# bitwise_seq

Fig. 1: bitwise_seq, congestion heat map
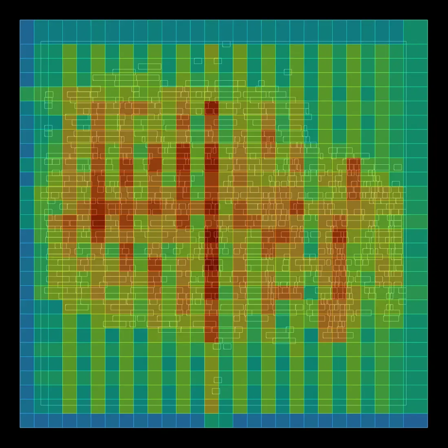

File: src/rtl/bitwise_pkg.sv
// Shared definitions for the bitwise_seq sequencer.
//   - instruction field widths: {opcode, Rn, imm}
//   - opcode constants for the attached bitwise machine
//   - sequencer FSM state encoding
//   - n clamping helper (instruction count limited to memory depth)
package bitwise_pkg;

  localparam int OPC_W  = 2;
  localparam int RN_W   = 2;
  localparam int IMM_W  = 8;
  localparam int OP_W   = OPC_W + RN_W;
  localparam int INSN_W = OP_W + IMM_W;
  localparam int ADDR_W = 4;
  localparam int N_W    = 5;

  localparam logic [OPC_W-1:0] OPC_MOV = 2'b00;
  localparam logic [OPC_W-1:0] OPC_XOR = 2'b01;
  localparam logic [OPC_W-1:0] OPC_ASL = 2'b10;
  localparam logic [OPC_W-1:0] OPC_SWP = 2'b11;

  typedef enum logic [2:0] {
    ST_IDLE  = 3'd0,
    ST_ISSUE = 3'd1,
    ST_WAIT  = 3'd2,
    ST_FIN   = 3'd3,
    ST_ERR   = 3'd4
  } state_t;

  // Counts beyond the memory depth run the whole memory once.
  function automatic logic [N_W-1:0] clamp_n(input logic [N_W-1:0] n_in,
                                             input int unsigned  depth);
    if (32'(n_in) > depth) return N_W'(depth);
    return n_in;
  endfunction

endpackage

File: src/rtl/seq_prog_mem.sv
// Program memory for bitwise_seq: DEPTH x INSN_W, one synchronous write
// port and one combinational read port. Contents are not reset.
//   i_clk    clock
//   i_we     write enable
//   i_waddr  write address
//   i_wdata  write data (instruction word)
//   i_raddr  read address
//   o_rdata  read data (combinational)
module seq_prog_mem
  import bitwise_pkg::*;
#(
  parameter int DEPTH = 16
) (
  input  logic              i_clk,
  input  logic              i_we,
  input  logic [ADDR_W-1:0] i_waddr,
  input  logic [INSN_W-1:0] i_wdata,
  input  logic [ADDR_W-1:0] i_raddr,
  output logic [INSN_W-1:0] o_rdata
);

  logic [INSN_W-1:0] r_mem [DEPTH];

  always_ff @(posedge i_clk) begin
    if (i_we) r_mem[i_waddr] <= i_wdata;
  end

  assign o_rdata = r_mem[i_raddr];

endmodule

File: src/rtl/bitwise_seq.sv
// bitwise_seq: runs a short program of bitwise-machine instructions.
// Each instruction is issued with a one-cycle start strobe, then the
// sequencer waits for a rising edge of done (bounded by TMO cycles).
//   clk, reset        clock, synchronous active-high reset
//   load/ld_addr/ld_data  program memory write (ignored while busy)
//   start, n          run entries 0..n-1 (n clamped to DEPTH, n=0 -> fin)
//   s, op, in         strobe, {opcode,Rn}, immediate to bitwise machine
//   done, mout        completion flag and output bus from the machine
//   busy, fin, err    status: running, completion pulse, sticky timeout
//   result, pc        last captured mout, current instruction index
module bitwise_seq
  import bitwise_pkg::*;
#(
  parameter int TMO   = 64,
  parameter int DEPTH = 16
) (
  input  logic              clk,
  input  logic              reset,
  input  logic              load,
  input  logic [ADDR_W-1:0] ld_addr,
  input  logic [INSN_W-1:0] ld_data,
  input  logic              start,
  input  logic [N_W-1:0]    n,
  output logic              s,
  output logic [OP_W-1:0]   op,
  output logic [IMM_W-1:0]  in,
  input  logic              done,
  input  logic [IMM_W-1:0]  mout,
  output logic              busy,
  output logic              fin,
  output logic              err,
  output logic [IMM_W-1:0]  result,
  output logic [ADDR_W-1:0] pc
);

  localparam int CNT_W = $clog2(TMO + 1);

  state_t             r_state;
  logic               r_s;
  logic [OP_W-1:0]    r_op;
  logic [IMM_W-1:0]   r_in;
  logic               r_fin;
  logic               r_err;
  logic [IMM_W-1:0]   r_result;
  logic [ADDR_W-1:0]  r_pc;
  logic [N_W-1:0]     r_n;
  logic [CNT_W-1:0]   r_cnt;
  logic               r_done_q;

  logic               w_cmpl;
  logic               w_last;
  logic               w_idle;
  logic               w_we;
  logic [ADDR_W-1:0]  w_raddr;
  logic [INSN_W-1:0]  w_insn;

  assign w_cmpl = done & ~r_done_q;
  assign w_last = (N_W'(r_pc) == (r_n - N_W'(1)));
  assign w_idle = (r_state == ST_IDLE) || (r_state == ST_ERR);
  assign w_we   = load && (w_idle || (r_state == ST_FIN));

  // Outputs are loaded on the edge that enters ISSUE, so the read address
  // must already point at the instruction about to be issued.
  assign w_raddr = (r_state == ST_WAIT) ? (r_pc + ADDR_W'(1)) : '0;

  seq_prog_mem #(
    .DEPTH (DEPTH)
  ) u_mem (
    .i_clk   (clk),
    .i_we    (w_we),
    .i_waddr (ld_addr),
    .i_wdata (ld_data),
    .i_raddr (w_raddr),
    .o_rdata (w_insn)
  );

  always_ff @(posedge clk) begin
    if (reset) begin
      r_state  <= ST_IDLE;
      r_s      <= 1'b0;
      r_op     <= '0;
      r_in     <= '0;
      r_fin    <= 1'b0;
      r_err    <= 1'b0;
      r_result <= '0;
      r_pc     <= '0;
      r_n      <= '0;
      r_cnt    <= '0;
      r_done_q <= 1'b0;
    end else begin
      r_done_q <= done;
      r_s      <= 1'b0;
      r_fin    <= 1'b0;
      unique case (r_state)
        ST_IDLE, ST_ERR: begin
          if (start) begin
            r_err <= 1'b0;
            r_pc  <= '0;
            r_cnt <= '0;
            if (n == '0) begin
              r_fin   <= 1'b1;
              r_state <= ST_FIN;
            end else begin
              r_n     <= clamp_n(n, DEPTH);
              r_s     <= 1'b1;
              r_op    <= w_insn[INSN_W-1:IMM_W];
              r_in    <= w_insn[IMM_W-1:0];
              r_state <= ST_ISSUE;
            end
          end
        end
        ST_ISSUE: begin
          r_cnt   <= '0;
          r_state <= ST_WAIT;
        end
        ST_WAIT: begin
          // Completion takes priority over a timeout in the same cycle.
          if (w_cmpl) begin
            r_result <= mout;
            if (w_last) begin
              r_fin   <= 1'b1;
              r_state <= ST_FIN;
            end else begin
              r_pc    <= r_pc + ADDR_W'(1);
              r_s     <= 1'b1;
              r_op    <= w_insn[INSN_W-1:IMM_W];
              r_in    <= w_insn[IMM_W-1:0];
              r_state <= ST_ISSUE;
            end
          end else if (r_cnt == CNT_W'(TMO - 1)) begin
            r_err   <= 1'b1;
            r_state <= ST_ERR;
          end else begin
            r_cnt <= r_cnt + CNT_W'(1);
          end
        end
        ST_FIN: begin
          r_state <= ST_IDLE;
        end
        default: begin
          r_state <= ST_IDLE;
        end
      endcase
    end
  end

  assign s      = r_s;
  assign op     = r_op;
  assign in     = r_in;
  assign fin    = r_fin;
  assign err    = r_err;
  assign result = r_result;
  assign pc     = r_pc;
  assign busy   = ~w_idle;

endmodule

File: config.mk
export PLATFORM = sky130hd
export DESIGN_NAME = bitwise_seq
export DESIGN_NICKNAME = d
export VERILOG_FILES = /design/src/rtl/bitwise_pkg.sv /design/src/rtl/seq_prog_mem.sv /design/src/rtl/bitwise_seq.sv
export SDC_FILE = /design/constraint.sdc
export NUM_CORES = 1
export LEC_CHECK = 0
export CAP_MARGIN = 40
export CORE_MARGIN = 10
export CORE_UTILIZATION = 30
export CTS_BUF_LIST = sky130_fd_sc_hd__clkbuf_4
export CTS_CLUSTER_DIAMETER = 60
export CTS_CLUSTER_SIZE = 12
export DETAILED_ROUTE_END_ITERATION = 8
export PLACE_DENSITY = 0.55
export SYNTH_ARGS = -nofsm -noshare
export SYNTH_HDL_FRONTEND = slang
export SYNTH_SLANG_ARGS = --single-unit
File: constraint.sdc
create_clock -name clk -period 3.2 [get_ports clk]
set_clock_uncertainty 0.2 [all_clocks]
set_input_delay 0.64 -clock clk [delete_from_list [all_inputs] [get_ports clk]]
set_output_delay 0.64 -clock clk [all_outputs]
set_load 0.01 [all_outputs]
# press_debounce

$ cat src/rtl/press_pkg.sv
// Shared types and defaults for the press debouncer.
package press_pkg;

  typedef enum logic [1:0] {
    RELEASED     = 2'd0,
    PRESS_WAIT   = 2'd1,
    PRESSED      = 2'd2,
    RELEASE_WAIT = 2'd3
  } press_state_t;

  localparam int PRESS_DEBOUNCE_DEFAULT = 4;

endpackage

$ cat src/rtl/press_debounce_bit.sv
// One-bit debouncer: a 4-state FSM that accepts a change only after DEBOUNCE
// consecutive agreeing samples, with registered level and one-shot outputs.
module press_debounce_bit
  import press_pkg::*;
#(
  parameter int DEBOUNCE = PRESS_DEBOUNCE_DEFAULT
) (
  input  logic clk,
  input  logic reset,
  input  logic press,
  output logic level,
  output logic pulse,
  output logic release_pulse
);

  localparam int CW = (DEBOUNCE > 2) ? $clog2(DEBOUNCE) : 1;
  localparam logic [CW-1:0] CNT_ONE  = CW'(1);
  localparam logic [CW-1:0] CNT_LAST = CW'(DEBOUNCE - 1);

  press_state_t    state;
  logic [CW-1:0]   cnt;

  // Pulses default low every cycle so each accepted edge yields exactly one.
  always_ff @(posedge clk) begin
    if (reset) begin
      state         <= RELEASED;
      cnt           <= '0;
      level         <= 1'b0;
      pulse         <= 1'b0;
      release_pulse <= 1'b0;
    end else begin
      pulse         <= 1'b0;
      release_pulse <= 1'b0;
      case (state)
        RELEASED: begin
          level <= 1'b0;
          if (press) begin
            state <= PRESS_WAIT;
            cnt   <= CNT_ONE;
          end else begin
            cnt   <= '0;
          end
        end
        PRESS_WAIT: begin
          if (!press) begin
            state <= RELEASED;
            cnt   <= '0;
          end else if (cnt == CNT_LAST) begin
            state <= PRESSED;
            cnt   <= '0;
            level <= 1'b1;
            pulse <= 1'b1;
          end else begin
            cnt   <= cnt + CNT_ONE;
          end
        end
        PRESSED: begin
          level <= 1'b1;
          if (!press) begin
            state <= RELEASE_WAIT;
            cnt   <= CNT_ONE;
          end
        end
        RELEASE_WAIT: begin
          // A single high sample abandons the release with no partial credit.
          if (press) begin
            state <= PRESSED;
            cnt   <= '0;
          end else if (cnt == CNT_LAST) begin
            state         <= RELEASED;
            cnt           <= '0;
            level         <= 1'b0;
            release_pulse <= 1'b1;
          end else begin
            cnt   <= cnt + CNT_ONE;
          end
        end
        default: begin
          state <= RELEASED;
          cnt   <= '0;
          level <= 1'b0;
        end
      endcase
    end
  end

endmodule

$ cat src/rtl/press_debounce.sv
// Per-bit debouncer bank: WIDTH independent copies of press_debounce_bit.
module press_debounce
  import press_pkg::*;
#(
  parameter int WIDTH    = 4,
  parameter int DEBOUNCE = PRESS_DEBOUNCE_DEFAULT
) (
  input  logic             clk,
  input  logic             reset,
  input  logic [WIDTH-1:0] press,
  output logic [WIDTH-1:0] level,
  output logic [WIDTH-1:0] pulse,
  output logic [WIDTH-1:0] release_pulse
);

  for (genvar i = 0; i < WIDTH; i++) begin : g_bit
    press_debounce_bit #(
      .DEBOUNCE(DEBOUNCE)
    ) u_bit (
      .clk          (clk),
      .reset        (reset),
      .press        (press[i]),
      .level        (level[i]),
      .pulse        (pulse[i]),
      .release_pulse(release_pulse[i])
    );
  end

endmodule
$ cat config.mk
export PLATFORM = sky130hd
export DESIGN_NAME = press_debounce
export DESIGN_NICKNAME = d
export VERILOG_FILES = /design/src/rtl/press_pkg.sv /design/src/rtl/press_debounce_bit.sv /design/src/rtl/press_debounce.sv
export SDC_FILE = /design/constraint.sdc
export NUM_CORES = 1
export LEC_CHECK = 0
export CORE_MARGIN = 2
export CORE_UTILIZATION = 45
export DETAILED_ROUTE_END_ITERATION = 7
export PLACE_DENSITY = 0.73
export SLEW_MARGIN = 0
export SYNTH_ARGS = -nofsm -noshare
export SYNTH_HDL_FRONTEND = slang
export SYNTH_SLANG_ARGS = --single-unit
$ cat constraint.sdc
create_clock -name clk -period 2 [get_ports clk]
set_input_delay 0.4 -clock clk [delete_from_list [all_inputs] [get_ports clk]]
set_output_delay 0.4 -clock clk [all_outputs]
set_load 0.05 [all_outputs]
# adder_sequencer

File: src/rtl/adder_seq_pkg.sv
// Shared definitions for the board adder sequencer: state codes and default width.
package adder_seq_pkg;

    localparam int DEFAULT_WIDTH = 8;

    localparam logic [1:0] S_A    = 2'b00;
    localparam logic [1:0] S_B    = 2'b01;
    localparam logic [1:0] S_ADD  = 2'b10;
    localparam logic [1:0] S_SHOW = 2'b11;

    typedef enum logic [1:0] {
        ST_A    = S_A,
        ST_B    = S_B,
        ST_ADD  = S_ADD,
        ST_SHOW = S_SHOW
    } state_e;

endpackage

File: src/rtl/sync_edge.sv
// Multi-flop synchronizer for an asynchronous key level, with an optional
// registered single-cycle pulse on each rising edge of the synchronized level.
module sync_edge #(
    parameter int STAGES  = 2,
    parameter bit EDGE_EN = 1'b1
) (
    input  logic Clk,
    input  logic reset,
    input  logic din,
    output logic level,
    output logic pulse
);

    logic [STAGES-1:0] syncChain;

    // Shift the asynchronous input through the synchronizer flops
    always_ff @(posedge Clk or posedge reset) begin
        if (reset) begin
            syncChain <= '0;
        end else begin
            syncChain <= {syncChain[STAGES-2:0], din};
        end
    end

    assign level = syncChain[STAGES-1];

    generate
        if (EDGE_EN) begin : gEdge
            logic levelPrev;
            logic pulseReg;

            // Emit one clean pulse per low-to-high transition of the synchronized level
            always_ff @(posedge Clk or posedge reset) begin
                if (reset) begin
                    levelPrev <= 1'b0;
                    pulseReg  <= 1'b0;
                end else begin
                    levelPrev <= level;
                    pulseReg  <= level & ~levelPrev;
                end
            end

            assign pulse = pulseReg;
        end else begin : gNoEdge
            assign pulse = 1'b0;
        end
    endgenerate

endmodule

File: src/rtl/adder_sequencer.sv
// Sequencing controller for the board adder: collects A and B from the switch
// bank with one enter key, performs a registered add, shows the result and can
// chain further additions into a running accumulator.
module adder_sequencer
    import adder_seq_pkg::*;
#(
    parameter int WIDTH       = DEFAULT_WIDTH,
    parameter int SYNC_STAGES = 2
) (
    input  logic             Clk,
    input  logic             reset,
    input  logic [WIDTH-1:0] sw,
    input  logic             enter,
    input  logic             clr,
    input  logic             mode,
    output logic [WIDTH-1:0] op_a,
    output logic [WIDTH-1:0] op_b,
    output logic [WIDTH-1:0] sum,
    output logic             cout,
    output logic             ovf,
    output logic             valid,
    output logic [1:0]       state
);

    logic entPulse;
    logic entLevel;
    logic clrLevel;
    logic unusedClrPulse;

    state_e           stateReg;
    state_e           stateNext;
    logic [WIDTH-1:0] opANext;
    logic [WIDTH-1:0] opBNext;
    logic [WIDTH-1:0] sumNext;
    logic             coutNext;
    logic             ovfNext;
    logic             chain;
    logic             chainNext;
    logic [WIDTH:0]   addFull;

    sync_edge #(
        .STAGES (SYNC_STAGES),
        .EDGE_EN(1'b1)
    ) uEnterSync (
        .Clk  (Clk),
        .reset(reset),
        .din  (enter),
        .level(entLevel),
        .pulse(entPulse)
    );

    sync_edge #(
        .STAGES (SYNC_STAGES),
        .EDGE_EN(1'b0)
    ) uClrSync (
        .Clk  (Clk),
        .reset(reset),
        .din  (clr),
        .level(clrLevel),
        .pulse(unusedClrPulse)
    );

    // Next-state and datapath decisions; clear wins over any enter pulse
    always_comb begin
        stateNext = stateReg;
        opANext   = op_a;
        opBNext   = op_b;
        sumNext   = sum;
        coutNext  = cout;
        ovfNext   = ovf;
        chainNext = chain;
        addFull   = {1'b0, op_a} + {1'b0, op_b};

        if (clrLevel) begin
            stateNext = ST_A;
            opANext   = '0;
            opBNext   = '0;
            sumNext   = '0;
            coutNext  = 1'b0;
            ovfNext   = 1'b0;
            chainNext = 1'b0;
        end else begin
            case (stateReg)
                ST_A: begin
                    if (entPulse) begin
                        opANext   = sw;
                        opBNext   = '0;
                        ovfNext   = 1'b0;
                        chainNext = 1'b0;
                        stateNext = ST_B;
                    end
                end
                ST_B: begin
                    if (entPulse) begin
                        opBNext   = sw;
                        stateNext = ST_ADD;
                    end
                end
                ST_ADD: begin
                    sumNext   = addFull[WIDTH-1:0];
                    coutNext  = addFull[WIDTH];
                    if (chain) begin
                        ovfNext = ovf | addFull[WIDTH];
                    end
                    stateNext = ST_SHOW;
                end
                ST_SHOW: begin
                    if (entPulse) begin
                        if (!mode) begin
                            opANext   = sw;
                            opBNext   = '0;
                            ovfNext   = 1'b0;
                            chainNext = 1'b0;
                            stateNext = ST_B;
                        end else begin
                            // The carry that produced the value being carried forward joins the sticky flag
                            opANext   = sum;
                            opBNext   = sw;
                            ovfNext   = ovf | cout;
                            chainNext = 1'b1;
                            stateNext = ST_ADD;
                        end
                    end
                end
                default: begin
                    stateNext = ST_A;
                end
            endcase
        end
    end

    // State and datapath registers, cleared asynchronously by reset
    always_ff @(posedge Clk or posedge reset) begin
        if (reset) begin
            stateReg <= ST_A;
            op_a     <= '0;
            op_b     <= '0;
            sum      <= '0;
            cout     <= 1'b0;
            ovf      <= 1'b0;
            chain    <= 1'b0;
        end else begin
            stateReg <= stateNext;
            op_a     <= opANext;
            op_b     <= opBNext;
            sum      <= sumNext;
            cout     <= coutNext;
            ovf      <= ovfNext;
            chain    <= chainNext;
        end
    end

    assign valid = (stateReg == ST_SHOW);
    assign state = stateReg;

    // The synchronized enter level is only consumed through its edge pulse
    logic unusedEntLevel;
    assign unusedEntLevel = entLevel;

endmodule

File: config.mk
export PLATFORM = sky130hd
export DESIGN_NAME = adder_sequencer
export DESIGN_NICKNAME = d
export VERILOG_FILES = /design/src/rtl/adder_seq_pkg.sv /design/src/rtl/sync_edge.sv /design/src/rtl/adder_sequencer.sv
export SDC_FILE = /design/constraint.sdc
export NUM_CORES = 1
export LEC_CHECK = 0
export CORE_UTILIZATION = 50
export DETAILED_ROUTE_END_ITERATION = 12
export HOLD_SLACK_MARGIN = 0.1
export PLACE_DENSITY_LB_ADDON = 0.3
export SETUP_SLACK_MARGIN = 0.02
export SLEW_MARGIN = 20
export SYNTH_ARGS = -nofsm -noshare
export SYNTH_HDL_FRONTEND = slang
export SYNTH_SLANG_ARGS = --single-unit
File: constraint.sdc
create_clock -name Clk -period 2 [get_ports Clk]
set_input_delay 0.5 -clock Clk [delete_from_list [all_inputs] [get_ports Clk]]
set_output_delay 0.5 -clock Clk [all_outputs]
set_load 0.005 [all_outputs]
# dmem_arbiter

===== config.mk =====
export PLATFORM = sky130hd
export DESIGN_NAME = dmem_arbiter
export DESIGN_NICKNAME = d
export VERILOG_FILES = /design/src/rtl/dmem_arbiter_pkg.sv /design/src/rtl/dmem_arbiter_rr_arb2.sv /design/src/rtl/dmem_arbiter.sv
export SDC_FILE = /design/constraint.sdc
export NUM_CORES = 1
export LEC_CHECK = 0
export ABC_AREA = 1
export CORE_AREA = 2 2 117 119
export CTS_BUF_LIST = sky130_fd_sc_hd__clkbuf_16
export DETAILED_ROUTE_END_ITERATION = 7
export DIE_AREA = 0 0 119 121
export PLACE_DENSITY = 0.81
export SYNTH_ARGS = -nofsm -noshare
export SYNTH_HDL_FRONTEND = slang
export SYNTH_SLANG_ARGS = --single-unit

===== constraint.sdc =====
create_clock -name clk -period 3 [get_ports clk]
set_clock_uncertainty 0.1 [all_clocks]
set_input_delay 0.45 -clock clk [delete_from_list [all_inputs] [get_ports clk]]
set_output_delay 0.45 -clock clk [all_outputs]
set_load 0.01 [all_outputs]

===== src/rtl/dmem_arbiter_pkg.sv =====
// Shared definitions for the two-port data-memory arbiter: FSM states,
// port index constants, default RAM limit and the address range check.
package dmem_arbiter_pkg;

    typedef enum logic [1:0] {
        IDLE = 2'd0,
        OWN0 = 2'd1,
        OWN1 = 2'd2
    } state_t;

    localparam int unsigned PORT_CORE = 0;
    localparam int unsigned PORT_DMA  = 1;

    localparam logic [31:0] DEFAULT_ADDR_LIMIT = 32'h0000_0800;

    // An access is serviced only if it lies inside RAM and is word aligned.
    function automatic logic addr_in_range(input logic [31:0] addr,
                                           input logic [31:0] limit);
        return (addr < limit) && (addr[1:0] == 2'b00);
    endfunction

endpackage


===== src/rtl/dmem_arbiter_rr_arb2.sv =====
// Two-way round-robin grant: a lone requester wins, on a conflict the port
// that was not granted last wins.
module rr_arb2 (
    input  logic [1:0] valid,
    input  logic       last,
    output logic [1:0] grant
);

    // One-hot grant decided purely from the current requests.
    always_comb begin
        grant = 2'b00;
        case (valid)
            2'b01:   grant = 2'b01;
            2'b10:   grant = 2'b10;
            2'b11:   grant = last ? 2'b01 : 2'b10;
            default: grant = 2'b00;
        endcase
    end

endmodule


===== src/rtl/dmem_arbiter.sv =====
// Arbiter sharing one single-port data RAM between the core load/store port
// (port 0) and the loader/DMA port (port 1), with optional bus locking.
module dmem_arbiter
    import dmem_arbiter_pkg::*;
#(
    parameter logic [31:0] ADDR_LIMIT = DEFAULT_ADDR_LIMIT,
    parameter int unsigned LOCK_MAX   = 16
) (
    input  logic        clk,
    input  logic        rst_n,
    input  logic [1:0]  req_valid,
    output logic [1:0]  req_ready,
    input  logic [1:0]  req_we,
    input  logic [63:0] req_addr,
    input  logic [63:0] req_wdata,
    input  logic [1:0]  req_lock,
    output logic [1:0]  rsp_valid,
    output logic [63:0] rsp_rdata,
    output logic [1:0]  rsp_err,
    output logic [31:0] mem_address,
    output logic [31:0] mem_data_in,
    output logic        mem_we,
    input  logic [31:0] mem_data_out
);

    localparam int unsigned CNT_W = (LOCK_MAX > 1) ? $clog2(LOCK_MAX) : 1;
    localparam logic [CNT_W-1:0] CNT_LAST = CNT_W'(LOCK_MAX - 1);

    state_t            state_q, state_d;
    logic [CNT_W-1:0]  lock_cnt_q, lock_cnt_d;
    logic              last_grant_q, last_grant_d;
    logic [1:0]        rsp_valid_q, rsp_valid_d;
    logic [63:0]       rsp_rdata_q, rsp_rdata_d;
    logic [1:0]        rsp_err_q, rsp_err_d;

    logic [1:0]        rr_grant;
    logic [1:0]        grant;
    logic              xfer;
    logic              gidx;
    logic [31:0]       g_addr;
    logic [31:0]       g_wdata;
    logic              g_we;
    logic              g_lock;
    logic              g_in_range;

    rr_arb2 u_rr (
        .valid (req_valid),
        .last  (last_grant_q),
        .grant (rr_grant)
    );

    // Grant selection: round-robin when idle, owner only while locked.
    always_comb begin
        grant = 2'b00;
        if (rst_n) begin
            case (state_q)
                IDLE:    grant = rr_grant;
                OWN0:    grant = {1'b0, req_valid[PORT_CORE]};
                OWN1:    grant = {req_valid[PORT_DMA], 1'b0};
                default: grant = 2'b00;
            endcase
        end
    end

    // Granted-port mux and RAM-side controls.
    always_comb begin
        xfer        = |grant;
        gidx        = grant[PORT_DMA];
        g_addr      = gidx ? req_addr[63:32]  : req_addr[31:0];
        g_wdata     = gidx ? req_wdata[63:32] : req_wdata[31:0];
        g_we        = req_we[gidx];
        g_lock      = req_lock[gidx];
        g_in_range  = addr_in_range(g_addr, ADDR_LIMIT);
        mem_address = '0;
        mem_data_in = '0;
        mem_we      = 1'b0;
        if (xfer) begin
            mem_address = {g_addr[31:2], 2'b00};
            mem_data_in = g_wdata;
            mem_we      = g_we & g_in_range;
        end
    end

    // Next state, lock counter and round-robin history.
    always_comb begin
        state_d      = state_q;
        lock_cnt_d   = lock_cnt_q;
        last_grant_d = last_grant_q;
        case (state_q)
            IDLE: begin
                lock_cnt_d = '0;
                if (xfer) begin
                    last_grant_d = gidx;
                    if (g_lock) state_d = gidx ? OWN1 : OWN0;
                end
            end
            OWN0, OWN1: begin
                lock_cnt_d = lock_cnt_q + 1'b1;
                if (xfer) begin
                    last_grant_d = gidx;
                    if (!g_lock) begin
                        state_d    = IDLE;
                        lock_cnt_d = '0;
                    end
                end
                // Lock budget exhausted: release and let the other port win next.
                if (lock_cnt_q == CNT_LAST) begin
                    state_d      = IDLE;
                    lock_cnt_d   = '0;
                    last_grant_d = (state_q == OWN1);
                end
            end
            default: begin
                state_d    = IDLE;
                lock_cnt_d = '0;
            end
        endcase
    end

    // Response for the transfer of this cycle, presented on the next cycle.
    always_comb begin
        rsp_valid_d = '0;
        rsp_rdata_d = '0;
        rsp_err_d   = '0;
        if (xfer) begin
            rsp_valid_d[gidx] = 1'b1;
            rsp_err_d[gidx]   = ~g_in_range;
            if (!g_we && g_in_range) begin
                if (gidx) rsp_rdata_d[63:32] = mem_data_out;
                else      rsp_rdata_d[31:0]  = mem_data_out;
            end
        end
    end

    // State registers; reset drops ownership and any pending response.
    always_ff @(posedge clk or negedge rst_n) begin
        if (!rst_n) begin
            state_q      <= IDLE;
            lock_cnt_q   <= '0;
            last_grant_q <= 1'b1;
            rsp_valid_q  <= '0;
            rsp_rdata_q  <= '0;
            rsp_err_q    <= '0;
        end else begin
            state_q      <= state_d;
            lock_cnt_q   <= lock_cnt_d;
            last_grant_q <= last_grant_d;
            rsp_valid_q  <= rsp_valid_d;
            rsp_rdata_q  <= rsp_rdata_d;
            rsp_err_q    <= rsp_err_d;
        end
    end

    assign req_ready = grant;
    assign rsp_valid = rsp_valid_q;
    assign rsp_rdata = rsp_rdata_q;
    assign rsp_err   = rsp_err_q;

endmodule


Fig. 2: dmem_arbiter, congestion heat map
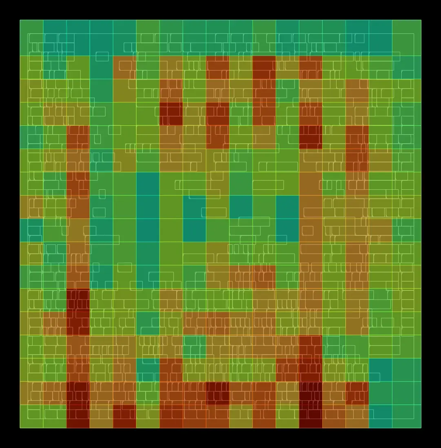
grt met1 use: 24.51%
busiest layer in global routing: met2
met3 usage: 6.109%
Global Route met2 Usage: 36.57%

==> flow_summary.toml, dmem_arbiter <==
# generated from flow reports
[detailed_routing]
met2_length_um = 8108
drt_pass1_iterations = 5
m1WireLength_um = 6228
drt_iter0_drc = 344
num_vias = 4854

[worst_setup_path]
critical_path_class = "reg -> out"
cp-start-kind = "register"

[layout]
inverters_excl_clock = 71
fillers = 1086
seq_area_share_pct = 22.87
comb_cells = 366
final-nonclk-buf-share_pct = 43.75

[yosys]
yosys_warnings = 0
syn-instance-count = 546
synth_area_leader_cell = "dfrtp_1"
ys_sh_xor_pct = 0.2063
top_area_share_pct = 43.62
synthArstFlopShare_pct = 100.0

[outcome]
status = "finished with violations"
violations = "setup timing"

[pwr]
p_per_area_nw_per_um2 = 535.7
vdd_drop_max_uv = 265.9

[die]
chip_area_sq_um = 14400
pin_count = 303
fp.dieH_um = 121
core-area_sq_um = 13090

[cts]
clock-sinks = 75
cts_root_buffer = "clkbuf_16"

[final_timing]
setup_violations = 3
rsz0062_at_grt = "true"
timing.hold.ws_ns = 0.07782
setup_ws_ns = -0.08472

[placement]
dp_cells = 1026
dp_slack_ns = -0.2732

[global_routing]
grt_max_degree = 44
antenna_found_initial = 4
==> dmem_arbiter: power by group <==
part | switching, mW | internal [mW] | total [mW] | leakage [nW]
registers | 0.0306 | 1.06 | 1.09 | 1.04
logic | 1.16 | 1.18 | 2.34 | 3.21
clock network | 0.411 | 0.558 | 0.969 | 0.137
total | 1.61 | 2.79 | 4.40 | 4.39
==> dmem_arbiter: path summary, 6_finish.rpt <==
check	startpoint	slack (ns)	cells past startpoint	endpoint
max	state_q[1]$_DFFE_PN0P_	-0.08	12	mem_data_in[17]
min	rst_n	0.08	2	rsp_rdata[57]$_DFF_PN0_
max reg2reg	state_q[1]$_DFFE_PN0P_	0.28	15	rsp_rdata[0]$_DFF_PN0_
min reg2reg	lock_cnt_q[0]$_DFF_PN0_	0.36	1	lock_cnt_q[0]$_DFF_PN0_
max in group asynchronous	rst_n	1.83	3	rsp_rdata[33]$_DFF_PN0_
min in group clk	lock_cnt_q[0]$_DFF_PN0_	0.36	1	lock_cnt_q[0]$_DFF_PN0_
==> dmem_arbiter: sequential cells by signal, summed over array words and instances (netlist names) <==
name	cells
rsp_rdata	64
state_q	2
rsp_err	2
rsp_valid	2
last_grant_q	1
lock_cnt_q	4
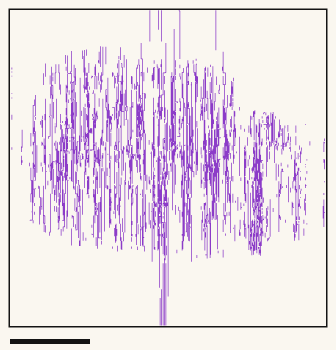
Fig. 3. Metal 2 (bitwise_seq).
The bar under the picture is 50 um long.
nets with wire on the layer: 650
main direction: vertical
longest straight run: 66.2 um
wire length on this layer: 11,300 um
share of all routed wire: 47%

## Picture notes: Fig. 1
met3 usage: 2.309%
Global Route met2 Usage: 19.80%

==> flow_summary.toml, bitwise_seq <==
# generated from flow reports
[worst_setup_path]
worstSetupStartpoint = "r_state[0]$_SDFFE_PP0P_"
worstPathRequired_ns = 2.36
path_buffers = 2
rr_worst_depth = 6
path_max_fanout = 14
crit_end = "busy"
r2r_setup_slack_ns = 0.53
cp_top_family = "buffers and inverters"

[pwr]
pwr-share-seq_pct = 64.0
internal_power_mw = 4.068
p_per_area_nw_per_um2 = 473.8
swShare_pct = 23.10
vdd_drop_max_uv = 340.9

[layout]
regMostFlops = "u_mem.r_mem"
layout-drive-gt1-share_pct = 15.32
mostFrequentLayoutCells = "edfxtp_1 (192), clkdlybuf4s50_1 (61), nand2_1 (52), mux2i_1 (49), buf_4 (45)"
biggestCellCategory = "registers"
fin_area_sq_um = 11160
utilization_pct = 35.56
clockBufferCount = 39

[cts]
cts_inserted_buffers = 23
cts_root_buffer = "clkbuf_4"
cts_resized = 0

[yosys]
yosys_cells = 660
syn_nets = 697
synthArstFlopShare_pct = 0
synth_cell_type_count = 65
ys_sh_xor_pct = 1.092
syn-instance-count = 660

[final_timing]
timing.hold.ws_ns = 0.2438
slew_viol_final = 0
maxSlewHeadroom_pct = 53.98
final_hold_viol_count = 0
rsz0062_at_grt = "false"
setup_violations = 0
setup_ws_ns = 0.1539

[job]
cap_violations = 0

[placement]
placed_area_sq_um = 10850

[detailed_routing]
drt_iter0_drc = 430
drt_pass1_iterations = 5
drtAntennaViolNets = 0

[die]
core-area_sq_um = 31390
pin_count = 62
fp.dieH_um = 198.1

[global_routing]
grt_usage_pct = 11.98
grt_max_degree = 38

[outcome]
status = "finished, final reports clean"

[min_path]
worst_hold_path_type = "reg -> reg"
-- bitwise_seq: layer usage --
metal | track usage [%] | vias up
li1 | - | 2781
met1 | 15.84 | 2913
met2 | 19.80 | 141
met3 | 2.309 | 34
met4 | 2.847 | 0
met5 | 0 | -
-- bitwise_seq: cell usage after synthesis (2+ instances only) --
library cell  count
or4_1             2
a2111oi_0         3
o21ai_0           3
mux2i_1          49
a21oi_1          24
dfxtp_1          43
nand3_1           7
ha_1              3
a22oi_1          19
o2bb2ai_1         9
a32o_1            3
o32ai_1           3
mux2_2            7
nand2_1          52
xor2_1            2
and3_1            5
nand3b_1          4
nor2_1           37
a221oi_1         21
buf_6             3
edfxtp_1        192
o21a_1            4
xnor2_1           8
nor3_1           13
or3_1             3
a32oi_1          10
mux4_2            3
clkbuf_1         19
o22ai_1          22
a211oi_1         10
nor2b_1           6
nor3b_1           5
inv_1             9
nand4_1           3
a31oi_1           3
buf_2            16
nand2b_1          3
nor4b_1           2
o211ai_1          4
-- bitwise_seq: worst min-delay path: stages, from the launching register on --
cell	delay (ns)
dfxtp_1	0.33
nand2_1	0.05
a31oi_1	0.03
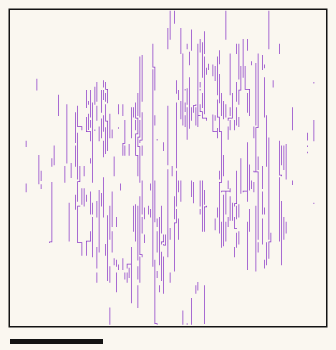
Fig. 4. Metal 2 (press_debounce).
The bar under the picture is 20 um long.
wire length on this layer: 1,440 um
nets with wire on the layer: 183
share of all routed wire: 44%
final wirelength: 3253 um
Global Route met2 Usage: 23.77%
via count: 1,406

==> flow_summary.toml, press_debounce <==
# generated from flow reports
[min_path]
worst_hold_path_type = "reg -> reg"
worstHoldEndpoint = "g_bit[0].u_bit.level$_SDFFE_PP0P_"

[worst_setup_path]
r2r_setup_slack_ns = 0.41

[yosys]
synthArstFlopShare_pct = 0
synth.cellmix.simpleShare_pct = 23.46
yosys_warnings = 0
top_logic_kind = "simple AND/OR/NAND/NOR gates"
common_cells = "dfxtp_1 (28), ha_1 (20), nor2_1 (18)"

[final_timing]
slew_viol_final = 0

[detailed_routing]
top_layer = "met4"
vias_per_cell = 5.326

[cts]
clock-sinks = 28
clockBufferDepth = 2

[global_routing]
gr-total-overflow = 0
grt_first_pass_wirelength_um = 5520

[placement]
gp_congestion = 0.8130

[outcome]
status = "finished, final reports clean"
==> press_debounce: worst reg2reg max path, stage by stage, from the launching register on <==
cell and delay [ns]:
dfxtp_1 0.41, clkinvlp_2 0.20, ha_1 0.31, or4_1 0.48, a21oi_1 0.14
==> press_debounce: where the power goes <==
group	internal (mW)	switching (mW)	leakage, nW
logic	0.364	0.504	0.552
clock network	0.268	0.175	0.0357
registers	0.647	0.0819	0.229
total	1.28	0.761	0.816
==> press_debounce: through the flow <==
stage | std cells | hold slack, ns | total power [mW] | worst slack (ns)
after global routing | 264 | 0.4772 | 2.186 | 0.08484
after detailed placement | 260 | 0.4539 | 1.594 | 0.2114
after global placement | 260 | 0.4455 | 1.589 | 0.2614
after CTS | 264 | 0.4660 | 2.045 | 0.1174
after floorplan | 210 | 0.4384 | 1.442 | 0.5514
final | 264 | 0.4626 | 2.039 | 0.1197
==> press_debounce: area by class of cell <==
type / instances / area [sq um]
Fill cell: 358 / 1922
Multi-Input combinational cell: 149 / 1077
Sequential cell: 28 / 560.5
Timing Repair Buffer: 21 / 200.2
Tap cell: 50 / 62.56
Inverter: 12 / 48.80
Clock buffer: 3 / 41.29
Clock inverter: 1 / 30.03
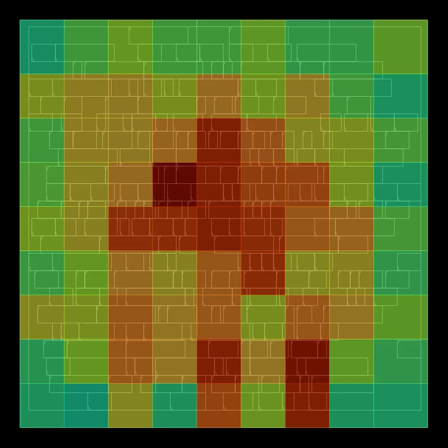
Fig. 5. Congestion heat map (adder_sequencer).
busiest layer in global routing: met2
Finished Core Util: 71.46%
GRT Overall Usage: 25.57%
grt met1 use: 31.62%
WL/cell: 17.51 um

==> flow_summary.toml, adder_sequencer <==
# generated from flow reports
[outcome]
status = "finished, final reports clean"

[yosys]
numSynthFlops = 35
ys_chip_area_sq_um = 1898
ys_seq_share_pct = 46.14
synthAoiAreaFrac_pct = 22.08
syn-instance-count = 181
synthesis.area_sq_um = 1898
synth-main-ff-cell = "dfrtp_1"
synth_cell_type_count = 42

[layout]
comb_share_pct = 37.88
fin_cells = 289
inverters_excl_clock = 11
comb_cells = 128
clock_cell_area_share_pct = 3.826
seq_area_share_pct = 33.57
area_growth_pct = 37.84

[worst_setup_path]
cp_slowest_stage_delay_ns = 0.45
worstPathRequired_ns = 2.15
critical_path_class = "reg -> reg"
cp_top_family = "AND-OR/OR-AND gates"
path_max_fanout = 8

[pwr]
power.total_mw = 2.478
maxPowerGroup = "combinational cells"
p_per_area_nw_per_um2 = 947.0
pwr-share-clk_pct = 22.4
comb_power_share_pct = 40.3
pg_seq_uw = 923

[cts]
clock-sinks = 35
clk_pin_slew_ns = 0.07
cts_resized = 6

[die]
initCoreUtil_pct = 51.85
rows = 22

[detailed_routing]
num_vias = 1723
drc = 0
drt_iter0_drc = 93

[placement]
port_buffers = 41
dp_slack_ns = -0.08473
dp_cells = 272

[final_timing]
max_slew.worst_pin.slew_ns = 0.5036
maxSlewHeadroom_pct = 66.35
final_hold_viol_count = 0

[job]
tool_warnings = 30

[global_routing]
gr-total-overflow = 0
[adder_sequencer: metal layers]
layer,vias to the layer above,GRT usage (%),share of wire [%],wire (um)
li1,785,-,-,-
met4,0,6.534,2.8,140
met2,62,44.95,52,2629
met3,15,5.254,5.3,266
met5,-,0,0,0
met1,861,31.62,40,2025
[adder_sequencer: cell usage after synthesis (2+ instances only)]
cell type / n / area [sq um]
nand3_1: 5 / 25.02
dfrtp_1: 35 / 875.8
and3_1: 2 / 12.51
o21ai_1: 2 / 10.01
inv_1: 10 / 37.54
a31oi_1: 3 / 18.77
o21a_1: 3 / 22.52
o31ai_1: 9 / 67.56
o211ai_1: 2 / 15.01
ha_1: 13 / 162.7
clkbuf_1: 2 / 7.510
nor3_1: 2 / 10.01
and4b_1: 2 / 20.02
nand2_1: 15 / 56.30
buf_2: 4 / 20.02
o311ai_0: 2 / 17.52
mux2i_1: 9 / 90.09
a211oi_1: 4 / 30.03
nand2_2: 2 / 12.51
a21oi_4: 2 / 32.53
o21ai_0: 4 / 20.02
nor2_1: 13 / 48.80
nor2b_1: 3 / 18.77
a22o_1: 7 / 61.31
a21oi_1: 9 / 45.04

# fetch_stage

`config.mk`:
```
export PLATFORM = sky130hd
export DESIGN_NAME = fetch_stage
export DESIGN_NICKNAME = d
export VERILOG_FILES = /design/src/rtl/fetch_stage_pkg.sv /design/src/rtl/fetch_buffer.sv /design/src/rtl/fetch_stage.sv
export SDC_FILE = /design/constraint.sdc
export NUM_CORES = 1
export LEC_CHECK = 0
export CORE_ASPECT_RATIO = 0.75
export CORE_MARGIN = 2
export CORE_UTILIZATION = 51
export DETAILED_ROUTE_END_ITERATION = 8
export GPL_ROUTABILITY_DRIVEN = 0
export HOLD_SLACK_MARGIN = 0.1
export PLACE_DENSITY = 0.8
export SETUP_SLACK_MARGIN = 0.4
export SLEW_MARGIN = 20
export SYNTH_ARGS = -nofsm -noshare
export SYNTH_HDL_FRONTEND = slang
export SYNTH_SLANG_ARGS = --single-unit
```
`constraint.sdc`:
```
create_clock -name clk -period 3.1 [get_ports clk]
set_clock_uncertainty 0.15 [all_clocks]
set_input_delay 0.62 -clock clk [delete_from_list [all_inputs] [get_ports clk]]
set_output_delay 0.62 -clock clk [all_outputs]
set_load 0.05 [all_outputs]
```
`src/rtl/fetch_stage_pkg.sv`:
```
// fetch_stage_pkg: fetch FSM states, reset/NOP constants, trap codes and the if_id record layout
package fetch_stage_pkg;
  typedef enum logic [1:0] {FETCH, HOLD, DRAIN} fetch_state_t;
  localparam logic [63:0] PC_RESET_DEFAULT = 64'h8000_0000;
  localparam logic [31:0] NOP_INST = 32'h0000_0013;
  localparam logic [3:0] INST_ADDR_MISALIGNED = 4'd0;
  localparam logic [3:0] ILLEGAL_INST = 4'd2;
  typedef struct packed {
    logic       trap_valid;
    logic [3:0] trap_code;
    logic       is_exception;
  } trap_t;
  typedef struct packed {
    logic [31:0] inst;
    logic [63:0] inst_pc;
    logic        valid;
    logic [63:0] inst_counter;
    trap_t       trap;
  } if_id_t;
endpackage

```
`src/rtl/fetch_buffer.sv`:
```
// fetch_buffer: one-entry if_id register (load/load_rec fill, consume drains, flush drops valid, rec out, free = can take a load this cycle)
module fetch_buffer
  import fetch_stage_pkg::*;
(
  input  logic   clk,
  input  logic   reset_n,
  input  logic   load,
  input  if_id_t load_rec,
  input  logic   consume,
  input  logic   flush,
  output if_id_t rec,
  output logic   free
);
  assign free = !rec.valid || consume;
  always_ff @(posedge clk or negedge reset_n)
    if (!reset_n) rec <= '0;
    else if (flush) rec.valid <= 1'b0;
    else if (load) rec <= load_rec;
    else if (consume) rec.valid <= 1'b0;
endmodule

```
`src/rtl/fetch_stage.sv`:
```
// fetch_stage: PC/FSM owner issuing one-at-a-time ireq_valid/ireq_addr, taking iresp_data_ok/iresp_data, presenting if_id_state to decode (id_ready), honouring redirect_valid/redirect_pc
module fetch_stage
  import fetch_stage_pkg::*;
#(
  parameter logic [63:0] PC_RESET = PC_RESET_DEFAULT,
  parameter logic [31:0] NOP_INST = fetch_stage_pkg::NOP_INST
) (
  input  logic        clk,
  input  logic        reset_n,
  output logic        ireq_valid,
  output logic [63:0] ireq_addr,
  input  logic        iresp_data_ok,
  input  logic [31:0] iresp_data,
  output if_id_t      if_id_state,
  input  logic        id_ready,
  input  logic        redirect_valid,
  input  logic [63:0] redirect_pc
);
  fetch_state_t state, state_nx;
  logic [63:0] pc, pc_nx, req_addr, cnt;
  logic pending, free, consume, load, mis, fire;
  if_id_t load_rec;
  assign mis = |pc[1:0];
  assign fire = ireq_valid && iresp_data_ok;
  // a trap record is never consumed; only a redirect clears it
  assign consume = id_ready && !if_id_state.trap.trap_valid;
  assign ireq_valid = reset_n && ((state == DRAIN) || (state == FETCH && !mis && (free || pending)));
  assign ireq_addr = pending ? req_addr : pc;
  assign load = !redirect_valid && state == FETCH && (mis ? free : fire);
  assign load_rec = mis ? if_id_t'{NOP_INST, pc, 1'b1, cnt, trap_t'{1'b1, INST_ADDR_MISALIGNED, 1'b1}}
                        : if_id_t'{iresp_data, pc, 1'b1, cnt, trap_t'{1'b0, 4'd0, 1'b0}};
  assign pc_nx = redirect_valid ? redirect_pc : (state == FETCH && fire) ? pc + 64'd4 : pc;
  always_comb
    state_nx = redirect_valid ? ((ireq_valid && !iresp_data_ok) ? DRAIN : FETCH)
             : state == DRAIN ? (iresp_data_ok ? FETCH : DRAIN)
             : state == HOLD  ? (consume ? FETCH : HOLD)
             : mis            ? (free ? HOLD : FETCH)
             : (fire && !free) ? HOLD : FETCH;
  always_ff @(posedge clk or negedge reset_n)
    if (!reset_n) begin
      state    <= FETCH;
      pc       <= PC_RESET;
      cnt      <= '0;
      pending  <= 1'b0;
      req_addr <= '0;
    end else begin
      state    <= state_nx;
      pc       <= pc_nx;
      pending  <= ireq_valid && !iresp_data_ok;
      req_addr <= ireq_addr;
      if (load) cnt <= cnt + 64'd1;
    end
  fetch_buffer u_buf (
    .clk     (clk),
    .reset_n (reset_n),
    .load    (load),
    .load_rec(load_rec),
    .consume (consume),
    .flush   (redirect_valid),
    .rec     (if_id_state),
    .free    (free)
  );
endmodule

```
# prng_arbiter

==> src/rtl/prng_arbiter.sv <==
// Seeds and free-runs an external 16-bit LCG, and hands fresh values to two round-robin requesters.
// Optional define PRNG_ARBITER_SEED_MIX_EN XORs captured SeedIn values with a free-running counter.
module prng_arbiter #(
   parameter int unsigned STIR_CYCLES = 3,
   parameter logic [9:0]  RESET_SEED  = 10'h000
) (
   input  logic        Clock,
   input  logic        Reset,
   input  logic [9:0]  SeedIn,
   input  logic        SeedLoad,
   input  logic        Req0,
   input  logic        Req1,
   output logic        Ack0,
   output logic        Ack1,
   output logic [15:0] RandOut,
   output logic        Busy,
   output logic        PrngEnable,
   output logic [9:0]  PrngSeed,
   input  logic [15:0] PrngState
);

   typedef enum logic [1:0] {
      ST_SEED = 2'd0,
      ST_RUN  = 2'd1,
      ST_STIR = 2'd2
   } state_t;

   localparam logic [3:0] STIR_LOAD = 4'(STIR_CYCLES - 1);

   state_t     state_reg;
   logic [9:0] seed_reg;
   logic [9:0] pend_val_reg;
   logic       pend_reg;
   logic       rr_reg;
   logic       grantee_reg;
   logic [3:0] cnt_reg;
   logic [9:0] seed_in_mixed;
   logic       elig0;
   logic       elig1;
   logic       pick1;

`ifdef PRNG_ARBITER_SEED_MIX_EN
   logic [9:0] mix_cnt_reg;

   always_ff @(posedge Clock or posedge Reset) begin
      if (Reset) begin
         mix_cnt_reg <= '0;
      end else begin
         mix_cnt_reg <= mix_cnt_reg + 10'd1;
      end
   end

   assign seed_in_mixed = SeedIn ^ mix_cnt_reg;
`else
   assign seed_in_mixed = SeedIn;
`endif

   // A requester being acked this cycle is not eligible, so a late-dropping Req is not served twice.
   assign elig0 = Req0 & ~Ack0;
   assign elig1 = Req1 & ~Ack1;
   assign pick1 = elig1 & (~elig0 | rr_reg);

   assign PrngSeed = seed_reg;

   always_ff @(posedge Clock or posedge Reset) begin
      if (Reset) begin
         state_reg    <= ST_SEED;
         seed_reg     <= RESET_SEED;
         pend_val_reg <= '0;
         pend_reg     <= 1'b0;
         rr_reg       <= 1'b0;
         grantee_reg  <= 1'b0;
         cnt_reg      <= '0;
         Ack0         <= 1'b0;
         Ack1         <= 1'b0;
         RandOut      <= '0;
         Busy         <= 1'b1;
         PrngEnable   <= 1'b0;
      end else begin
         Ack0 <= 1'b0;
         Ack1 <= 1'b0;
         case (state_reg)
            ST_SEED: begin
               if (SeedLoad) begin
                  pend_reg     <= 1'b1;
                  pend_val_reg <= seed_in_mixed;
               end
               PrngEnable <= 1'b1;
               Busy       <= 1'b0;
               state_reg  <= ST_RUN;
            end
            ST_RUN: begin
               if (SeedLoad || pend_reg) begin
                  // A direct pulse is newer than anything pended, so it wins.
                  seed_reg   <= SeedLoad ? seed_in_mixed : pend_val_reg;
                  pend_reg   <= 1'b0;
                  PrngEnable <= 1'b0;
                  Busy       <= 1'b1;
                  state_reg  <= ST_SEED;
               end else if (elig0 || elig1) begin
                  grantee_reg <= pick1;
                  cnt_reg     <= STIR_LOAD;
                  Busy        <= 1'b1;
                  state_reg   <= ST_STIR;
               end
            end
            ST_STIR: begin
               if (SeedLoad) begin
                  pend_reg     <= 1'b1;
                  pend_val_reg <= seed_in_mixed;
               end
               if (cnt_reg == 4'd0) begin
                  RandOut   <= PrngState;
                  Ack0      <= ~grantee_reg;
                  Ack1      <= grantee_reg;
                  rr_reg    <= ~grantee_reg;
                  Busy      <= 1'b0;
                  state_reg <= ST_RUN;
               end else begin
                  cnt_reg <= cnt_reg - 4'd1;
               end
            end
            default: begin
               PrngEnable <= 1'b0;
               Busy       <= 1'b1;
               state_reg  <= ST_SEED;
            end
         endcase
      end
   end

endmodule

==> config.mk <==
export PLATFORM = sky130hd
export DESIGN_NAME = prng_arbiter
export DESIGN_NICKNAME = d
export VERILOG_FILES = /design/src/rtl/prng_arbiter.sv
export SDC_FILE = /design/constraint.sdc
export NUM_CORES = 1
export LEC_CHECK = 0
export CELL_PAD_IN_SITES_DETAIL_PLACEMENT = 0
export CELL_PAD_IN_SITES_GLOBAL_PLACEMENT = 1
export CORE_MARGIN = 2
export CORE_UTILIZATION = 30
export DETAILED_ROUTE_END_ITERATION = 12
export HOLD_SLACK_MARGIN = 0.08
export MAX_ROUTING_LAYER = met4
export PLACE_DENSITY = 0.72
export SYNTH_ARGS = -nofsm -noshare
export SYNTH_HDL_FRONTEND = slang
export SYNTH_SLANG_ARGS = --single-unit
==> constraint.sdc <==
create_clock -name Clock -period 2.34 [get_ports Clock]
set_input_delay 0.468 -clock Clock [delete_from_list [all_inputs] [get_ports Clock]]
set_output_delay 0.468 -clock Clock [all_outputs]
set_load 0.02 [all_outputs]
# sr_cmd_gen

==> config.mk <==
export PLATFORM = sky130hd
export DESIGN_NAME = sr_cmd_gen
export DESIGN_NICKNAME = d
export VERILOG_FILES = /design/src/rtl/sr_cmd_gen.sv
export SDC_FILE = /design/constraint.sdc
export NUM_CORES = 1
export LEC_CHECK = 0
export CAP_MARGIN = 10
export CORE_MARGIN = 3
export CORE_UTILIZATION = 50
export CTS_BUF_LIST = sky130_fd_sc_hd__clkbuf_4 sky130_fd_sc_hd__clkbuf_8
export DETAILED_ROUTE_END_ITERATION = 8
export GPL_ROUTABILITY_DRIVEN = 1
export PLACE_DENSITY = 0.74
export SYNTH_ARGS = -nofsm -noshare
export SYNTH_HDL_FRONTEND = slang
export SYNTH_SLANG_ARGS = --single-unit
==> constraint.sdc <==
create_clock -name clk -period 2.08 [get_ports clk]
set_input_delay 0.416 -clock clk [delete_from_list [all_inputs] [get_ports clk]]
set_output_delay 0.416 -clock clk [all_outputs]
set_load 0.05 [all_outputs]
==> src/rtl/sr_cmd_gen.sv <==
// sr_cmd_gen: pushbutton command generator for a clocked SR flip-flop stage.
// Each debounced press of set_btn / clr_btn becomes one PULSE_LEN-cycle pulse
// on s or r. The pulse is followed by a one-cycle CHECK that compares q_fb
// with the commanded value. s and r come from a single one-hot state decode,
// so they can never be high together.

// Per-button conditioning: 2-flop synchroniser, debounce counter and
// rising-edge detector on the debounced level.
module sr_cmd_gen_deb #(
    parameter int DEB_CYCLES = 4
) (
    input  logic clk,
    input  logic rst_n,
    input  logic btn,
    output logic req
);

    localparam logic [7:0] DEB_LIM = 8'(DEB_CYCLES);

    logic       sync1_r;
    logic       sync2_r;
    logic       level_r;
    logic       level_d_r;
    logic [7:0] cnt_r;

    // Two-stage synchroniser for the asynchronous button input.
    always_ff @(posedge clk or negedge rst_n) begin
        if (!rst_n) begin
            sync1_r <= 1'b0;
            sync2_r <= 1'b0;
        end else begin
            sync1_r <= btn;
            sync2_r <= sync1_r;
        end
    end

    // Debounce: the level flips only after DEB_CYCLES consecutive differing samples.
    always_ff @(posedge clk or negedge rst_n) begin
        if (!rst_n) begin
            level_r <= 1'b0;
            cnt_r   <= 8'd0;
        end else if (cnt_r == DEB_LIM) begin
            level_r <= ~level_r;
            cnt_r   <= 8'd0;
        end else if (sync2_r != level_r) begin
            cnt_r   <= cnt_r + 8'd1;
        end else begin
            cnt_r   <= 8'd0;
        end
    end

    // Delayed copy of the debounced level for rising-edge detection.
    always_ff @(posedge clk or negedge rst_n) begin
        if (!rst_n) begin
            level_d_r <= 1'b0;
        end else begin
            level_d_r <= level_r;
        end
    end

    // Request is a single cycle on the debounced rising edge; falling edges are ignored.
    assign req = level_r & ~level_d_r;

endmodule

// Top level: two conditioned buttons feeding the command FSM.
module sr_cmd_gen #(
    parameter int DEB_CYCLES = 4,
    parameter int PULSE_LEN  = 2
) (
    input  logic       clk,
    input  logic       rst_n,
    input  logic       set_btn,
    input  logic       clr_btn,
    input  logic       q_fb,
    output logic       s,
    output logic       r,
    output logic       busy,
    output logic       conflict,
    output logic       mismatch,
    output logic [7:0] evt_cnt
);

    localparam logic [3:0] PULSE_LIM = 4'(PULSE_LEN);

    typedef enum logic [1:0] {
        IDLE    = 2'd0,
        PULSE_S = 2'd1,
        PULSE_R = 2'd2,
        CHECK   = 2'd3
    } state_t;

    logic       set_req_s;
    logic       clr_req_s;

    state_t     state_r;
    state_t     state_nx_s;
    logic [3:0] pcnt_r;
    logic [3:0] pcnt_nx_s;
    logic [7:0] evt_r;
    logic [7:0] evt_nx_s;
    logic       conflict_r;
    logic       conflict_nx_s;
    logic       mismatch_r;
    logic       mismatch_nx_s;
    logic       exp_q_r;
    logic       exp_q_nx_s;
    logic       cmd_s_r;
    logic       cmd_r_r;
    logic       busy_r;

    sr_cmd_gen_deb #(.DEB_CYCLES(DEB_CYCLES)) u_deb_set (
        .clk   (clk),
        .rst_n (rst_n),
        .btn   (set_btn),
        .req   (set_req_s)
    );

    sr_cmd_gen_deb #(.DEB_CYCLES(DEB_CYCLES)) u_deb_clr (
        .clk   (clk),
        .rst_n (rst_n),
        .btn   (clr_btn),
        .req   (clr_req_s)
    );

    // Next-state logic; requests are only honoured in IDLE, elsewhere they are dropped.
    always_comb begin
        state_nx_s    = state_r;
        pcnt_nx_s     = pcnt_r;
        evt_nx_s      = evt_r;
        conflict_nx_s = conflict_r;
        mismatch_nx_s = mismatch_r;
        exp_q_nx_s    = exp_q_r;
        case (state_r)
            IDLE: begin
                if (set_req_s && !clr_req_s) begin
                    state_nx_s = PULSE_S;
                    pcnt_nx_s  = PULSE_LIM;
                    evt_nx_s   = evt_r + 8'd1;
                    exp_q_nx_s = 1'b1;
                end else if (clr_req_s && !set_req_s) begin
                    state_nx_s = PULSE_R;
                    pcnt_nx_s  = PULSE_LIM;
                    evt_nx_s   = evt_r + 8'd1;
                    exp_q_nx_s = 1'b0;
                end else if (set_req_s && clr_req_s) begin
                    conflict_nx_s = 1'b1;
                end else begin
                    state_nx_s = IDLE;
                end
            end
            PULSE_S, PULSE_R: begin
                if (pcnt_r <= 4'd1) begin
                    state_nx_s = CHECK;
                    pcnt_nx_s  = 4'd0;
                end else begin
                    pcnt_nx_s  = pcnt_r - 4'd1;
                end
            end
            CHECK: begin
                state_nx_s = IDLE;
                if (q_fb != exp_q_r) begin
                    mismatch_nx_s = 1'b1;
                end else begin
                    mismatch_nx_s = mismatch_r;
                end
            end
            default: begin
                state_nx_s = IDLE;
                pcnt_nx_s  = 4'd0;
            end
        endcase
    end

    // State, counters and sticky flags.
    always_ff @(posedge clk or negedge rst_n) begin
        if (!rst_n) begin
            state_r    <= IDLE;
            pcnt_r     <= 4'd0;
            evt_r      <= 8'd0;
            conflict_r <= 1'b0;
            mismatch_r <= 1'b0;
            exp_q_r    <= 1'b0;
        end else begin
            state_r    <= state_nx_s;
            pcnt_r     <= pcnt_nx_s;
            evt_r      <= evt_nx_s;
            conflict_r <= conflict_nx_s;
            mismatch_r <= mismatch_nx_s;
            exp_q_r    <= exp_q_nx_s;
        end
    end

    // Registered command outputs decoded from the next state so they align with it.
    always_ff @(posedge clk or negedge rst_n) begin
        if (!rst_n) begin
            cmd_s_r <= 1'b0;
            cmd_r_r <= 1'b0;
            busy_r  <= 1'b0;
        end else begin
            cmd_s_r <= (state_nx_s == PULSE_S);
            cmd_r_r <= (state_nx_s == PULSE_R);
            busy_r  <= (state_nx_s != IDLE);
        end
    end

    assign s        = cmd_s_r;
    assign r        = cmd_r_r;
    assign busy     = busy_r;
    assign conflict = conflict_r;
    assign mismatch = mismatch_r;
    assign evt_cnt  = evt_r;

endmodule

Fig. 6: sr_cmd_gen, signal wires on met3
Cells faint in the background.
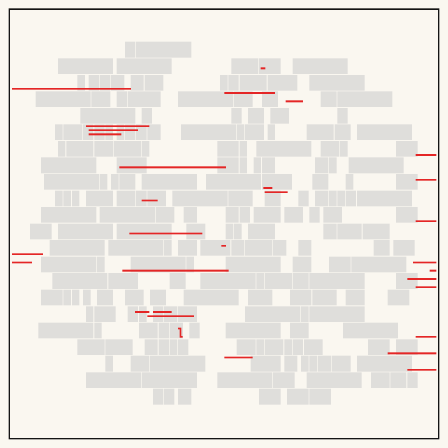
wire length on this layer: 169 um
nets with wire on the layer: 24
main direction: horizontal
share of all routed wire: 4.8%
longest straight run: 19.3 um

==> flow_summary.toml, sr_cmd_gen <==
# generated from flow reports
[layout]
logic_area_sq_um = 918.4
seq_area_share_pct = 45.83
clock_cell_area_share_pct = 4.063
layout-drive-gt1-share_pct = 9.813
biggestCellCategory = "registers"
seqCellArea_sq_um = 1101
ff_count = 44
final-nonclk-buf-share_pct = 7.188
nNonClkBuffers = 18
nets = 230
fin_area_sq_um = 2402

[placement]
dp_slack_ns = 0.3495
port_buffers = 17

[final_timing]
max_clock_freq_mhz = 512.2
final_hold_viol_count = 0

[detailed_routing]
vias_per_cell = 5.515
wirelength_um = 3503
drt_iter0_drc = 46
drtAntennaViolNets = 0

[worst_setup_path]
critical_path_class = "reg -> out"
crit_end = "evt_cnt[0]"
cp_slowest_stage_delay_ns = 0.83
path_buffers = 1
worstPathRequired_ns = 1.66
cp_top_family = "buffers and inverters"

[pwr]
vdd_drop_max_uv = 720.9
power_switching_mw = 1.395
pg_seq_mw = 1.29

[yosys]
top_area_share_pct = 53.01
synth.top_cells.by_area = "dfrtp_1 (53%), ha_1 (7.2%), xnor2_1 (4.6%)"
synth_top_cell_by_count = "dfrtp_1"

[min_path]
worst_hold_path_type = "in -> async"

[global_routing]
grtUsageMet3_pct = 4.892
grt_max_degree = 45
grt_first_pass_wirelength_um = 6037

[job]
cap_violations = 0

[cts]
clockBufferDepth = 2
cts_root_buffer = "clkbuf_8"
cts_resized = 0

[die]
die_w_um = 70.45

[outcome]
status = "finished, final reports clean"
==> sr_cmd_gen: registers in the layout (all words and copies together), names as in the netlist, 2 cells and up <==
signal           count
u_deb_clr.cnt_r      8
state_r              2
u_deb_set.cnt_r      8
evt_cnt              8
pcnt_r               4
==> sr_cmd_gen: cell usage in the layout, fill, tap and decap left out, drive strengths merged, types with 2 or more instances in the layout <==
cell / count
nand2: 12
or2: 2
clkdlybuf4s50: 16
nand4: 3
nor2: 15
nand3b: 2
a21oi: 10
inv: 14
clkbuf: 8
nor4b: 2
a21o: 6
or3: 6
nand2b: 4
buf: 2
dfrtp: 44
nor2b: 2
ha: 12
nand3: 8
nor3: 2
mux2: 3
xnor2: 11
xor2: 7
o21ai: 8
==> sr_cmd_gen: cells by family (layout without fill, tap and decap cells) <==
family	Yosys count	after routing	share of synthesized area, %
AND-OR/OR-AND	34	34	10.96
XOR/XNOR	18	18	7.590
adder cells (fa/ha/maj)	12	12	7.229
buffers and inverters	15	40	2.771
flip-flops	44	44	53.01
multiplexers	3	3	1.626
AND/OR/NAND/NOR	63	63	16.81
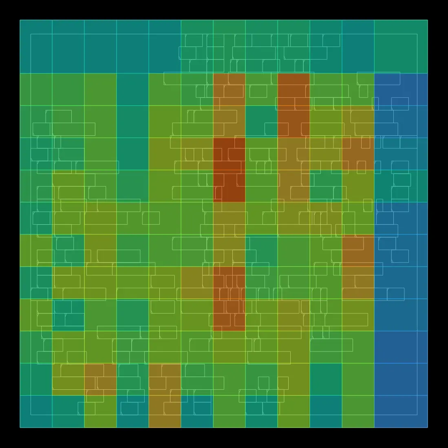
Fig. 7. Congestion heat map (prng_arbiter).
busiest layer in global routing: met1
Finished Core Util: 43.41%

==> flow_summary.toml, prng_arbiter <==
# generated from flow reports
[pwr]
p_leak_nw = 1.310
power.total_mw = 3.836
vdd_drop_max_uv = 475.0

[yosys]
synthArstFlopShare_pct = 100.0
synth_top_cell_by_count = "dfrtp_1"
synthesis.area_sq_um = 2083
numSynthFlops = 49

[cts]
clockBufferDepth = 2
cts_root_buffer = "clkbuf_8"
cts_hold_buf = 0
cts_resized = 0
worstSkewPairLatency_ns = 0.30

[layout]
nets = 255
layout-drive-gt1-share_pct = 22.32
mostFrequentLayoutCells = "clkdlybuf4s50_1 (60), dfrtp_1 (48), mux2_2 (19), nor2_1 (13), a21oi_1 (11)"
largest_reg_flops = 16
antenna_cells = 0
fin_cells = 304

[detailed_routing]
vias_per_cell = 4.454
wirelength_um = 3858
num_vias = 1354

[die]
core-area_sq_um = 6756

[worst_setup_path]
worstPathRequired_ns = 1.87
cp_top_family = "buffers and inverters"
path_max_fanout = 2
critical_path_class = "reg -> out"
worstReg2RegEnd = "RandOut[7]$_DFFE_PP0P_"

[outcome]
status = "finished, final reports clean"

[final_timing]
max_clock_freq_mhz = 531.0
clock_skew_ns = 0.008237

[global_routing]
grt_max_degree = 32
grt_usage_pct = 11.11
gr-total-overflow = 0

[job]
tool_warnings = 26
[prng_arbiter: routing by layer]
metal / track usage (%) / share of wire [%] / up-vias
met5: - / 0 / -
met3: 3.128 / 5.6 / 5
li1: - / - / 667
met4: 3.776 / 1.1 / 0
met2: 15.29 / 43 / 45
met1: 15.68 / 50 / 637
[prng_arbiter: report_power, final]
group / leakage (nW) / total (mW) / switching (mW) / internal (mW)
clock: 0.0574 / 0.629 / 0.281 / 0.348
combinational: 0.677 / 1.68 / 0.750 / 0.934
sequential: 0.575 / 1.52 / 0.261 / 1.26
[prng_arbiter: logic make-up (layout without fill, tap and decap cells)]
family                     after synthesis  count (layout)  share of synthesized area [%]
AOI/OAI and AO/OA                       19              19                          5.586
xor gates and xnor gates                 1               1                         0.4205
adders and majority gates                1               1                         0.6005
buffers and inverters                    9              78                          2.102
DFF                                     49              49                          58.92
muxes                                   38              38                          21.38
and+or+nand+nor                         38              38                          10.99
[prng_arbiter: final cells by class]
type	count	area (sq um)
fill	680	3824
sequential	49	1227
multi-input combinational	97	812.0
timing repair buffer	66	658.1
tap	80	100.1
clock buffer	6	82.58
clock inverter	2	37.54
inverter	4	15.01
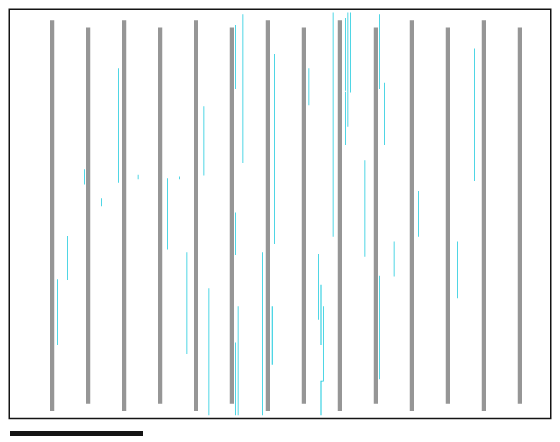
Fig. 8. Metal 4 (fetch_stage).
The bar under the picture is 50 um long. Supply wires on this layer in grey.
share of all routed wire: 2.6%
nets with wire on the layer: 26

==> flow_summary.toml, fetch_stage <==
# generated from flow reports
[yosys]
edf_count = 0
top_area_share_pct = 58.42
synth_cell_type_count = 48
synth_top_cell_by_count = "nand2_1"
synth-main-ff-cell = "dfrtp_1"

[detailed_routing]
drt_pass1_iterations = 5
wirelength_um = 41780
drt_iter0_drc = 879
num_vias = 12043

[pwr]
pg_clk_mw = 4.61
internal_power_mw = 9.854
pg_seq_mw = 5.93

[min_path]
worst_hold_path_type = "in -> reg"
hold_start = "redirect_valid"

[worst_setup_path]
r2r-start = "pc[0]$_DFFE_PN0P_"
worstSetupStartpoint = "u_buf.rec[70]$_DFFE_PN0P_"
path_max_fanout = 5
crit_end = "if_id_state[70]"
path_buffers = 1

[global_routing]
grt_first_pass_wirelength_um = 66850
grt_pass1_vias = 12069
antenna_found_initial = 9

[cts]
h-tree-depth = 2
cts_root_buffer = "clkbuf_16"
cts_hold_buf = 1
cts_tree = "done"

[job]
tool_warnings = 31

[outcome]
status = "finished, final reports clean"

[layout]
logic_area_sq_um = 6003
antenna_cells = 5
ff_count = 357
final-nonclk-buf-share_pct = 17.60
comb_cells = 1037
clock_cell_area_share_pct = 6.309

[final_timing]
timing.hold.ws_ns = 0.1854
[fetch_stage: state kept, by name, summed over array words and instances (netlist names)]
register,count
req_addr,64
cnt,64
state,2
pc,64
pending,1
u_buf.rec,162
[fetch_stage: per-stage QoR]
step	util [%]	cells	setup slack, ns	area, sq um
6_report	69.55	2236	0.4823	20350
5_1_grt	69.54	2234	0.3823	20340
4_1_cts	69.11	2224	0.3379	20220
3_5_place_dp	64.50	2154	0.06329	18870
3_3_place_gp	64.50	2154	0.1769	18870
2_1_floorplan	-	1486	0.2505	15260
[fetch_stage: per-layer routing]
metal  vias to the layer above  global-route usage [%]  part of all wire [%]
met5                         -                       0                 0.077
met4                         4                   7.786                   2.6
met3                        79                   5.956                   6.9
met2                       396                   40.80                    46
met1                      5960                   38.90                    45
li1                       5604                       -                     -
[fetch_stage: kinds of logic (layout without fill, tap and decap cells)]
group / count (synthesis) / after routing
AND/OR/NAND/NOR: 726 / 726
multiplexers: 72 / 72
buffers and inverters: 92 / 445
flip-flops: 357 / 357
AND-OR/OR-AND: 109 / 109
XOR/XNOR: 124 / 124
adder cells (fa/ha/maj): 2 / 2
other: 1 / 9

==> notes/layouts.md <==
Pictures saved along the way, in no particular order.

Metal 1.
panel A
The bar under the picture is 50 um long. Supply wires on this layer in grey.
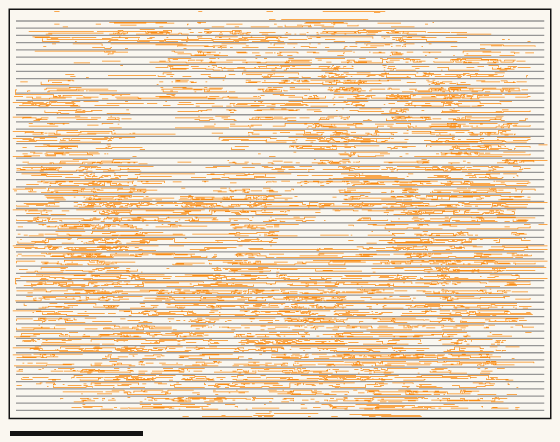
panel B
The bar under the picture is 20 um long. Supply wires on this layer in grey.
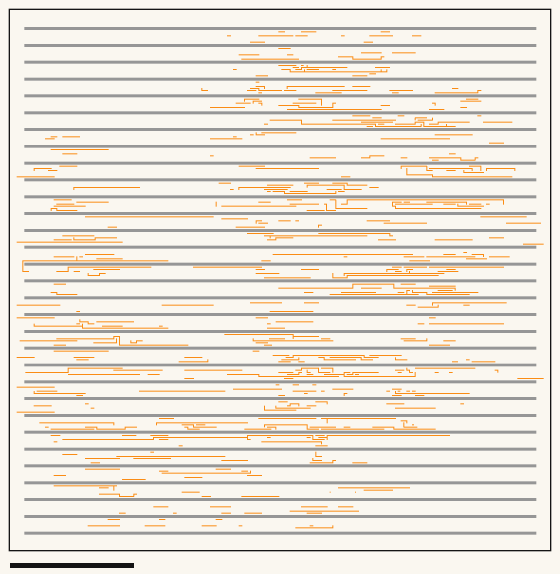
panel C
The bar under the picture is 20 um long. Supply wires on this layer in grey.
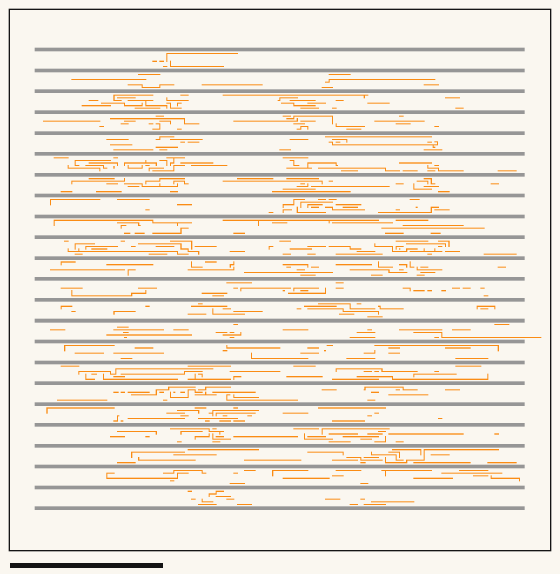
sr_cmd_gen is panel C.
fetch_stage is panel A.
prng_arbiter is panel B.
- smallest die: panel C
- largest die: panel A


# mux_arbiter

File: src/rtl/mux_arbiter.sv
// Registered M-to-1 arbitrating multiplexer with valid/ready on every channel.
// Define MUX_ARB_ROUND_ROBIN_EN for round-robin arbitration; otherwise the lowest valid index wins.
module mux_arbiter #(
  parameter int N = 32,
  parameter int M = 4,
  localparam int S = $clog2(M)
) (
  input  logic           clk,
  input  logic           rst,
  input  logic [M*N-1:0] in_data,
  input  logic [M-1:0]   in_valid,
  output logic [M-1:0]   in_ready,
  output logic [N-1:0]   out_data,
  output logic           out_valid,
  input  logic           out_ready,
  output logic [S-1:0]   out_sel
);

  logic           load;
  logic           gntValid;
  logic           inXfer;
  logic [S-1:0]   gntIdx;
  logic [S-1:0]   basePtr;
  logic [S:0]     scanIdx;

  logic [N-1:0]   outData_q, outData_d;
  logic [S-1:0]   outSel_q, outSel_d;
  logic           outValid_q, outValid_d;

  // Scan downward so the channel closest to basePtr (in wrapped order) is written last and wins.
  always_comb begin
    gntValid = 1'b0;
    gntIdx   = '0;
    scanIdx  = '0;
    for (int k = M - 1; k >= 0; k--) begin
      scanIdx = {1'b0, basePtr} + (S + 1)'(k);
      if (scanIdx >= (S + 1)'(M)) begin
        scanIdx = scanIdx - (S + 1)'(M);
      end
      if (in_valid[scanIdx[S-1:0]]) begin
        gntValid = 1'b1;
        gntIdx   = scanIdx[S-1:0];
      end
    end
  end

  assign load   = !rst && (!outValid_q || out_ready);
  assign inXfer = gntValid && load;

  always_comb begin
    in_ready = '0;
    if (inXfer) begin
      in_ready[gntIdx] = 1'b1;
    end
  end

  always_comb begin
    outData_d  = outData_q;
    outSel_d   = outSel_q;
    outValid_d = outValid_q;
    if (inXfer) begin
      outData_d  = in_data[int'(gntIdx)*N +: N];
      outSel_d   = gntIdx;
      outValid_d = 1'b1;
    end else if (outValid_q && out_ready) begin
      outValid_d = 1'b0;
    end
  end

  always_ff @(posedge clk) begin
    if (rst) begin
      outData_q  <= '0;
      outSel_q   <= '0;
      outValid_q <= 1'b0;
    end else begin
      outData_q  <= outData_d;
      outSel_q   <= outSel_d;
      outValid_q <= outValid_d;
    end
  end

`ifdef MUX_ARB_ROUND_ROBIN_EN
  logic [S-1:0] ptr_q, ptr_d;
  logic [S-1:0] nextPtr;

  // Explicit wrap keeps the pointer inside 0..M-1 when M is not a power of two.
  assign nextPtr = (gntIdx == S'(M - 1)) ? '0 : gntIdx + 1'b1;
  assign ptr_d   = inXfer ? nextPtr : ptr_q;
  assign basePtr = ptr_q;

  always_ff @(posedge clk) begin
    if (rst) begin
      ptr_q <= '0;
    end else begin
      ptr_q <= ptr_d;
    end
  end
`else
  assign basePtr = '0;
`endif

  assign out_data  = outData_q;
  assign out_sel   = outSel_q;
  assign out_valid = outValid_q;

endmodule

File: config.mk
export PLATFORM = sky130hd
export DESIGN_NAME = mux_arbiter
export DESIGN_NICKNAME = d
export VERILOG_FILES = /design/src/rtl/mux_arbiter.sv
export SDC_FILE = /design/constraint.sdc
export NUM_CORES = 1
export LEC_CHECK = 0
export CORE_AREA = 10 10 95 97
export DETAILED_ROUTE_END_ITERATION = 16
export DIE_AREA = 0 0 105 107
export GPL_ROUTABILITY_DRIVEN = 0
export PLACE_DENSITY = 0.75
export SLEW_MARGIN = 30
export SYNTH_ARGS = -nofsm -noshare
export SYNTH_HDL_FRONTEND = slang
export SYNTH_SLANG_ARGS = --single-unit
File: constraint.sdc
create_clock -name clk -period 3 [get_ports clk]
set_input_delay 0.6 -clock clk [delete_from_list [all_inputs] [get_ports clk]]
set_output_delay 0.6 -clock clk [all_outputs]
set_load 0.01 [all_outputs]
# regfile_wb_arbiter

### src/rtl/regfile_wb_arbiter.sv
// regfile_wb_arbiter
//   Writeback scheduler for a 2-write-port register file. It shares the two ports
//   among NUM_REQ writeback sources with round-robin arbitration. Up to two writes
//   are granted per cycle, and the granted writes are registered for the port.
//   x0 writes are swallowed here. Same-address pairs are split across cycles, so the
//   register file never sees two writes to one address in a single cycle.
//
//   Ports
//     i_clk, i_rst_n       clock; asynchronous active-low reset
//     i_hold               freeze: no grants this cycle
//     i_req_valid/addr/data per-requester write request (held until ready)
//     o_req_ready          combinational grant per requester
//     o_w_en/addr/data     registered write port 0 (index 0) and port 1 (index 1)
//     o_busy               any request pending or any write in flight
//     o_stat_writes/conflicts  (only when RF_WB_ARB_STATS_EN is defined)
//
//   Optional feature macro: RF_WB_ARB_STATS_EN adds the statistics counters.
module regfile_wb_arbiter #(
  parameter int NUM_REQ = 4,
  parameter int ADDR_W  = 7,
  parameter int DATA_W  = 32
) (
  input  logic                           i_clk,
  input  logic                           i_rst_n,
  input  logic                           i_hold,
  input  logic [NUM_REQ-1:0]             i_req_valid,
  input  logic [NUM_REQ-1:0][ADDR_W-1:0] i_req_addr,
  input  logic [NUM_REQ-1:0][DATA_W-1:0] i_req_data,
  output logic [NUM_REQ-1:0]             o_req_ready,
  output logic [1:0]                     o_w_en,
  output logic [1:0][ADDR_W-1:0]         o_w_addr,
  output logic [1:0][DATA_W-1:0]         o_w_data,
  output logic                           o_busy
`ifdef RF_WB_ARB_STATS_EN
  ,
  output logic [31:0]                    o_stat_writes,
  output logic [31:0]                    o_stat_conflicts
`endif
);

  localparam int PTR_W = (NUM_REQ > 1) ? $clog2(NUM_REQ) : 1;
  localparam int IDX_W = PTR_W + 1;

  logic [PTR_W-1:0]          rr_ptr_q, rr_ptr_d;
  logic [1:0]                w_en_q, w_en_d;
  logic [1:0][ADDR_W-1:0]    w_addr_q, w_addr_d;
  logic [1:0][DATA_W-1:0]    w_data_q, w_data_d;

  logic                      g0_vld, g1_vld;
  logic [PTR_W-1:0]          g0_idx, g1_idx;
  logic                      arb_en;
  logic [NUM_REQ-1:0]        gnt;

  // Grants are suppressed during reset so ready never rises before the first edge.
  assign arb_en = i_rst_n & ~i_hold;

  // Round-robin scan starting at rr_ptr. Slot 0 takes the first valid requester;
  // slot 1 takes the next valid one whose nonzero address differs from slot 0's.
  always_comb begin
    logic [IDX_W-1:0] sum;
    logic [PTR_W-1:0] cand;
    g0_vld = 1'b0;
    g1_vld = 1'b0;
    g0_idx = '0;
    g1_idx = '0;
    sum    = '0;
    cand   = '0;
    for (int k = 0; k < NUM_REQ; k++) begin
      sum = IDX_W'({1'b0, rr_ptr_q}) + IDX_W'(k);
      if (sum >= IDX_W'(NUM_REQ)) sum = sum - IDX_W'(NUM_REQ);
      cand = sum[PTR_W-1:0];
      if (i_req_valid[cand]) begin
        if (!g0_vld) begin
          g0_vld = 1'b1;
          g0_idx = cand;
        end else if (!g1_vld &&
                     !((i_req_addr[cand] != '0) && (i_req_addr[cand] == i_req_addr[g0_idx]))) begin
          g1_vld = 1'b1;
          g1_idx = cand;
        end
      end
    end
  end

  for (genvar gi = 0; gi < NUM_REQ; gi++) begin : g_rdy
    assign gnt[gi] = arb_en & ((g0_vld & (g0_idx == PTR_W'(gi))) |
                               (g1_vld & (g1_idx == PTR_W'(gi))));
  end
  assign o_req_ready = gnt;

  // Next-state for the output stage and pointer. An x0 grant loads addr/data but
  // leaves the enable low; an unused slot keeps its previous addr/data.
  always_comb begin
    logic [PTR_W-1:0] last;
    logic [IDX_W-1:0] nxt;
    w_en_d   = 2'b00;
    w_addr_d = w_addr_q;
    w_data_d = w_data_q;
    rr_ptr_d = rr_ptr_q;
    last     = g1_vld ? g1_idx : g0_idx;
    nxt      = IDX_W'({1'b0, last}) + IDX_W'(1);
    if (arb_en && g0_vld) begin
      w_en_d[0]   = (i_req_addr[g0_idx] != '0);
      w_addr_d[0] = i_req_addr[g0_idx];
      w_data_d[0] = i_req_data[g0_idx];
      rr_ptr_d    = (nxt == IDX_W'(NUM_REQ)) ? '0 : nxt[PTR_W-1:0];
    end
    if (arb_en && g1_vld) begin
      w_en_d[1]   = (i_req_addr[g1_idx] != '0);
      w_addr_d[1] = i_req_addr[g1_idx];
      w_data_d[1] = i_req_data[g1_idx];
    end
  end

  always_ff @(posedge i_clk or negedge i_rst_n) begin
    if (!i_rst_n) begin
      rr_ptr_q <= '0;
      w_en_q   <= '0;
      w_addr_q <= '0;
      w_data_q <= '0;
    end else begin
      rr_ptr_q <= rr_ptr_d;
      w_en_q   <= w_en_d;
      w_addr_q <= w_addr_d;
      w_data_q <= w_data_d;
    end
  end

  assign o_w_en   = w_en_q;
  assign o_w_addr = w_addr_q;
  assign o_w_data = w_data_q;
  assign o_busy   = (|i_req_valid) | (|w_en_q);

`ifdef RF_WB_ARB_STATS_EN
  logic [31:0] stat_wr_q, stat_wr_d;
  logic [31:0] stat_cf_q, stat_cf_d;

  // A conflict cycle is any unfrozen cycle that leaves a valid request waiting,
  // whether it lost to an address collision or simply ran out of slots.
  always_comb begin
    stat_wr_d = stat_wr_q + 32'(w_en_q[0]) + 32'(w_en_q[1]);
    stat_cf_d = stat_cf_q;
    if (arb_en && (|(i_req_valid & ~gnt))) stat_cf_d = stat_cf_q + 32'd1;
  end

  always_ff @(posedge i_clk or negedge i_rst_n) begin
    if (!i_rst_n) begin
      stat_wr_q <= '0;
      stat_cf_q <= '0;
    end else begin
      stat_wr_q <= stat_wr_d;
      stat_cf_q <= stat_cf_d;
    end
  end

  assign o_stat_writes    = stat_wr_q;
  assign o_stat_conflicts = stat_cf_q;
`endif

endmodule

### config.mk
export PLATFORM = sky130hd
export DESIGN_NAME = regfile_wb_arbiter
export DESIGN_NICKNAME = d
export VERILOG_FILES = /design/src/rtl/regfile_wb_arbiter.sv
export SDC_FILE = /design/constraint.sdc
export NUM_CORES = 1
export LEC_CHECK = 0
export ABC_AREA = 1
export CAP_MARGIN = 20
export CORE_MARGIN = 2
export CORE_UTILIZATION = 30
export CTS_CLUSTER_SIZE = 30
export DETAILED_ROUTE_END_ITERATION = 6
export DONT_BUFFER_PORTS = 1
export SKIP_LAST_GASP = 1
export SYNTH_ARGS = -nofsm -noshare
export SYNTH_HDL_FRONTEND = slang
export SYNTH_SLANG_ARGS = --single-unit
### constraint.sdc
create_clock -name i_clk -period 12 [get_ports i_clk]
set_clock_uncertainty 0.15 [all_clocks]
set_input_delay 3.6 -clock i_clk [delete_from_list [all_inputs] [get_ports i_clk]]
set_output_delay 3.6 -clock i_clk [all_outputs]
set_load 0.01 [all_outputs]
# matmul_job_sequencer_flat

===== src/rtl/matmul_pcpi_pkg.sv =====
// Shared constants, state encoding and instruction helpers for the PCPI matrix job sequencer.
// Instruction layout: [31]=0, [30:15]=value, [14:12]=funct3, [11:7]=address, [6:0]=opcode.
package matmul_pcpi_pkg;

    localparam logic [6:0] CUSTOM_OPCODE = 7'b0001011;

    localparam logic [2:0] FUNCT3_WRITE = 3'b000;
    localparam logic [2:0] FUNCT3_CLEAR = 3'b101;
    localparam logic [2:0] FUNCT3_START = 3'b111;

    localparam logic [4:0] A_BASE     = 5'd0;
    localparam logic [4:0] B_BASE     = 5'd9;
    localparam logic [4:0] BIAS_BASE  = 5'd18;
    localparam logic [4:0] THR_ADDR   = 5'd27;
    localparam logic [4:0] N_OPERANDS = 5'd27;

    typedef enum logic [2:0] {
        StIdle,
        StLoad,
        StStart,
        StSettle,
        StWait,
        StClear,
        StDone
    } matmul_state_e;

    function automatic logic [31:0] build_insn(input logic [6:0]  opcode,
                                               input logic [4:0]  addr,
                                               input logic [2:0]  funct3,
                                               input logic [15:0] value);
        return {1'b0, value, funct3, addr, opcode};
    endfunction

    // Stream index -> coprocessor register: A, B, bias (row-major), then the threshold word.
    function automatic logic [4:0] operand_addr(input logic [4:0] idx,
                                                input logic [4:0] thr_addr);
        if (idx < B_BASE) begin
            return A_BASE + idx;
        end else if (idx < BIAS_BASE) begin
            return B_BASE + (idx - B_BASE);
        end else if (idx < N_OPERANDS) begin
            return BIAS_BASE + (idx - BIAS_BASE);
        end
        return thr_addr;
    endfunction

endpackage


===== src/rtl/matmul_job_sequencer_if.sv =====
// Operand stream and PCPI instruction port of the matmul job sequencer.
interface matmul_job_sequencer_if;

    logic        s_valid;
    logic        s_ready;
    logic [15:0] s_data;

    logic        pcpi_valid;
    logic [31:0] pcpi_insn;
    logic        pcpi_wait;
    logic        pcpi_ready;

    // master: the sequencer (stream sink, instruction source); slave: host and coprocessor side
    modport master (
        input  s_valid, s_data, pcpi_wait, pcpi_ready,
        output s_ready, pcpi_valid, pcpi_insn
    );

    modport slave (
        output s_valid, s_data, pcpi_wait, pcpi_ready,
        input  s_ready, pcpi_valid, pcpi_insn
    );

endinterface


===== src/rtl/matmul_insn_issue.sv =====
// Registered PCPI output stage: one pcpi_valid pulse per issue request, insn held between pulses.
module matmul_insn_issue (
    input  logic        clk,
    input  logic        resetn,
    input  logic        issue_en,
    input  logic [31:0] issue_insn,
    output logic        pcpi_valid,
    output logic [31:0] pcpi_insn
);

    always_ff @(posedge clk or negedge resetn) begin
        if (!resetn) begin
            pcpi_valid <= 1'b0;
            pcpi_insn  <= '0;
        end else begin
            pcpi_valid <= issue_en;
            if (issue_en) begin
                pcpi_insn <= issue_insn;
            end
        end
    end

endmodule


===== src/rtl/matmul_job_sequencer.sv =====
// Converts an operand stream into coprocessor WRITE instructions, then runs START / wait / CLEAR
// for one 3x3 fused matrix-multiply job.
module matmul_job_sequencer #(
    parameter logic [6:0]  CUSTOM_OPCODE  = matmul_pcpi_pkg::CUSTOM_OPCODE,
    parameter int unsigned TIMEOUT_CYCLES = 64,
    parameter logic [4:0]  THR_ADDR       = matmul_pcpi_pkg::THR_ADDR
) (
    input  logic                          clk,
    input  logic                          resetn,
    input  logic                          job_start,
    input  logic                          job_load_thr,
    input  logic                          job_abort,
    output logic                          job_busy,
    output logic                          job_done,
    output logic                          job_err,
    matmul_job_sequencer_if.master        bus
);

    import matmul_pcpi_pkg::*;

    localparam int unsigned TimerW = (TIMEOUT_CYCLES > 1) ? $clog2(TIMEOUT_CYCLES) : 1;
    localparam logic [TimerW-1:0] TimerLast = TimerW'(TIMEOUT_CYCLES - 1);

    matmul_state_e     state_q, state_d;
    logic [4:0]        word_cnt_q, word_cnt_d;
    logic [TimerW-1:0] timer_q, timer_d;
    logic              load_thr_q, load_thr_d;
    logic              err_q, err_d;

    logic              s_ready;
    logic              issue_en;
    logic [31:0]       issue_insn;
    logic [4:0]        last_idx;

    assign last_idx = load_thr_q ? N_OPERANDS : N_OPERANDS - 5'd1;

    always_ff @(posedge clk or negedge resetn) begin
        if (!resetn) begin
            state_q    <= StIdle;
            word_cnt_q <= '0;
            timer_q    <= '0;
            load_thr_q <= 1'b0;
            err_q      <= 1'b0;
        end else begin
            state_q    <= state_d;
            word_cnt_q <= word_cnt_d;
            timer_q    <= timer_d;
            load_thr_q <= load_thr_d;
            err_q      <= err_d;
        end
    end

    always_comb begin
        state_d    = state_q;
        word_cnt_d = word_cnt_q;
        timer_d    = timer_q;
        load_thr_d = load_thr_q;
        err_d      = err_q;
        s_ready    = 1'b0;
        issue_en   = 1'b0;
        issue_insn = '0;

        unique case (state_q)
            StIdle: begin
                if (job_start) begin
                    load_thr_d = job_load_thr;
                    word_cnt_d = '0;
                    err_d      = 1'b0;
                    state_d    = StLoad;
                end
            end
            StLoad: begin
                // Abort withholds s_ready so the word offered in that cycle is never written.
                if (job_abort) begin
                    err_d   = 1'b1;
                    state_d = StClear;
                end else begin
                    s_ready = 1'b1;
                    if (bus.s_valid) begin
                        issue_en   = 1'b1;
                        issue_insn = build_insn(CUSTOM_OPCODE,
                                                operand_addr(word_cnt_q, THR_ADDR),
                                                FUNCT3_WRITE, bus.s_data);
                        word_cnt_d = word_cnt_q + 5'd1;
                        if (word_cnt_q == last_idx) begin
                            state_d = StStart;
                        end
                    end
                end
            end
            StStart: begin
                if (job_abort) begin
                    err_d   = 1'b1;
                    state_d = StClear;
                end else begin
                    issue_en   = 1'b1;
                    issue_insn = build_insn(CUSTOM_OPCODE, 5'd0, FUNCT3_START, 16'd0);
                    state_d    = StSettle;
                end
            end
            StSettle: begin
                if (job_abort) begin
                    err_d   = 1'b1;
                    state_d = StClear;
                end else begin
                    timer_d = '0;
                    state_d = StWait;
                end
            end
            StWait: begin
                if (job_abort) begin
                    err_d   = 1'b1;
                    state_d = StClear;
                end else if (bus.pcpi_ready && !bus.pcpi_wait) begin
                    state_d = StClear;
                end else if (timer_q == TimerLast) begin
                    err_d   = 1'b1;
                    state_d = StClear;
                end else if (timer_q != '1) begin
                    timer_d = timer_q + 1'b1;
                end
            end
            StClear: begin
                issue_en   = 1'b1;
                issue_insn = build_insn(CUSTOM_OPCODE, 5'd0, FUNCT3_CLEAR, 16'd0);
                state_d    = StDone;
            end
            StDone: begin
                state_d = StIdle;
            end
            default: begin
                state_d = StIdle;
            end
        endcase
    end

    assign bus.s_ready = s_ready;
    assign job_busy    = (state_q != StIdle) && (state_q != StDone);
    assign job_done    = (state_q == StDone);
    assign job_err     = err_q;

    matmul_insn_issue u_issue (
        .clk        (clk),
        .resetn     (resetn),
        .issue_en   (issue_en),
        .issue_insn (issue_insn),
        .pcpi_valid (bus.pcpi_valid),
        .pcpi_insn  (bus.pcpi_insn)
    );

endmodule


===== src/flat_wrapper.sv =====
// flat-port wrapper written by rule: the top's interface ports become plain ports
module matmul_job_sequencer_flat import matmul_pcpi_pkg::*;
#(
    parameter logic [6:0]  CUSTOM_OPCODE  = matmul_pcpi_pkg::CUSTOM_OPCODE,
    parameter int unsigned TIMEOUT_CYCLES = 64,
    parameter logic [4:0]  THR_ADDR       = matmul_pcpi_pkg::THR_ADDR
)
  (clk, resetn, job_start, job_load_thr, job_abort, job_busy, job_done, job_err, bus_s_valid, bus_s_data, bus_pcpi_wait, bus_pcpi_ready, bus_s_ready, bus_pcpi_valid, bus_pcpi_insn);
  matmul_job_sequencer_if bus_i ();
  input  logic clk;
  input  logic resetn;
  input  logic job_start;
  input  logic job_load_thr;
  input  logic job_abort;
  output logic job_busy;
  output logic job_done;
  output logic job_err;
  input wire logic [$bits(bus_i.s_valid)-1:0] bus_s_valid;
  input wire logic [$bits(bus_i.s_data)-1:0] bus_s_data;
  input wire logic [$bits(bus_i.pcpi_wait)-1:0] bus_pcpi_wait;
  input wire logic [$bits(bus_i.pcpi_ready)-1:0] bus_pcpi_ready;
  output wire logic [$bits(bus_i.s_ready)-1:0] bus_s_ready;
  output wire logic [$bits(bus_i.pcpi_valid)-1:0] bus_pcpi_valid;
  output wire logic [$bits(bus_i.pcpi_insn)-1:0] bus_pcpi_insn;
  assign bus_i.s_valid = bus_s_valid;
  assign bus_i.s_data = bus_s_data;
  assign bus_i.pcpi_wait = bus_pcpi_wait;
  assign bus_i.pcpi_ready = bus_pcpi_ready;
  assign bus_s_ready = bus_i.s_ready;
  assign bus_pcpi_valid = bus_i.pcpi_valid;
  assign bus_pcpi_insn = bus_i.pcpi_insn;
  matmul_job_sequencer #(.CUSTOM_OPCODE(CUSTOM_OPCODE), .TIMEOUT_CYCLES(TIMEOUT_CYCLES), .THR_ADDR(THR_ADDR)) u_core (.clk(clk), .resetn(resetn), .job_start(job_start), .job_load_thr(job_load_thr), .job_abort(job_abort), .job_busy(job_busy), .job_done(job_done), .job_err(job_err), .bus(bus_i));
endmodule

===== config.mk =====
export PLATFORM = sky130hd
export DESIGN_NAME = matmul_job_sequencer_flat
export DESIGN_NICKNAME = d
export VERILOG_FILES = /design/src/rtl/matmul_pcpi_pkg.sv /design/src/rtl/matmul_job_sequencer_if.sv /design/src/rtl/matmul_insn_issue.sv /design/src/rtl/matmul_job_sequencer.sv /design/src/flat_wrapper.sv
export SDC_FILE = /design/constraint.sdc
export NUM_CORES = 1
export LEC_CHECK = 0
export ABC_AREA = 1
export CAP_MARGIN = 10
export CORE_MARGIN = 4
export CORE_UTILIZATION = 30
export DETAILED_ROUTE_END_ITERATION = 10
export PLACE_DENSITY = 0.61
export SYNTH_ARGS = -nofsm -noshare
export SYNTH_HDL_FRONTEND = slang
export SYNTH_SLANG_ARGS = --single-unit
export TNS_END_PERCENT = 5

===== constraint.sdc =====
create_clock -name clk -period 3.35 [get_ports clk]
set_input_delay 0.67 -clock clk [delete_from_list [all_inputs] [get_ports clk]]
set_output_delay 0.67 -clock clk [all_outputs]
set_load 0.005 [all_outputs]

# seq_divider_16by8

$ cat src/rtl/seq_divider_16by8.sv
// Iterative unsigned restoring divider: DW-bit dividend by VW-bit divisor, one quotient bit per clock.
// Operands enter through a valid/ready handshake and results leave through another.
module seq_divider_16by8 #(
  parameter int DW = 16,
  parameter int VW = 8,
  parameter int CW = 5
) (
  input  logic          clk,
  input  logic          rst,
  input  logic          in_valid,
  output logic          in_ready,
  input  logic [DW-1:0] dividend,
  input  logic [VW-1:0] divisor,
  output logic          out_valid,
  input  logic          out_ready,
  output logic [DW-1:0] quotient,
  output logic [VW-1:0] remainder,
  output logic          div_by_zero,
  output logic          busy
);

  typedef enum logic [1:0] {IDLE, BUSY, DONE} state_t;

  state_t        state_q, state_d;
  logic [DW-1:0] q_q, q_d;
  logic [VW-1:0] d_q, d_d;
  logic [VW-1:0] r_q, r_d;
  logic [CW-1:0] cnt_q, cnt_d;
  logic          dbz_q, dbz_d;

  logic          accept;
  logic [VW:0]   trial;
  logic [VW:0]   diff;
  logic          fits;

  assign accept = in_valid && (state_q == IDLE);

  // The stored remainder is always below D, so it fits in VW bits; the guard bit
  // is carried by the VW+1-bit trial value where the compare/subtract happens.
  assign trial = {r_q, q_q[DW-1]};
  assign diff  = trial - {1'b0, d_q};
  assign fits  = (trial >= {1'b0, d_q});

  // State register
  always_ff @(posedge clk) begin
    if (rst) begin
      state_q <= IDLE;
    end else begin
      state_q <= state_d;
    end
  end

  // Next-state logic
  always_comb begin
    state_d = state_q;
    case (state_q)
      IDLE: begin
        if (accept) begin
          state_d = (divisor == '0) ? DONE : BUSY;
        end
      end
      BUSY: begin
        if (cnt_q == CW'(1)) begin
          state_d = DONE;
        end
      end
      DONE: begin
        if (out_ready) begin
          state_d = IDLE;
        end
      end
      default: state_d = IDLE;
    endcase
  end

  // Output logic
  always_comb begin
    in_ready    = (state_q == IDLE);
    busy        = (state_q == BUSY);
    out_valid   = (state_q == DONE);
    quotient    = q_q;
    remainder   = r_q;
    div_by_zero = dbz_q;
  end

  // Datapath next values
  always_comb begin
    q_d   = q_q;
    d_d   = d_q;
    r_d   = r_q;
    cnt_d = cnt_q;
    dbz_d = dbz_q;
    if (accept) begin
      d_d = divisor;
      if (divisor == '0) begin
        q_d   = '1;
        r_d   = dividend[VW-1:0];
        cnt_d = '0;
        dbz_d = 1'b1;
      end else begin
        q_d   = dividend;
        r_d   = '0;
        cnt_d = CW'(DW);
        dbz_d = 1'b0;
      end
    end else if (state_q == BUSY) begin
      r_d   = fits ? diff[VW-1:0] : trial[VW-1:0];
      q_d   = {q_q[DW-2:0], fits};
      cnt_d = cnt_q - CW'(1);
    end
  end

  always_ff @(posedge clk) begin
    if (rst) begin
      q_q   <= '0;
      d_q   <= '0;
      r_q   <= '0;
      cnt_q <= '0;
      dbz_q <= 1'b0;
    end else begin
      q_q   <= q_d;
      d_q   <= d_d;
      r_q   <= r_d;
      cnt_q <= cnt_d;
      dbz_q <= dbz_d;
    end
  end

endmodule

$ cat config.mk
export PLATFORM = sky130hd
export DESIGN_NAME = seq_divider_16by8
export DESIGN_NICKNAME = d
export VERILOG_FILES = /design/src/rtl/seq_divider_16by8.sv
export SDC_FILE = /design/constraint.sdc
export NUM_CORES = 1
export LEC_CHECK = 0
export CAP_MARGIN = 20
export CORE_MARGIN = 5
export CORE_UTILIZATION = 45
export CTS_BUF_LIST = sky130_fd_sc_hd__clkbuf_8 sky130_fd_sc_hd__clkbuf_16
export DETAILED_ROUTE_END_ITERATION = 10
export PLACE_DENSITY = 0.75
export SLEW_MARGIN = 40
export SYNTH_ARGS = -nofsm -noshare
export SYNTH_HDL_FRONTEND = slang
export SYNTH_SLANG_ARGS = --single-unit
$ cat constraint.sdc
create_clock -name clk -period 2.9 [get_ports clk]
set_input_delay 0.58 -clock clk [delete_from_list [all_inputs] [get_ports clk]]
set_output_delay 0.58 -clock clk [all_outputs]
set_load 0.005 [all_outputs]
Fig. 9: seq_divider_16by8, congestion heat map
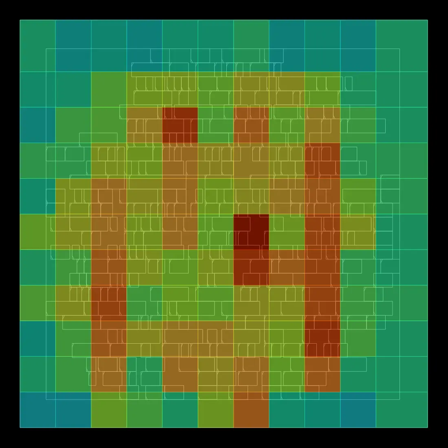
WL/cell: 15.25 um
grt met1 use: 25.33%
met3 usage: 3.741%
GRT Overall Usage: 18.96%
busiest layer in global routing: met2

==> flow_summary.toml, seq_divider_16by8 <==
# generated from flow reports
[die]
core-area_sq_um = 4661
chip_area_sq_um = 6243
die_w_um = 79.02
tapCellCount = 54
pin_count = 56

[yosys]
top_area_share_pct = 37.36
synth_cell_type_count = 41
yosys_cells = 272
ys_sh_adder_pct = 6.772
syn_nets = 311
synthMuxAreaShare_pct = 0
synth_area_leader_cell = "dfxtp_1"
syn-instance-count = 272
synthesis.area_sq_um = 2143
synth.top_cells.by_area = "dfxtp_1 (37%), a21oi_1 (9.3%), nand2_1 (6.8%)"

[final_timing]
clock_skew_ns = 0.009106
max_slew.worst_pin.slew_ns = 0.5244
max_clock_freq_mhz = 437.3
setup_violations = 0
slew_viol_final = 0
period_used_pct = 78.86
final_hold_viol_count = 0

[cts]
cts_root_buffer = "clkbuf_8"
clockBufferDepth = 2
cts_inserted_buffers = 5
cts_setup_buffers = 0
cts_hold_buf = 0

[worst_setup_path]
path_buffers = 1
cp-end-kind = "register"
path_max_fanout = 4
critical_path_class = "reg -> reg"
crit_arrival_ns = 2.53
cp_slowest_stage_delay_ns = 0.47
cp_cell_sequence = "inv_1 > ha_1 > fa_1 > nand2b_1 > a21oi_1 > a21o_1 > a21oi_1 > or4b_1 > nand3_1"

[job]
cap_violations = 0

[layout]
fin_cells = 379
biggestCellCategory = "multi-input combinational cells"
comb_share_pct = 42.18
seqCellArea_sq_um = 800.8
logic_area_sq_um = 1201

[min_path]
min_path_cells = 2

[global_routing]
grt_max_degree = 41

[outcome]
status = "finished, final reports clean"

[detailed_routing]
drc = 0
[seq_divider_16by8: per-layer routing]
metal | share of wire [%] | global-route usage [%]
met5 | 0 | 0
met4 | 1.8 | 6.701
met3 | 4.7 | 3.741
met2 | 47 | 30.39
met1 | 46 | 25.33
[seq_divider_16by8: stage by stage]
stage,cell area [sq um],utilization [%],setup WS [ns]
4_1_cts,2848,61.10,0.6183
6_report,2848,61.10,0.6131
3_3_place_gp,2736,58.71,0.3866
2_1_floorplan,2143,-,0.8018
5_1_grt,2848,61.10,0.4300
3_5_place_dp,2736,58.71,0.3654
[seq_divider_16by8: cell usage in the layout, fill, tap and decap left out, types with 7 or more instances in the layout]
cell / n
dfxtp_1: 40
nor2_1: 23
ha_1: 10
nand2_1: 39
a21oi_1: 40
inv_1: 17
buf_4: 7
nand3_1: 12
o221ai_1: 16
clkdlybuf4s50_1: 55
[seq_divider_16by8: sequential cells by signal (all words and copies together), names as in the netlist]
register and count:
cnt_q 5, d_q 8, div_by_zero 1, quotient 16
remainder 8, state_q 2
[seq_divider_16by8: tightest hold or removal path: stages, from the launching register on]
cell     delay (ns)
dfxtp_1        0.31
nand2_1        0.05
a21oi_1        0.05
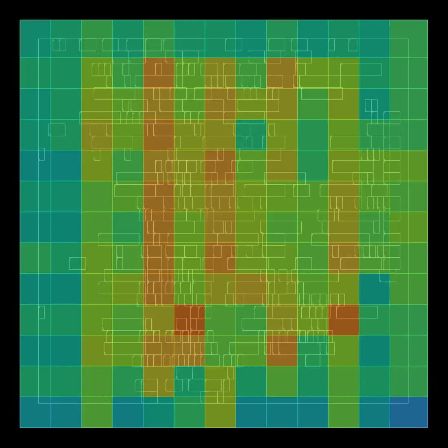
Fig. 10. Congestion heat map (matmul_job_sequencer_flat).
WL/cell: 11.46 um
Global Route met2 Usage: 19.37%

==> flow_summary.toml, matmul_job_sequencer_flat <==
# generated from flow reports
[yosys]
synth_cell_type_count = 30
top_logic_kind = "simple AND/OR/NAND/NOR gates"
synthAoiAreaFrac_pct = 6.498
synthesis.area_sq_um = 2079
top_area_share_pct = 49.34
synth.top_cells.by_area = "dfrtp_1 (49%), nand2_1 (17%), nand3_1 (4.1%)"
synth.avg_cell_area_sq_um = 8.187

[layout]
largest_reg_flops = 24
antenna_cells = 0
area_growth_pct = 32.61
fillers = 717
regMostFlops = "u_core.u_issue.pcpi_insn"

[cts]
h-tree-depth = 2
cts_inserted_buffers = 5
clockBufferDepth = 2
cts_root_buffer = "clkbuf_8"
worstSkewPairLatency_ns = 0.29

[outcome]
status = "finished, final reports clean"

[min_path]
hold_start = "u_core.u_issue.pcpi_insn[29]$_DFFE_PN0P_"

[detailed_routing]
drtAntennaViolNets = 0
drt_iter0_drc = 74
wirelength_um = 4459
drc = 0

[worst_setup_path]
cp_slowest_cell = "clkdlybuf4s50_1"
worstReg2RegEnd = "u_core.u_issue.pcpi_insn[3]$_DFFE_PN0P_"
path_buffers = 3
worstSetupStartpoint = "job_abort"
cp_cell_sequence = "clkdlybuf4s50_1 > nor2_4 > nand2_2 > inv_1 > clkdlybuf4s50_1"

[final_timing]
rsz0062_at_grt = "false"

[die]
initCoreUtil_pct = 30.78
fp.dieH_um = 91.26
pin_count = 61

[job]
tool_warnings = 26

[global_routing]
grt_max_degree = 42
gr-total-overflow = 0

[placement]
dp_cells = 381
gp_congestion = 0.8241
## matmul_job_sequencer_flat: Yosys cell counts, drive strengths merged
cell type,number
nand2,100
dfrtp,41
nor2,24
inv,23
nand3,18
o21ai,15
buf,13
a21oi,4
xor2,3
ha,2
nand4,2
nor3,2
o21bai,2
xnor2,2
a31oi,1
conb,1
or2,1
## matmul_job_sequencer_flat: routing by layer
metal  vias to the layer above  global-route usage, %  share of wire (%)
met1                       774                  14.15                 46
li1                        887                      -                  -
met4                         0                  4.899                1.5
met2                        37                  19.37                 49
met5                         -                      0                  0
met3                         7                  1.823                3.7
## matmul_job_sequencer_flat: area by class of cell
cell class                 count  share of cell area, %
tap                           80                  3.630
inverter                      23                  3.221
sequential                    41                  37.21
clock buffer                   7                  3.131
multi-input combinational    181                  31.67
clock inverter                 1                  1.089
timing repair buffer          56                  20.05
## matmul_job_sequencer_flat: kinds of logic after synthesis
family | Yosys count
compound gates | 22
buf+inv | 36
fa+ha+maj | 2
flops | 41
other cells | 1
simple gates | 147
xor+xnor | 5
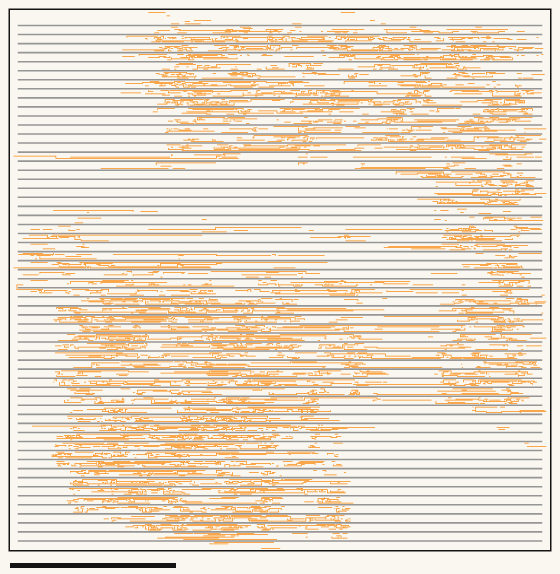
Fig. 11. Metal 1 (regfile_wb_arbiter).
The bar under the picture is 50 um long. Supply wires on this layer in grey.
main direction: horizontal
nets with wire on the layer: 1,247
wire length on this layer: 12,600 um
final wirelength: 31,570 um
via count: 8,385
grt met1 use: 28.67%

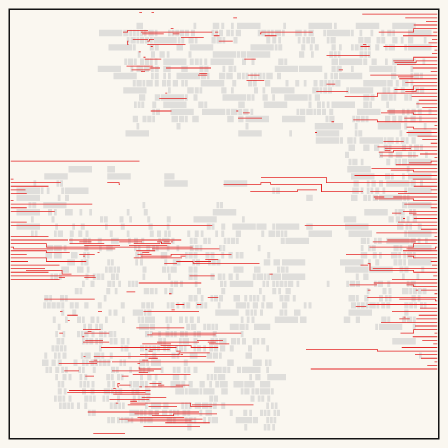
Fig. 12. Signal wires on met3 (regfile_wb_arbiter).
Cells faint in the background.
wire length on this layer: 3,580 um
nets with wire on the layer: 220
main direction: horizontal
share of all routed wire: 11%
longest straight run: 76.1 um
met3 usage: 8.480%

==> flow_summary.toml, regfile_wb_arbiter <==
# generated from flow reports
[yosys]
synth.top_cells.by_area = "dfrtp_1 (27%), nand2_1 (17%), nand3_1 (7.0%)"
ys_sh_adder_pct = 0.1662
ys_sh_xor_pct = 0.5816
synth_area_leader_cell = "dfrtp_1"
synthMuxAreaShare_pct = 0
ys_chip_area_sq_um = 7530
synth.avg_cell_area_sq_um = 6.202
yosys_cells = 1214
top_area_share_pct = 27.25
synthAoiAreaFrac_pct = 24.98
top_logic_kind = "simple AND/OR/NAND/NOR gates"
synth.cellmix.simpleShare_pct = 34.90
syn_nets = 1378

[global_routing]
grt_max_degree = 84
grt_usage_pct = 23.21

[worst_setup_path]
worstSetupStartpoint = "i_req_valid[2]"
cp.depth = 24
r2r-start = "rr_ptr_q[0]$_DFFE_PN0P_"
critical_path_class = "in -> out"
r2r_setup_slack_ns = 6.21
cp_slowest_stage_delay_ns = 0.66
cp-end-kind = "output port"

[layout]
seqCellArea_sq_um = 2052
layout-drive-gt1-share_pct = 5.722
final-nonclk-buf-share_pct = 1.323
inverters_excl_clock = 130
comb_share_pct = 57.65

[cts]
cts_resized = 0
worstSkewPairLatency_ns = 0.34

[min_path]
worstHoldEndpoint = "o_w_addr[6]$_DFFE_PN0P_"

[final_timing]
max_slew.worst_pin.slew_ns = 0.8455
fin_tns_setup_ns = 0

[detailed_routing]
detail_route.wl_per_cell_um = 21.11
drt_pass1_iterations = 5

[placement]
place_hpwl_um = 23070
placed_area_sq_um = 7631

[outcome]
status = "finished, final reports clean"

[die]
die_w_um = 162.4
-- regfile_wb_arbiter: synthesized netlist by cell type --
master	count
nand2_8	1
or2_0	1
dfrtp_1	82
nand2_4	14
nand3_1	106
ha_1	1
nor2_2	1
or3_1	1
buf_1	2
o21ai_0	75
nor2_1	98
nor4_1	1
or2_2	1
buf_2	21
a21oi_1	73
o21bai_1	5
nor3_1	3
and3_1	1
inv_2	4
o21a_1	1
nor3b_1	1
buf_6	10
nor2_8	1
a41oi_1	1
nand3_4	2
xnor2_1	2
inv_1	125
clkbuf_1	27
o22ai_1	7
clkinv_2	1
xor2_1	3
a31oi_1	66
nand2_2	7
nand4_1	3
buf_4	13
nand2_1	346
o211ai_1	32
nand3_2	3
o21ai_1	46
a22oi_1	13
o221ai_1	7
nand3b_1	6
-- regfile_wb_arbiter: metrics by stage --
stage,util (%)
floorplan,-
global route,32.47
global placement,31.20
CTS,32.47
detailed placement,31.20
finish,32.47
-- regfile_wb_arbiter: worst min-delay path, delay by kind of cell (launching register included) --
| kind | cells | cell delay [ns] |
|---|---|---|
| flops | 1 | 0.40 |
| simple gates | 2 | 0.13 |
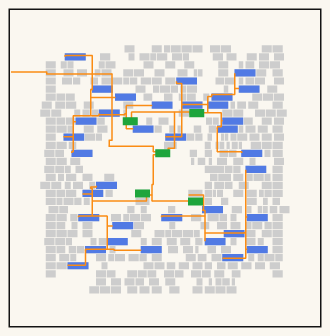
Fig. 13. Clock distribution (mux_arbiter).
legend:
  flip-flops:
    colour: blue
    count: 35
  clock wires:
    colour: orange
    length: 526 um
  clock-net drivers:
    colour: green
    count: 5
routed clock nets: 6
clock skew: 0.001003 ns
clk latency late pin: 0.28 ns

==> flow_summary.toml, mux_arbiter <==
# generated from flow reports
[global_routing]
grt_first_pass_wirelength_um = 15040
grtUsageMet3_pct = 6.766
grt_pass1_vias = 2782
use_met2_pct = 28.04

[cts]
clk_pin_slew_ns = 0.07
h-tree-depth = 2
cts_tree = "done"
cts_setup_buffers = 0
clock-sinks = 35

[final_timing]
setup_ws_ns = 0.1617
final_hold_viol_count = 0
fin_crit_ns = 2.838
setup_violations = 0
slew_viol_final = 0
fin_tns_setup_ns = 0

[worst_setup_path]
rr_worst_depth = 4
cp_top_family = "buffers and inverters"
r2r-start = "out_valid$_SDFFE_PP0P_"
cp_slowest_stage_delay_ns = 0.58
worstPathRequired_ns = 2.40
cp.depth = 6
path_buffers = 2

[placement]
dp_slack_ns = 0.1362
port_buffers = 173

[yosys]
ys_sh_xor_pct = 0
syn-instance-count = 236
synthesis.area_sq_um = 2165
synthAoiAreaFrac_pct = 32.83
yosys_warnings = 0
ys_sh_adder_pct = 0
synth.avg_cell_area_sq_um = 9.172
synth_top_cell_by_count = "dfxtp_1"

[die]
fp.dieH_um = 107
chip_area_sq_um = 11240
core-area_sq_um = 7137
rows = 31

[outcome]
status = "finished, final reports clean"

[layout]
fin_cells = 509

[detailed_routing]
detail_route.wl_per_cell_um = 18.76
vias_per_cell = 5.134

[job]
tool_warnings = 26
[mux_arbiter: cell type report]
type,instances,area [sq um]
multi-input cells,177,1328
inverters,1,3.754
clock buffers,8,100.1
well taps,99,123.9
fillers,673,3027
repair buffers,189,1854
flip-flops and latches,35,700.7
[mux_arbiter: worst min-delay path, cell delays in order, from the launching register on]
cell and delay [ns]:
dfxtp_1 0.31, nand2_1 0.05, a21oi_1 0.05
[mux_arbiter: worst max path at each step]
stage | slack, ns | end
global route | 0.05 | in_ready[2]
detailed placement | 0.14 | in_ready[3]
finish | 0.16 | in_ready[2]
global placement | 0.18 | in_ready[3]
floorplan | 0.78 | in_ready[2]
CTS | 0.12 | in_ready[3]
[mux_arbiter: state kept, by name (all words and copies together), names as in the netlist]
signal,count
out_data,32
out_sel,2
out_valid,1

==> layout pictures side by side <==
Metal 2.
picture 1
The bar under the picture is 20 um long.
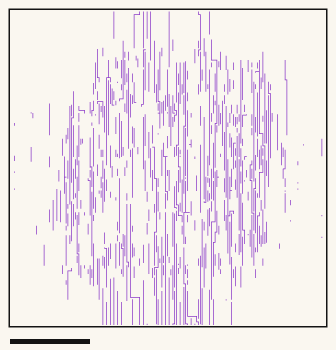
picture 2
The bar under the picture is 20 um long.
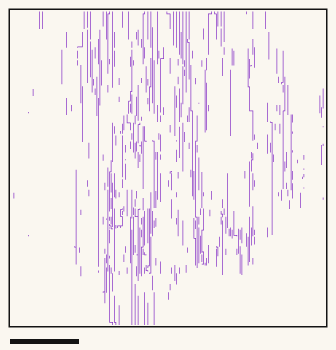
picture 3
The bar under the picture is 20 um long.
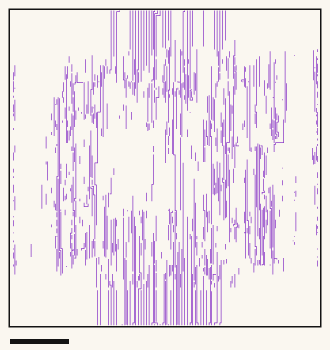
picture 4
The bar under the picture is 50 um long.
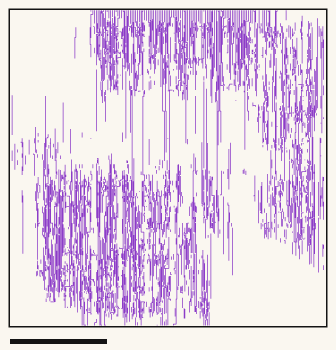
- smallest die: picture 1
- largest die: picture 4
matmul_job_sequencer_flat is picture 2.
mux_arbiter is picture 3.
seq_divider_16by8 is picture 1.
regfile_wb_arbiter is picture 4.



==> layout pictures side by side <==
Congestion heat map.
(a)
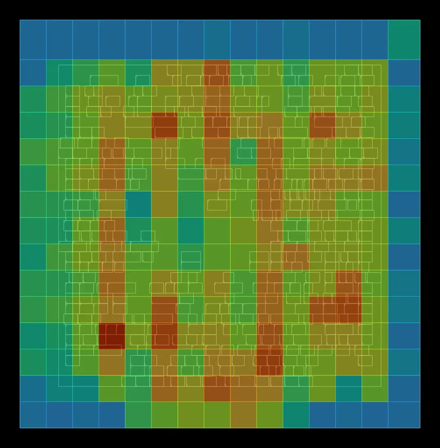
(b)
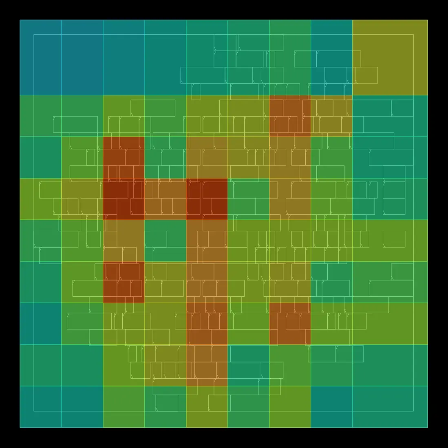
(c)
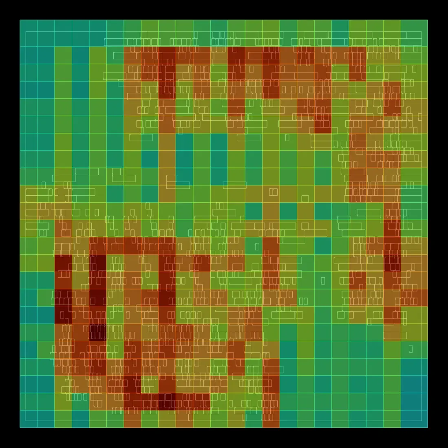
(d)
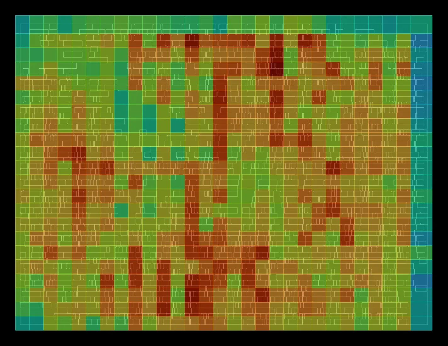
(e)
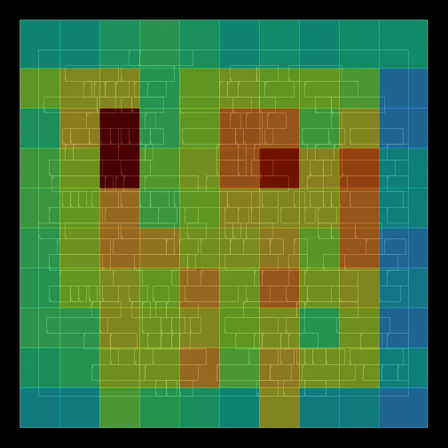
- lowest utilization: (c)
- highest track usage: (d)
(b) -> press_debounce
(c) -> regfile_wb_arbiter
(d) -> fetch_stage
(a) -> mux_arbiter
(e) -> sr_cmd_gen


==> notes/layouts.md <==
Pictures saved along the way, in no particular order.

Clock distribution.
shot_01.png
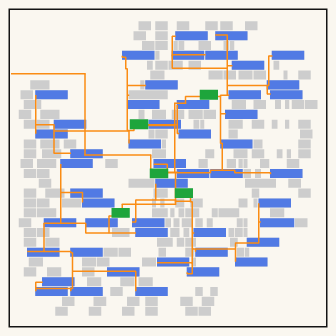
shot_02.png
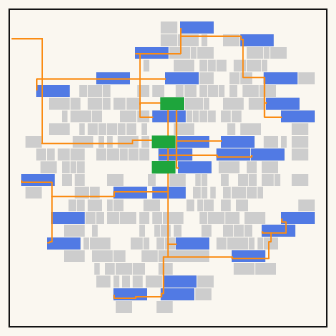
shot_03.png
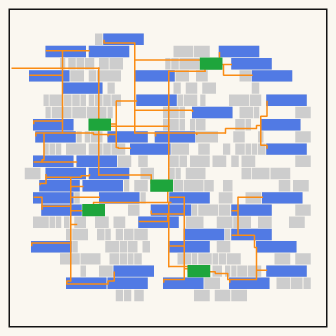
shot_04.png
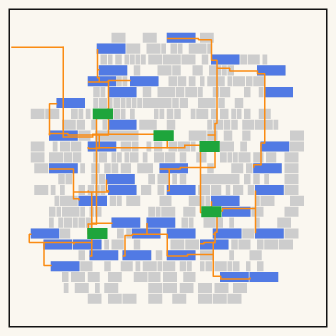
shot_05.png
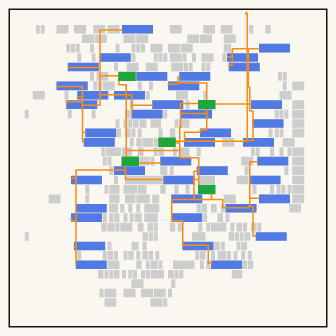
shot_01.png: prng_arbiter
shot_03.png: sr_cmd_gen
shot_02.png: press_debounce
shot_05.png: matmul_job_sequencer_flat
shot_04.png: seq_divider_16by8
The one with the fewest sequential cells is shot_02.png.

Key to shot_02.png:
legend:
  clock wires:
    colour: orange
    length: 353 um
  flip-flops:
    colour: blue
    count: 28
  clock-net drivers:
    colour: green
    count: 3
routed clock nets: 4
flops lie: spread over the die

No activity file was given, so power comes from the tool's default toggle rates.
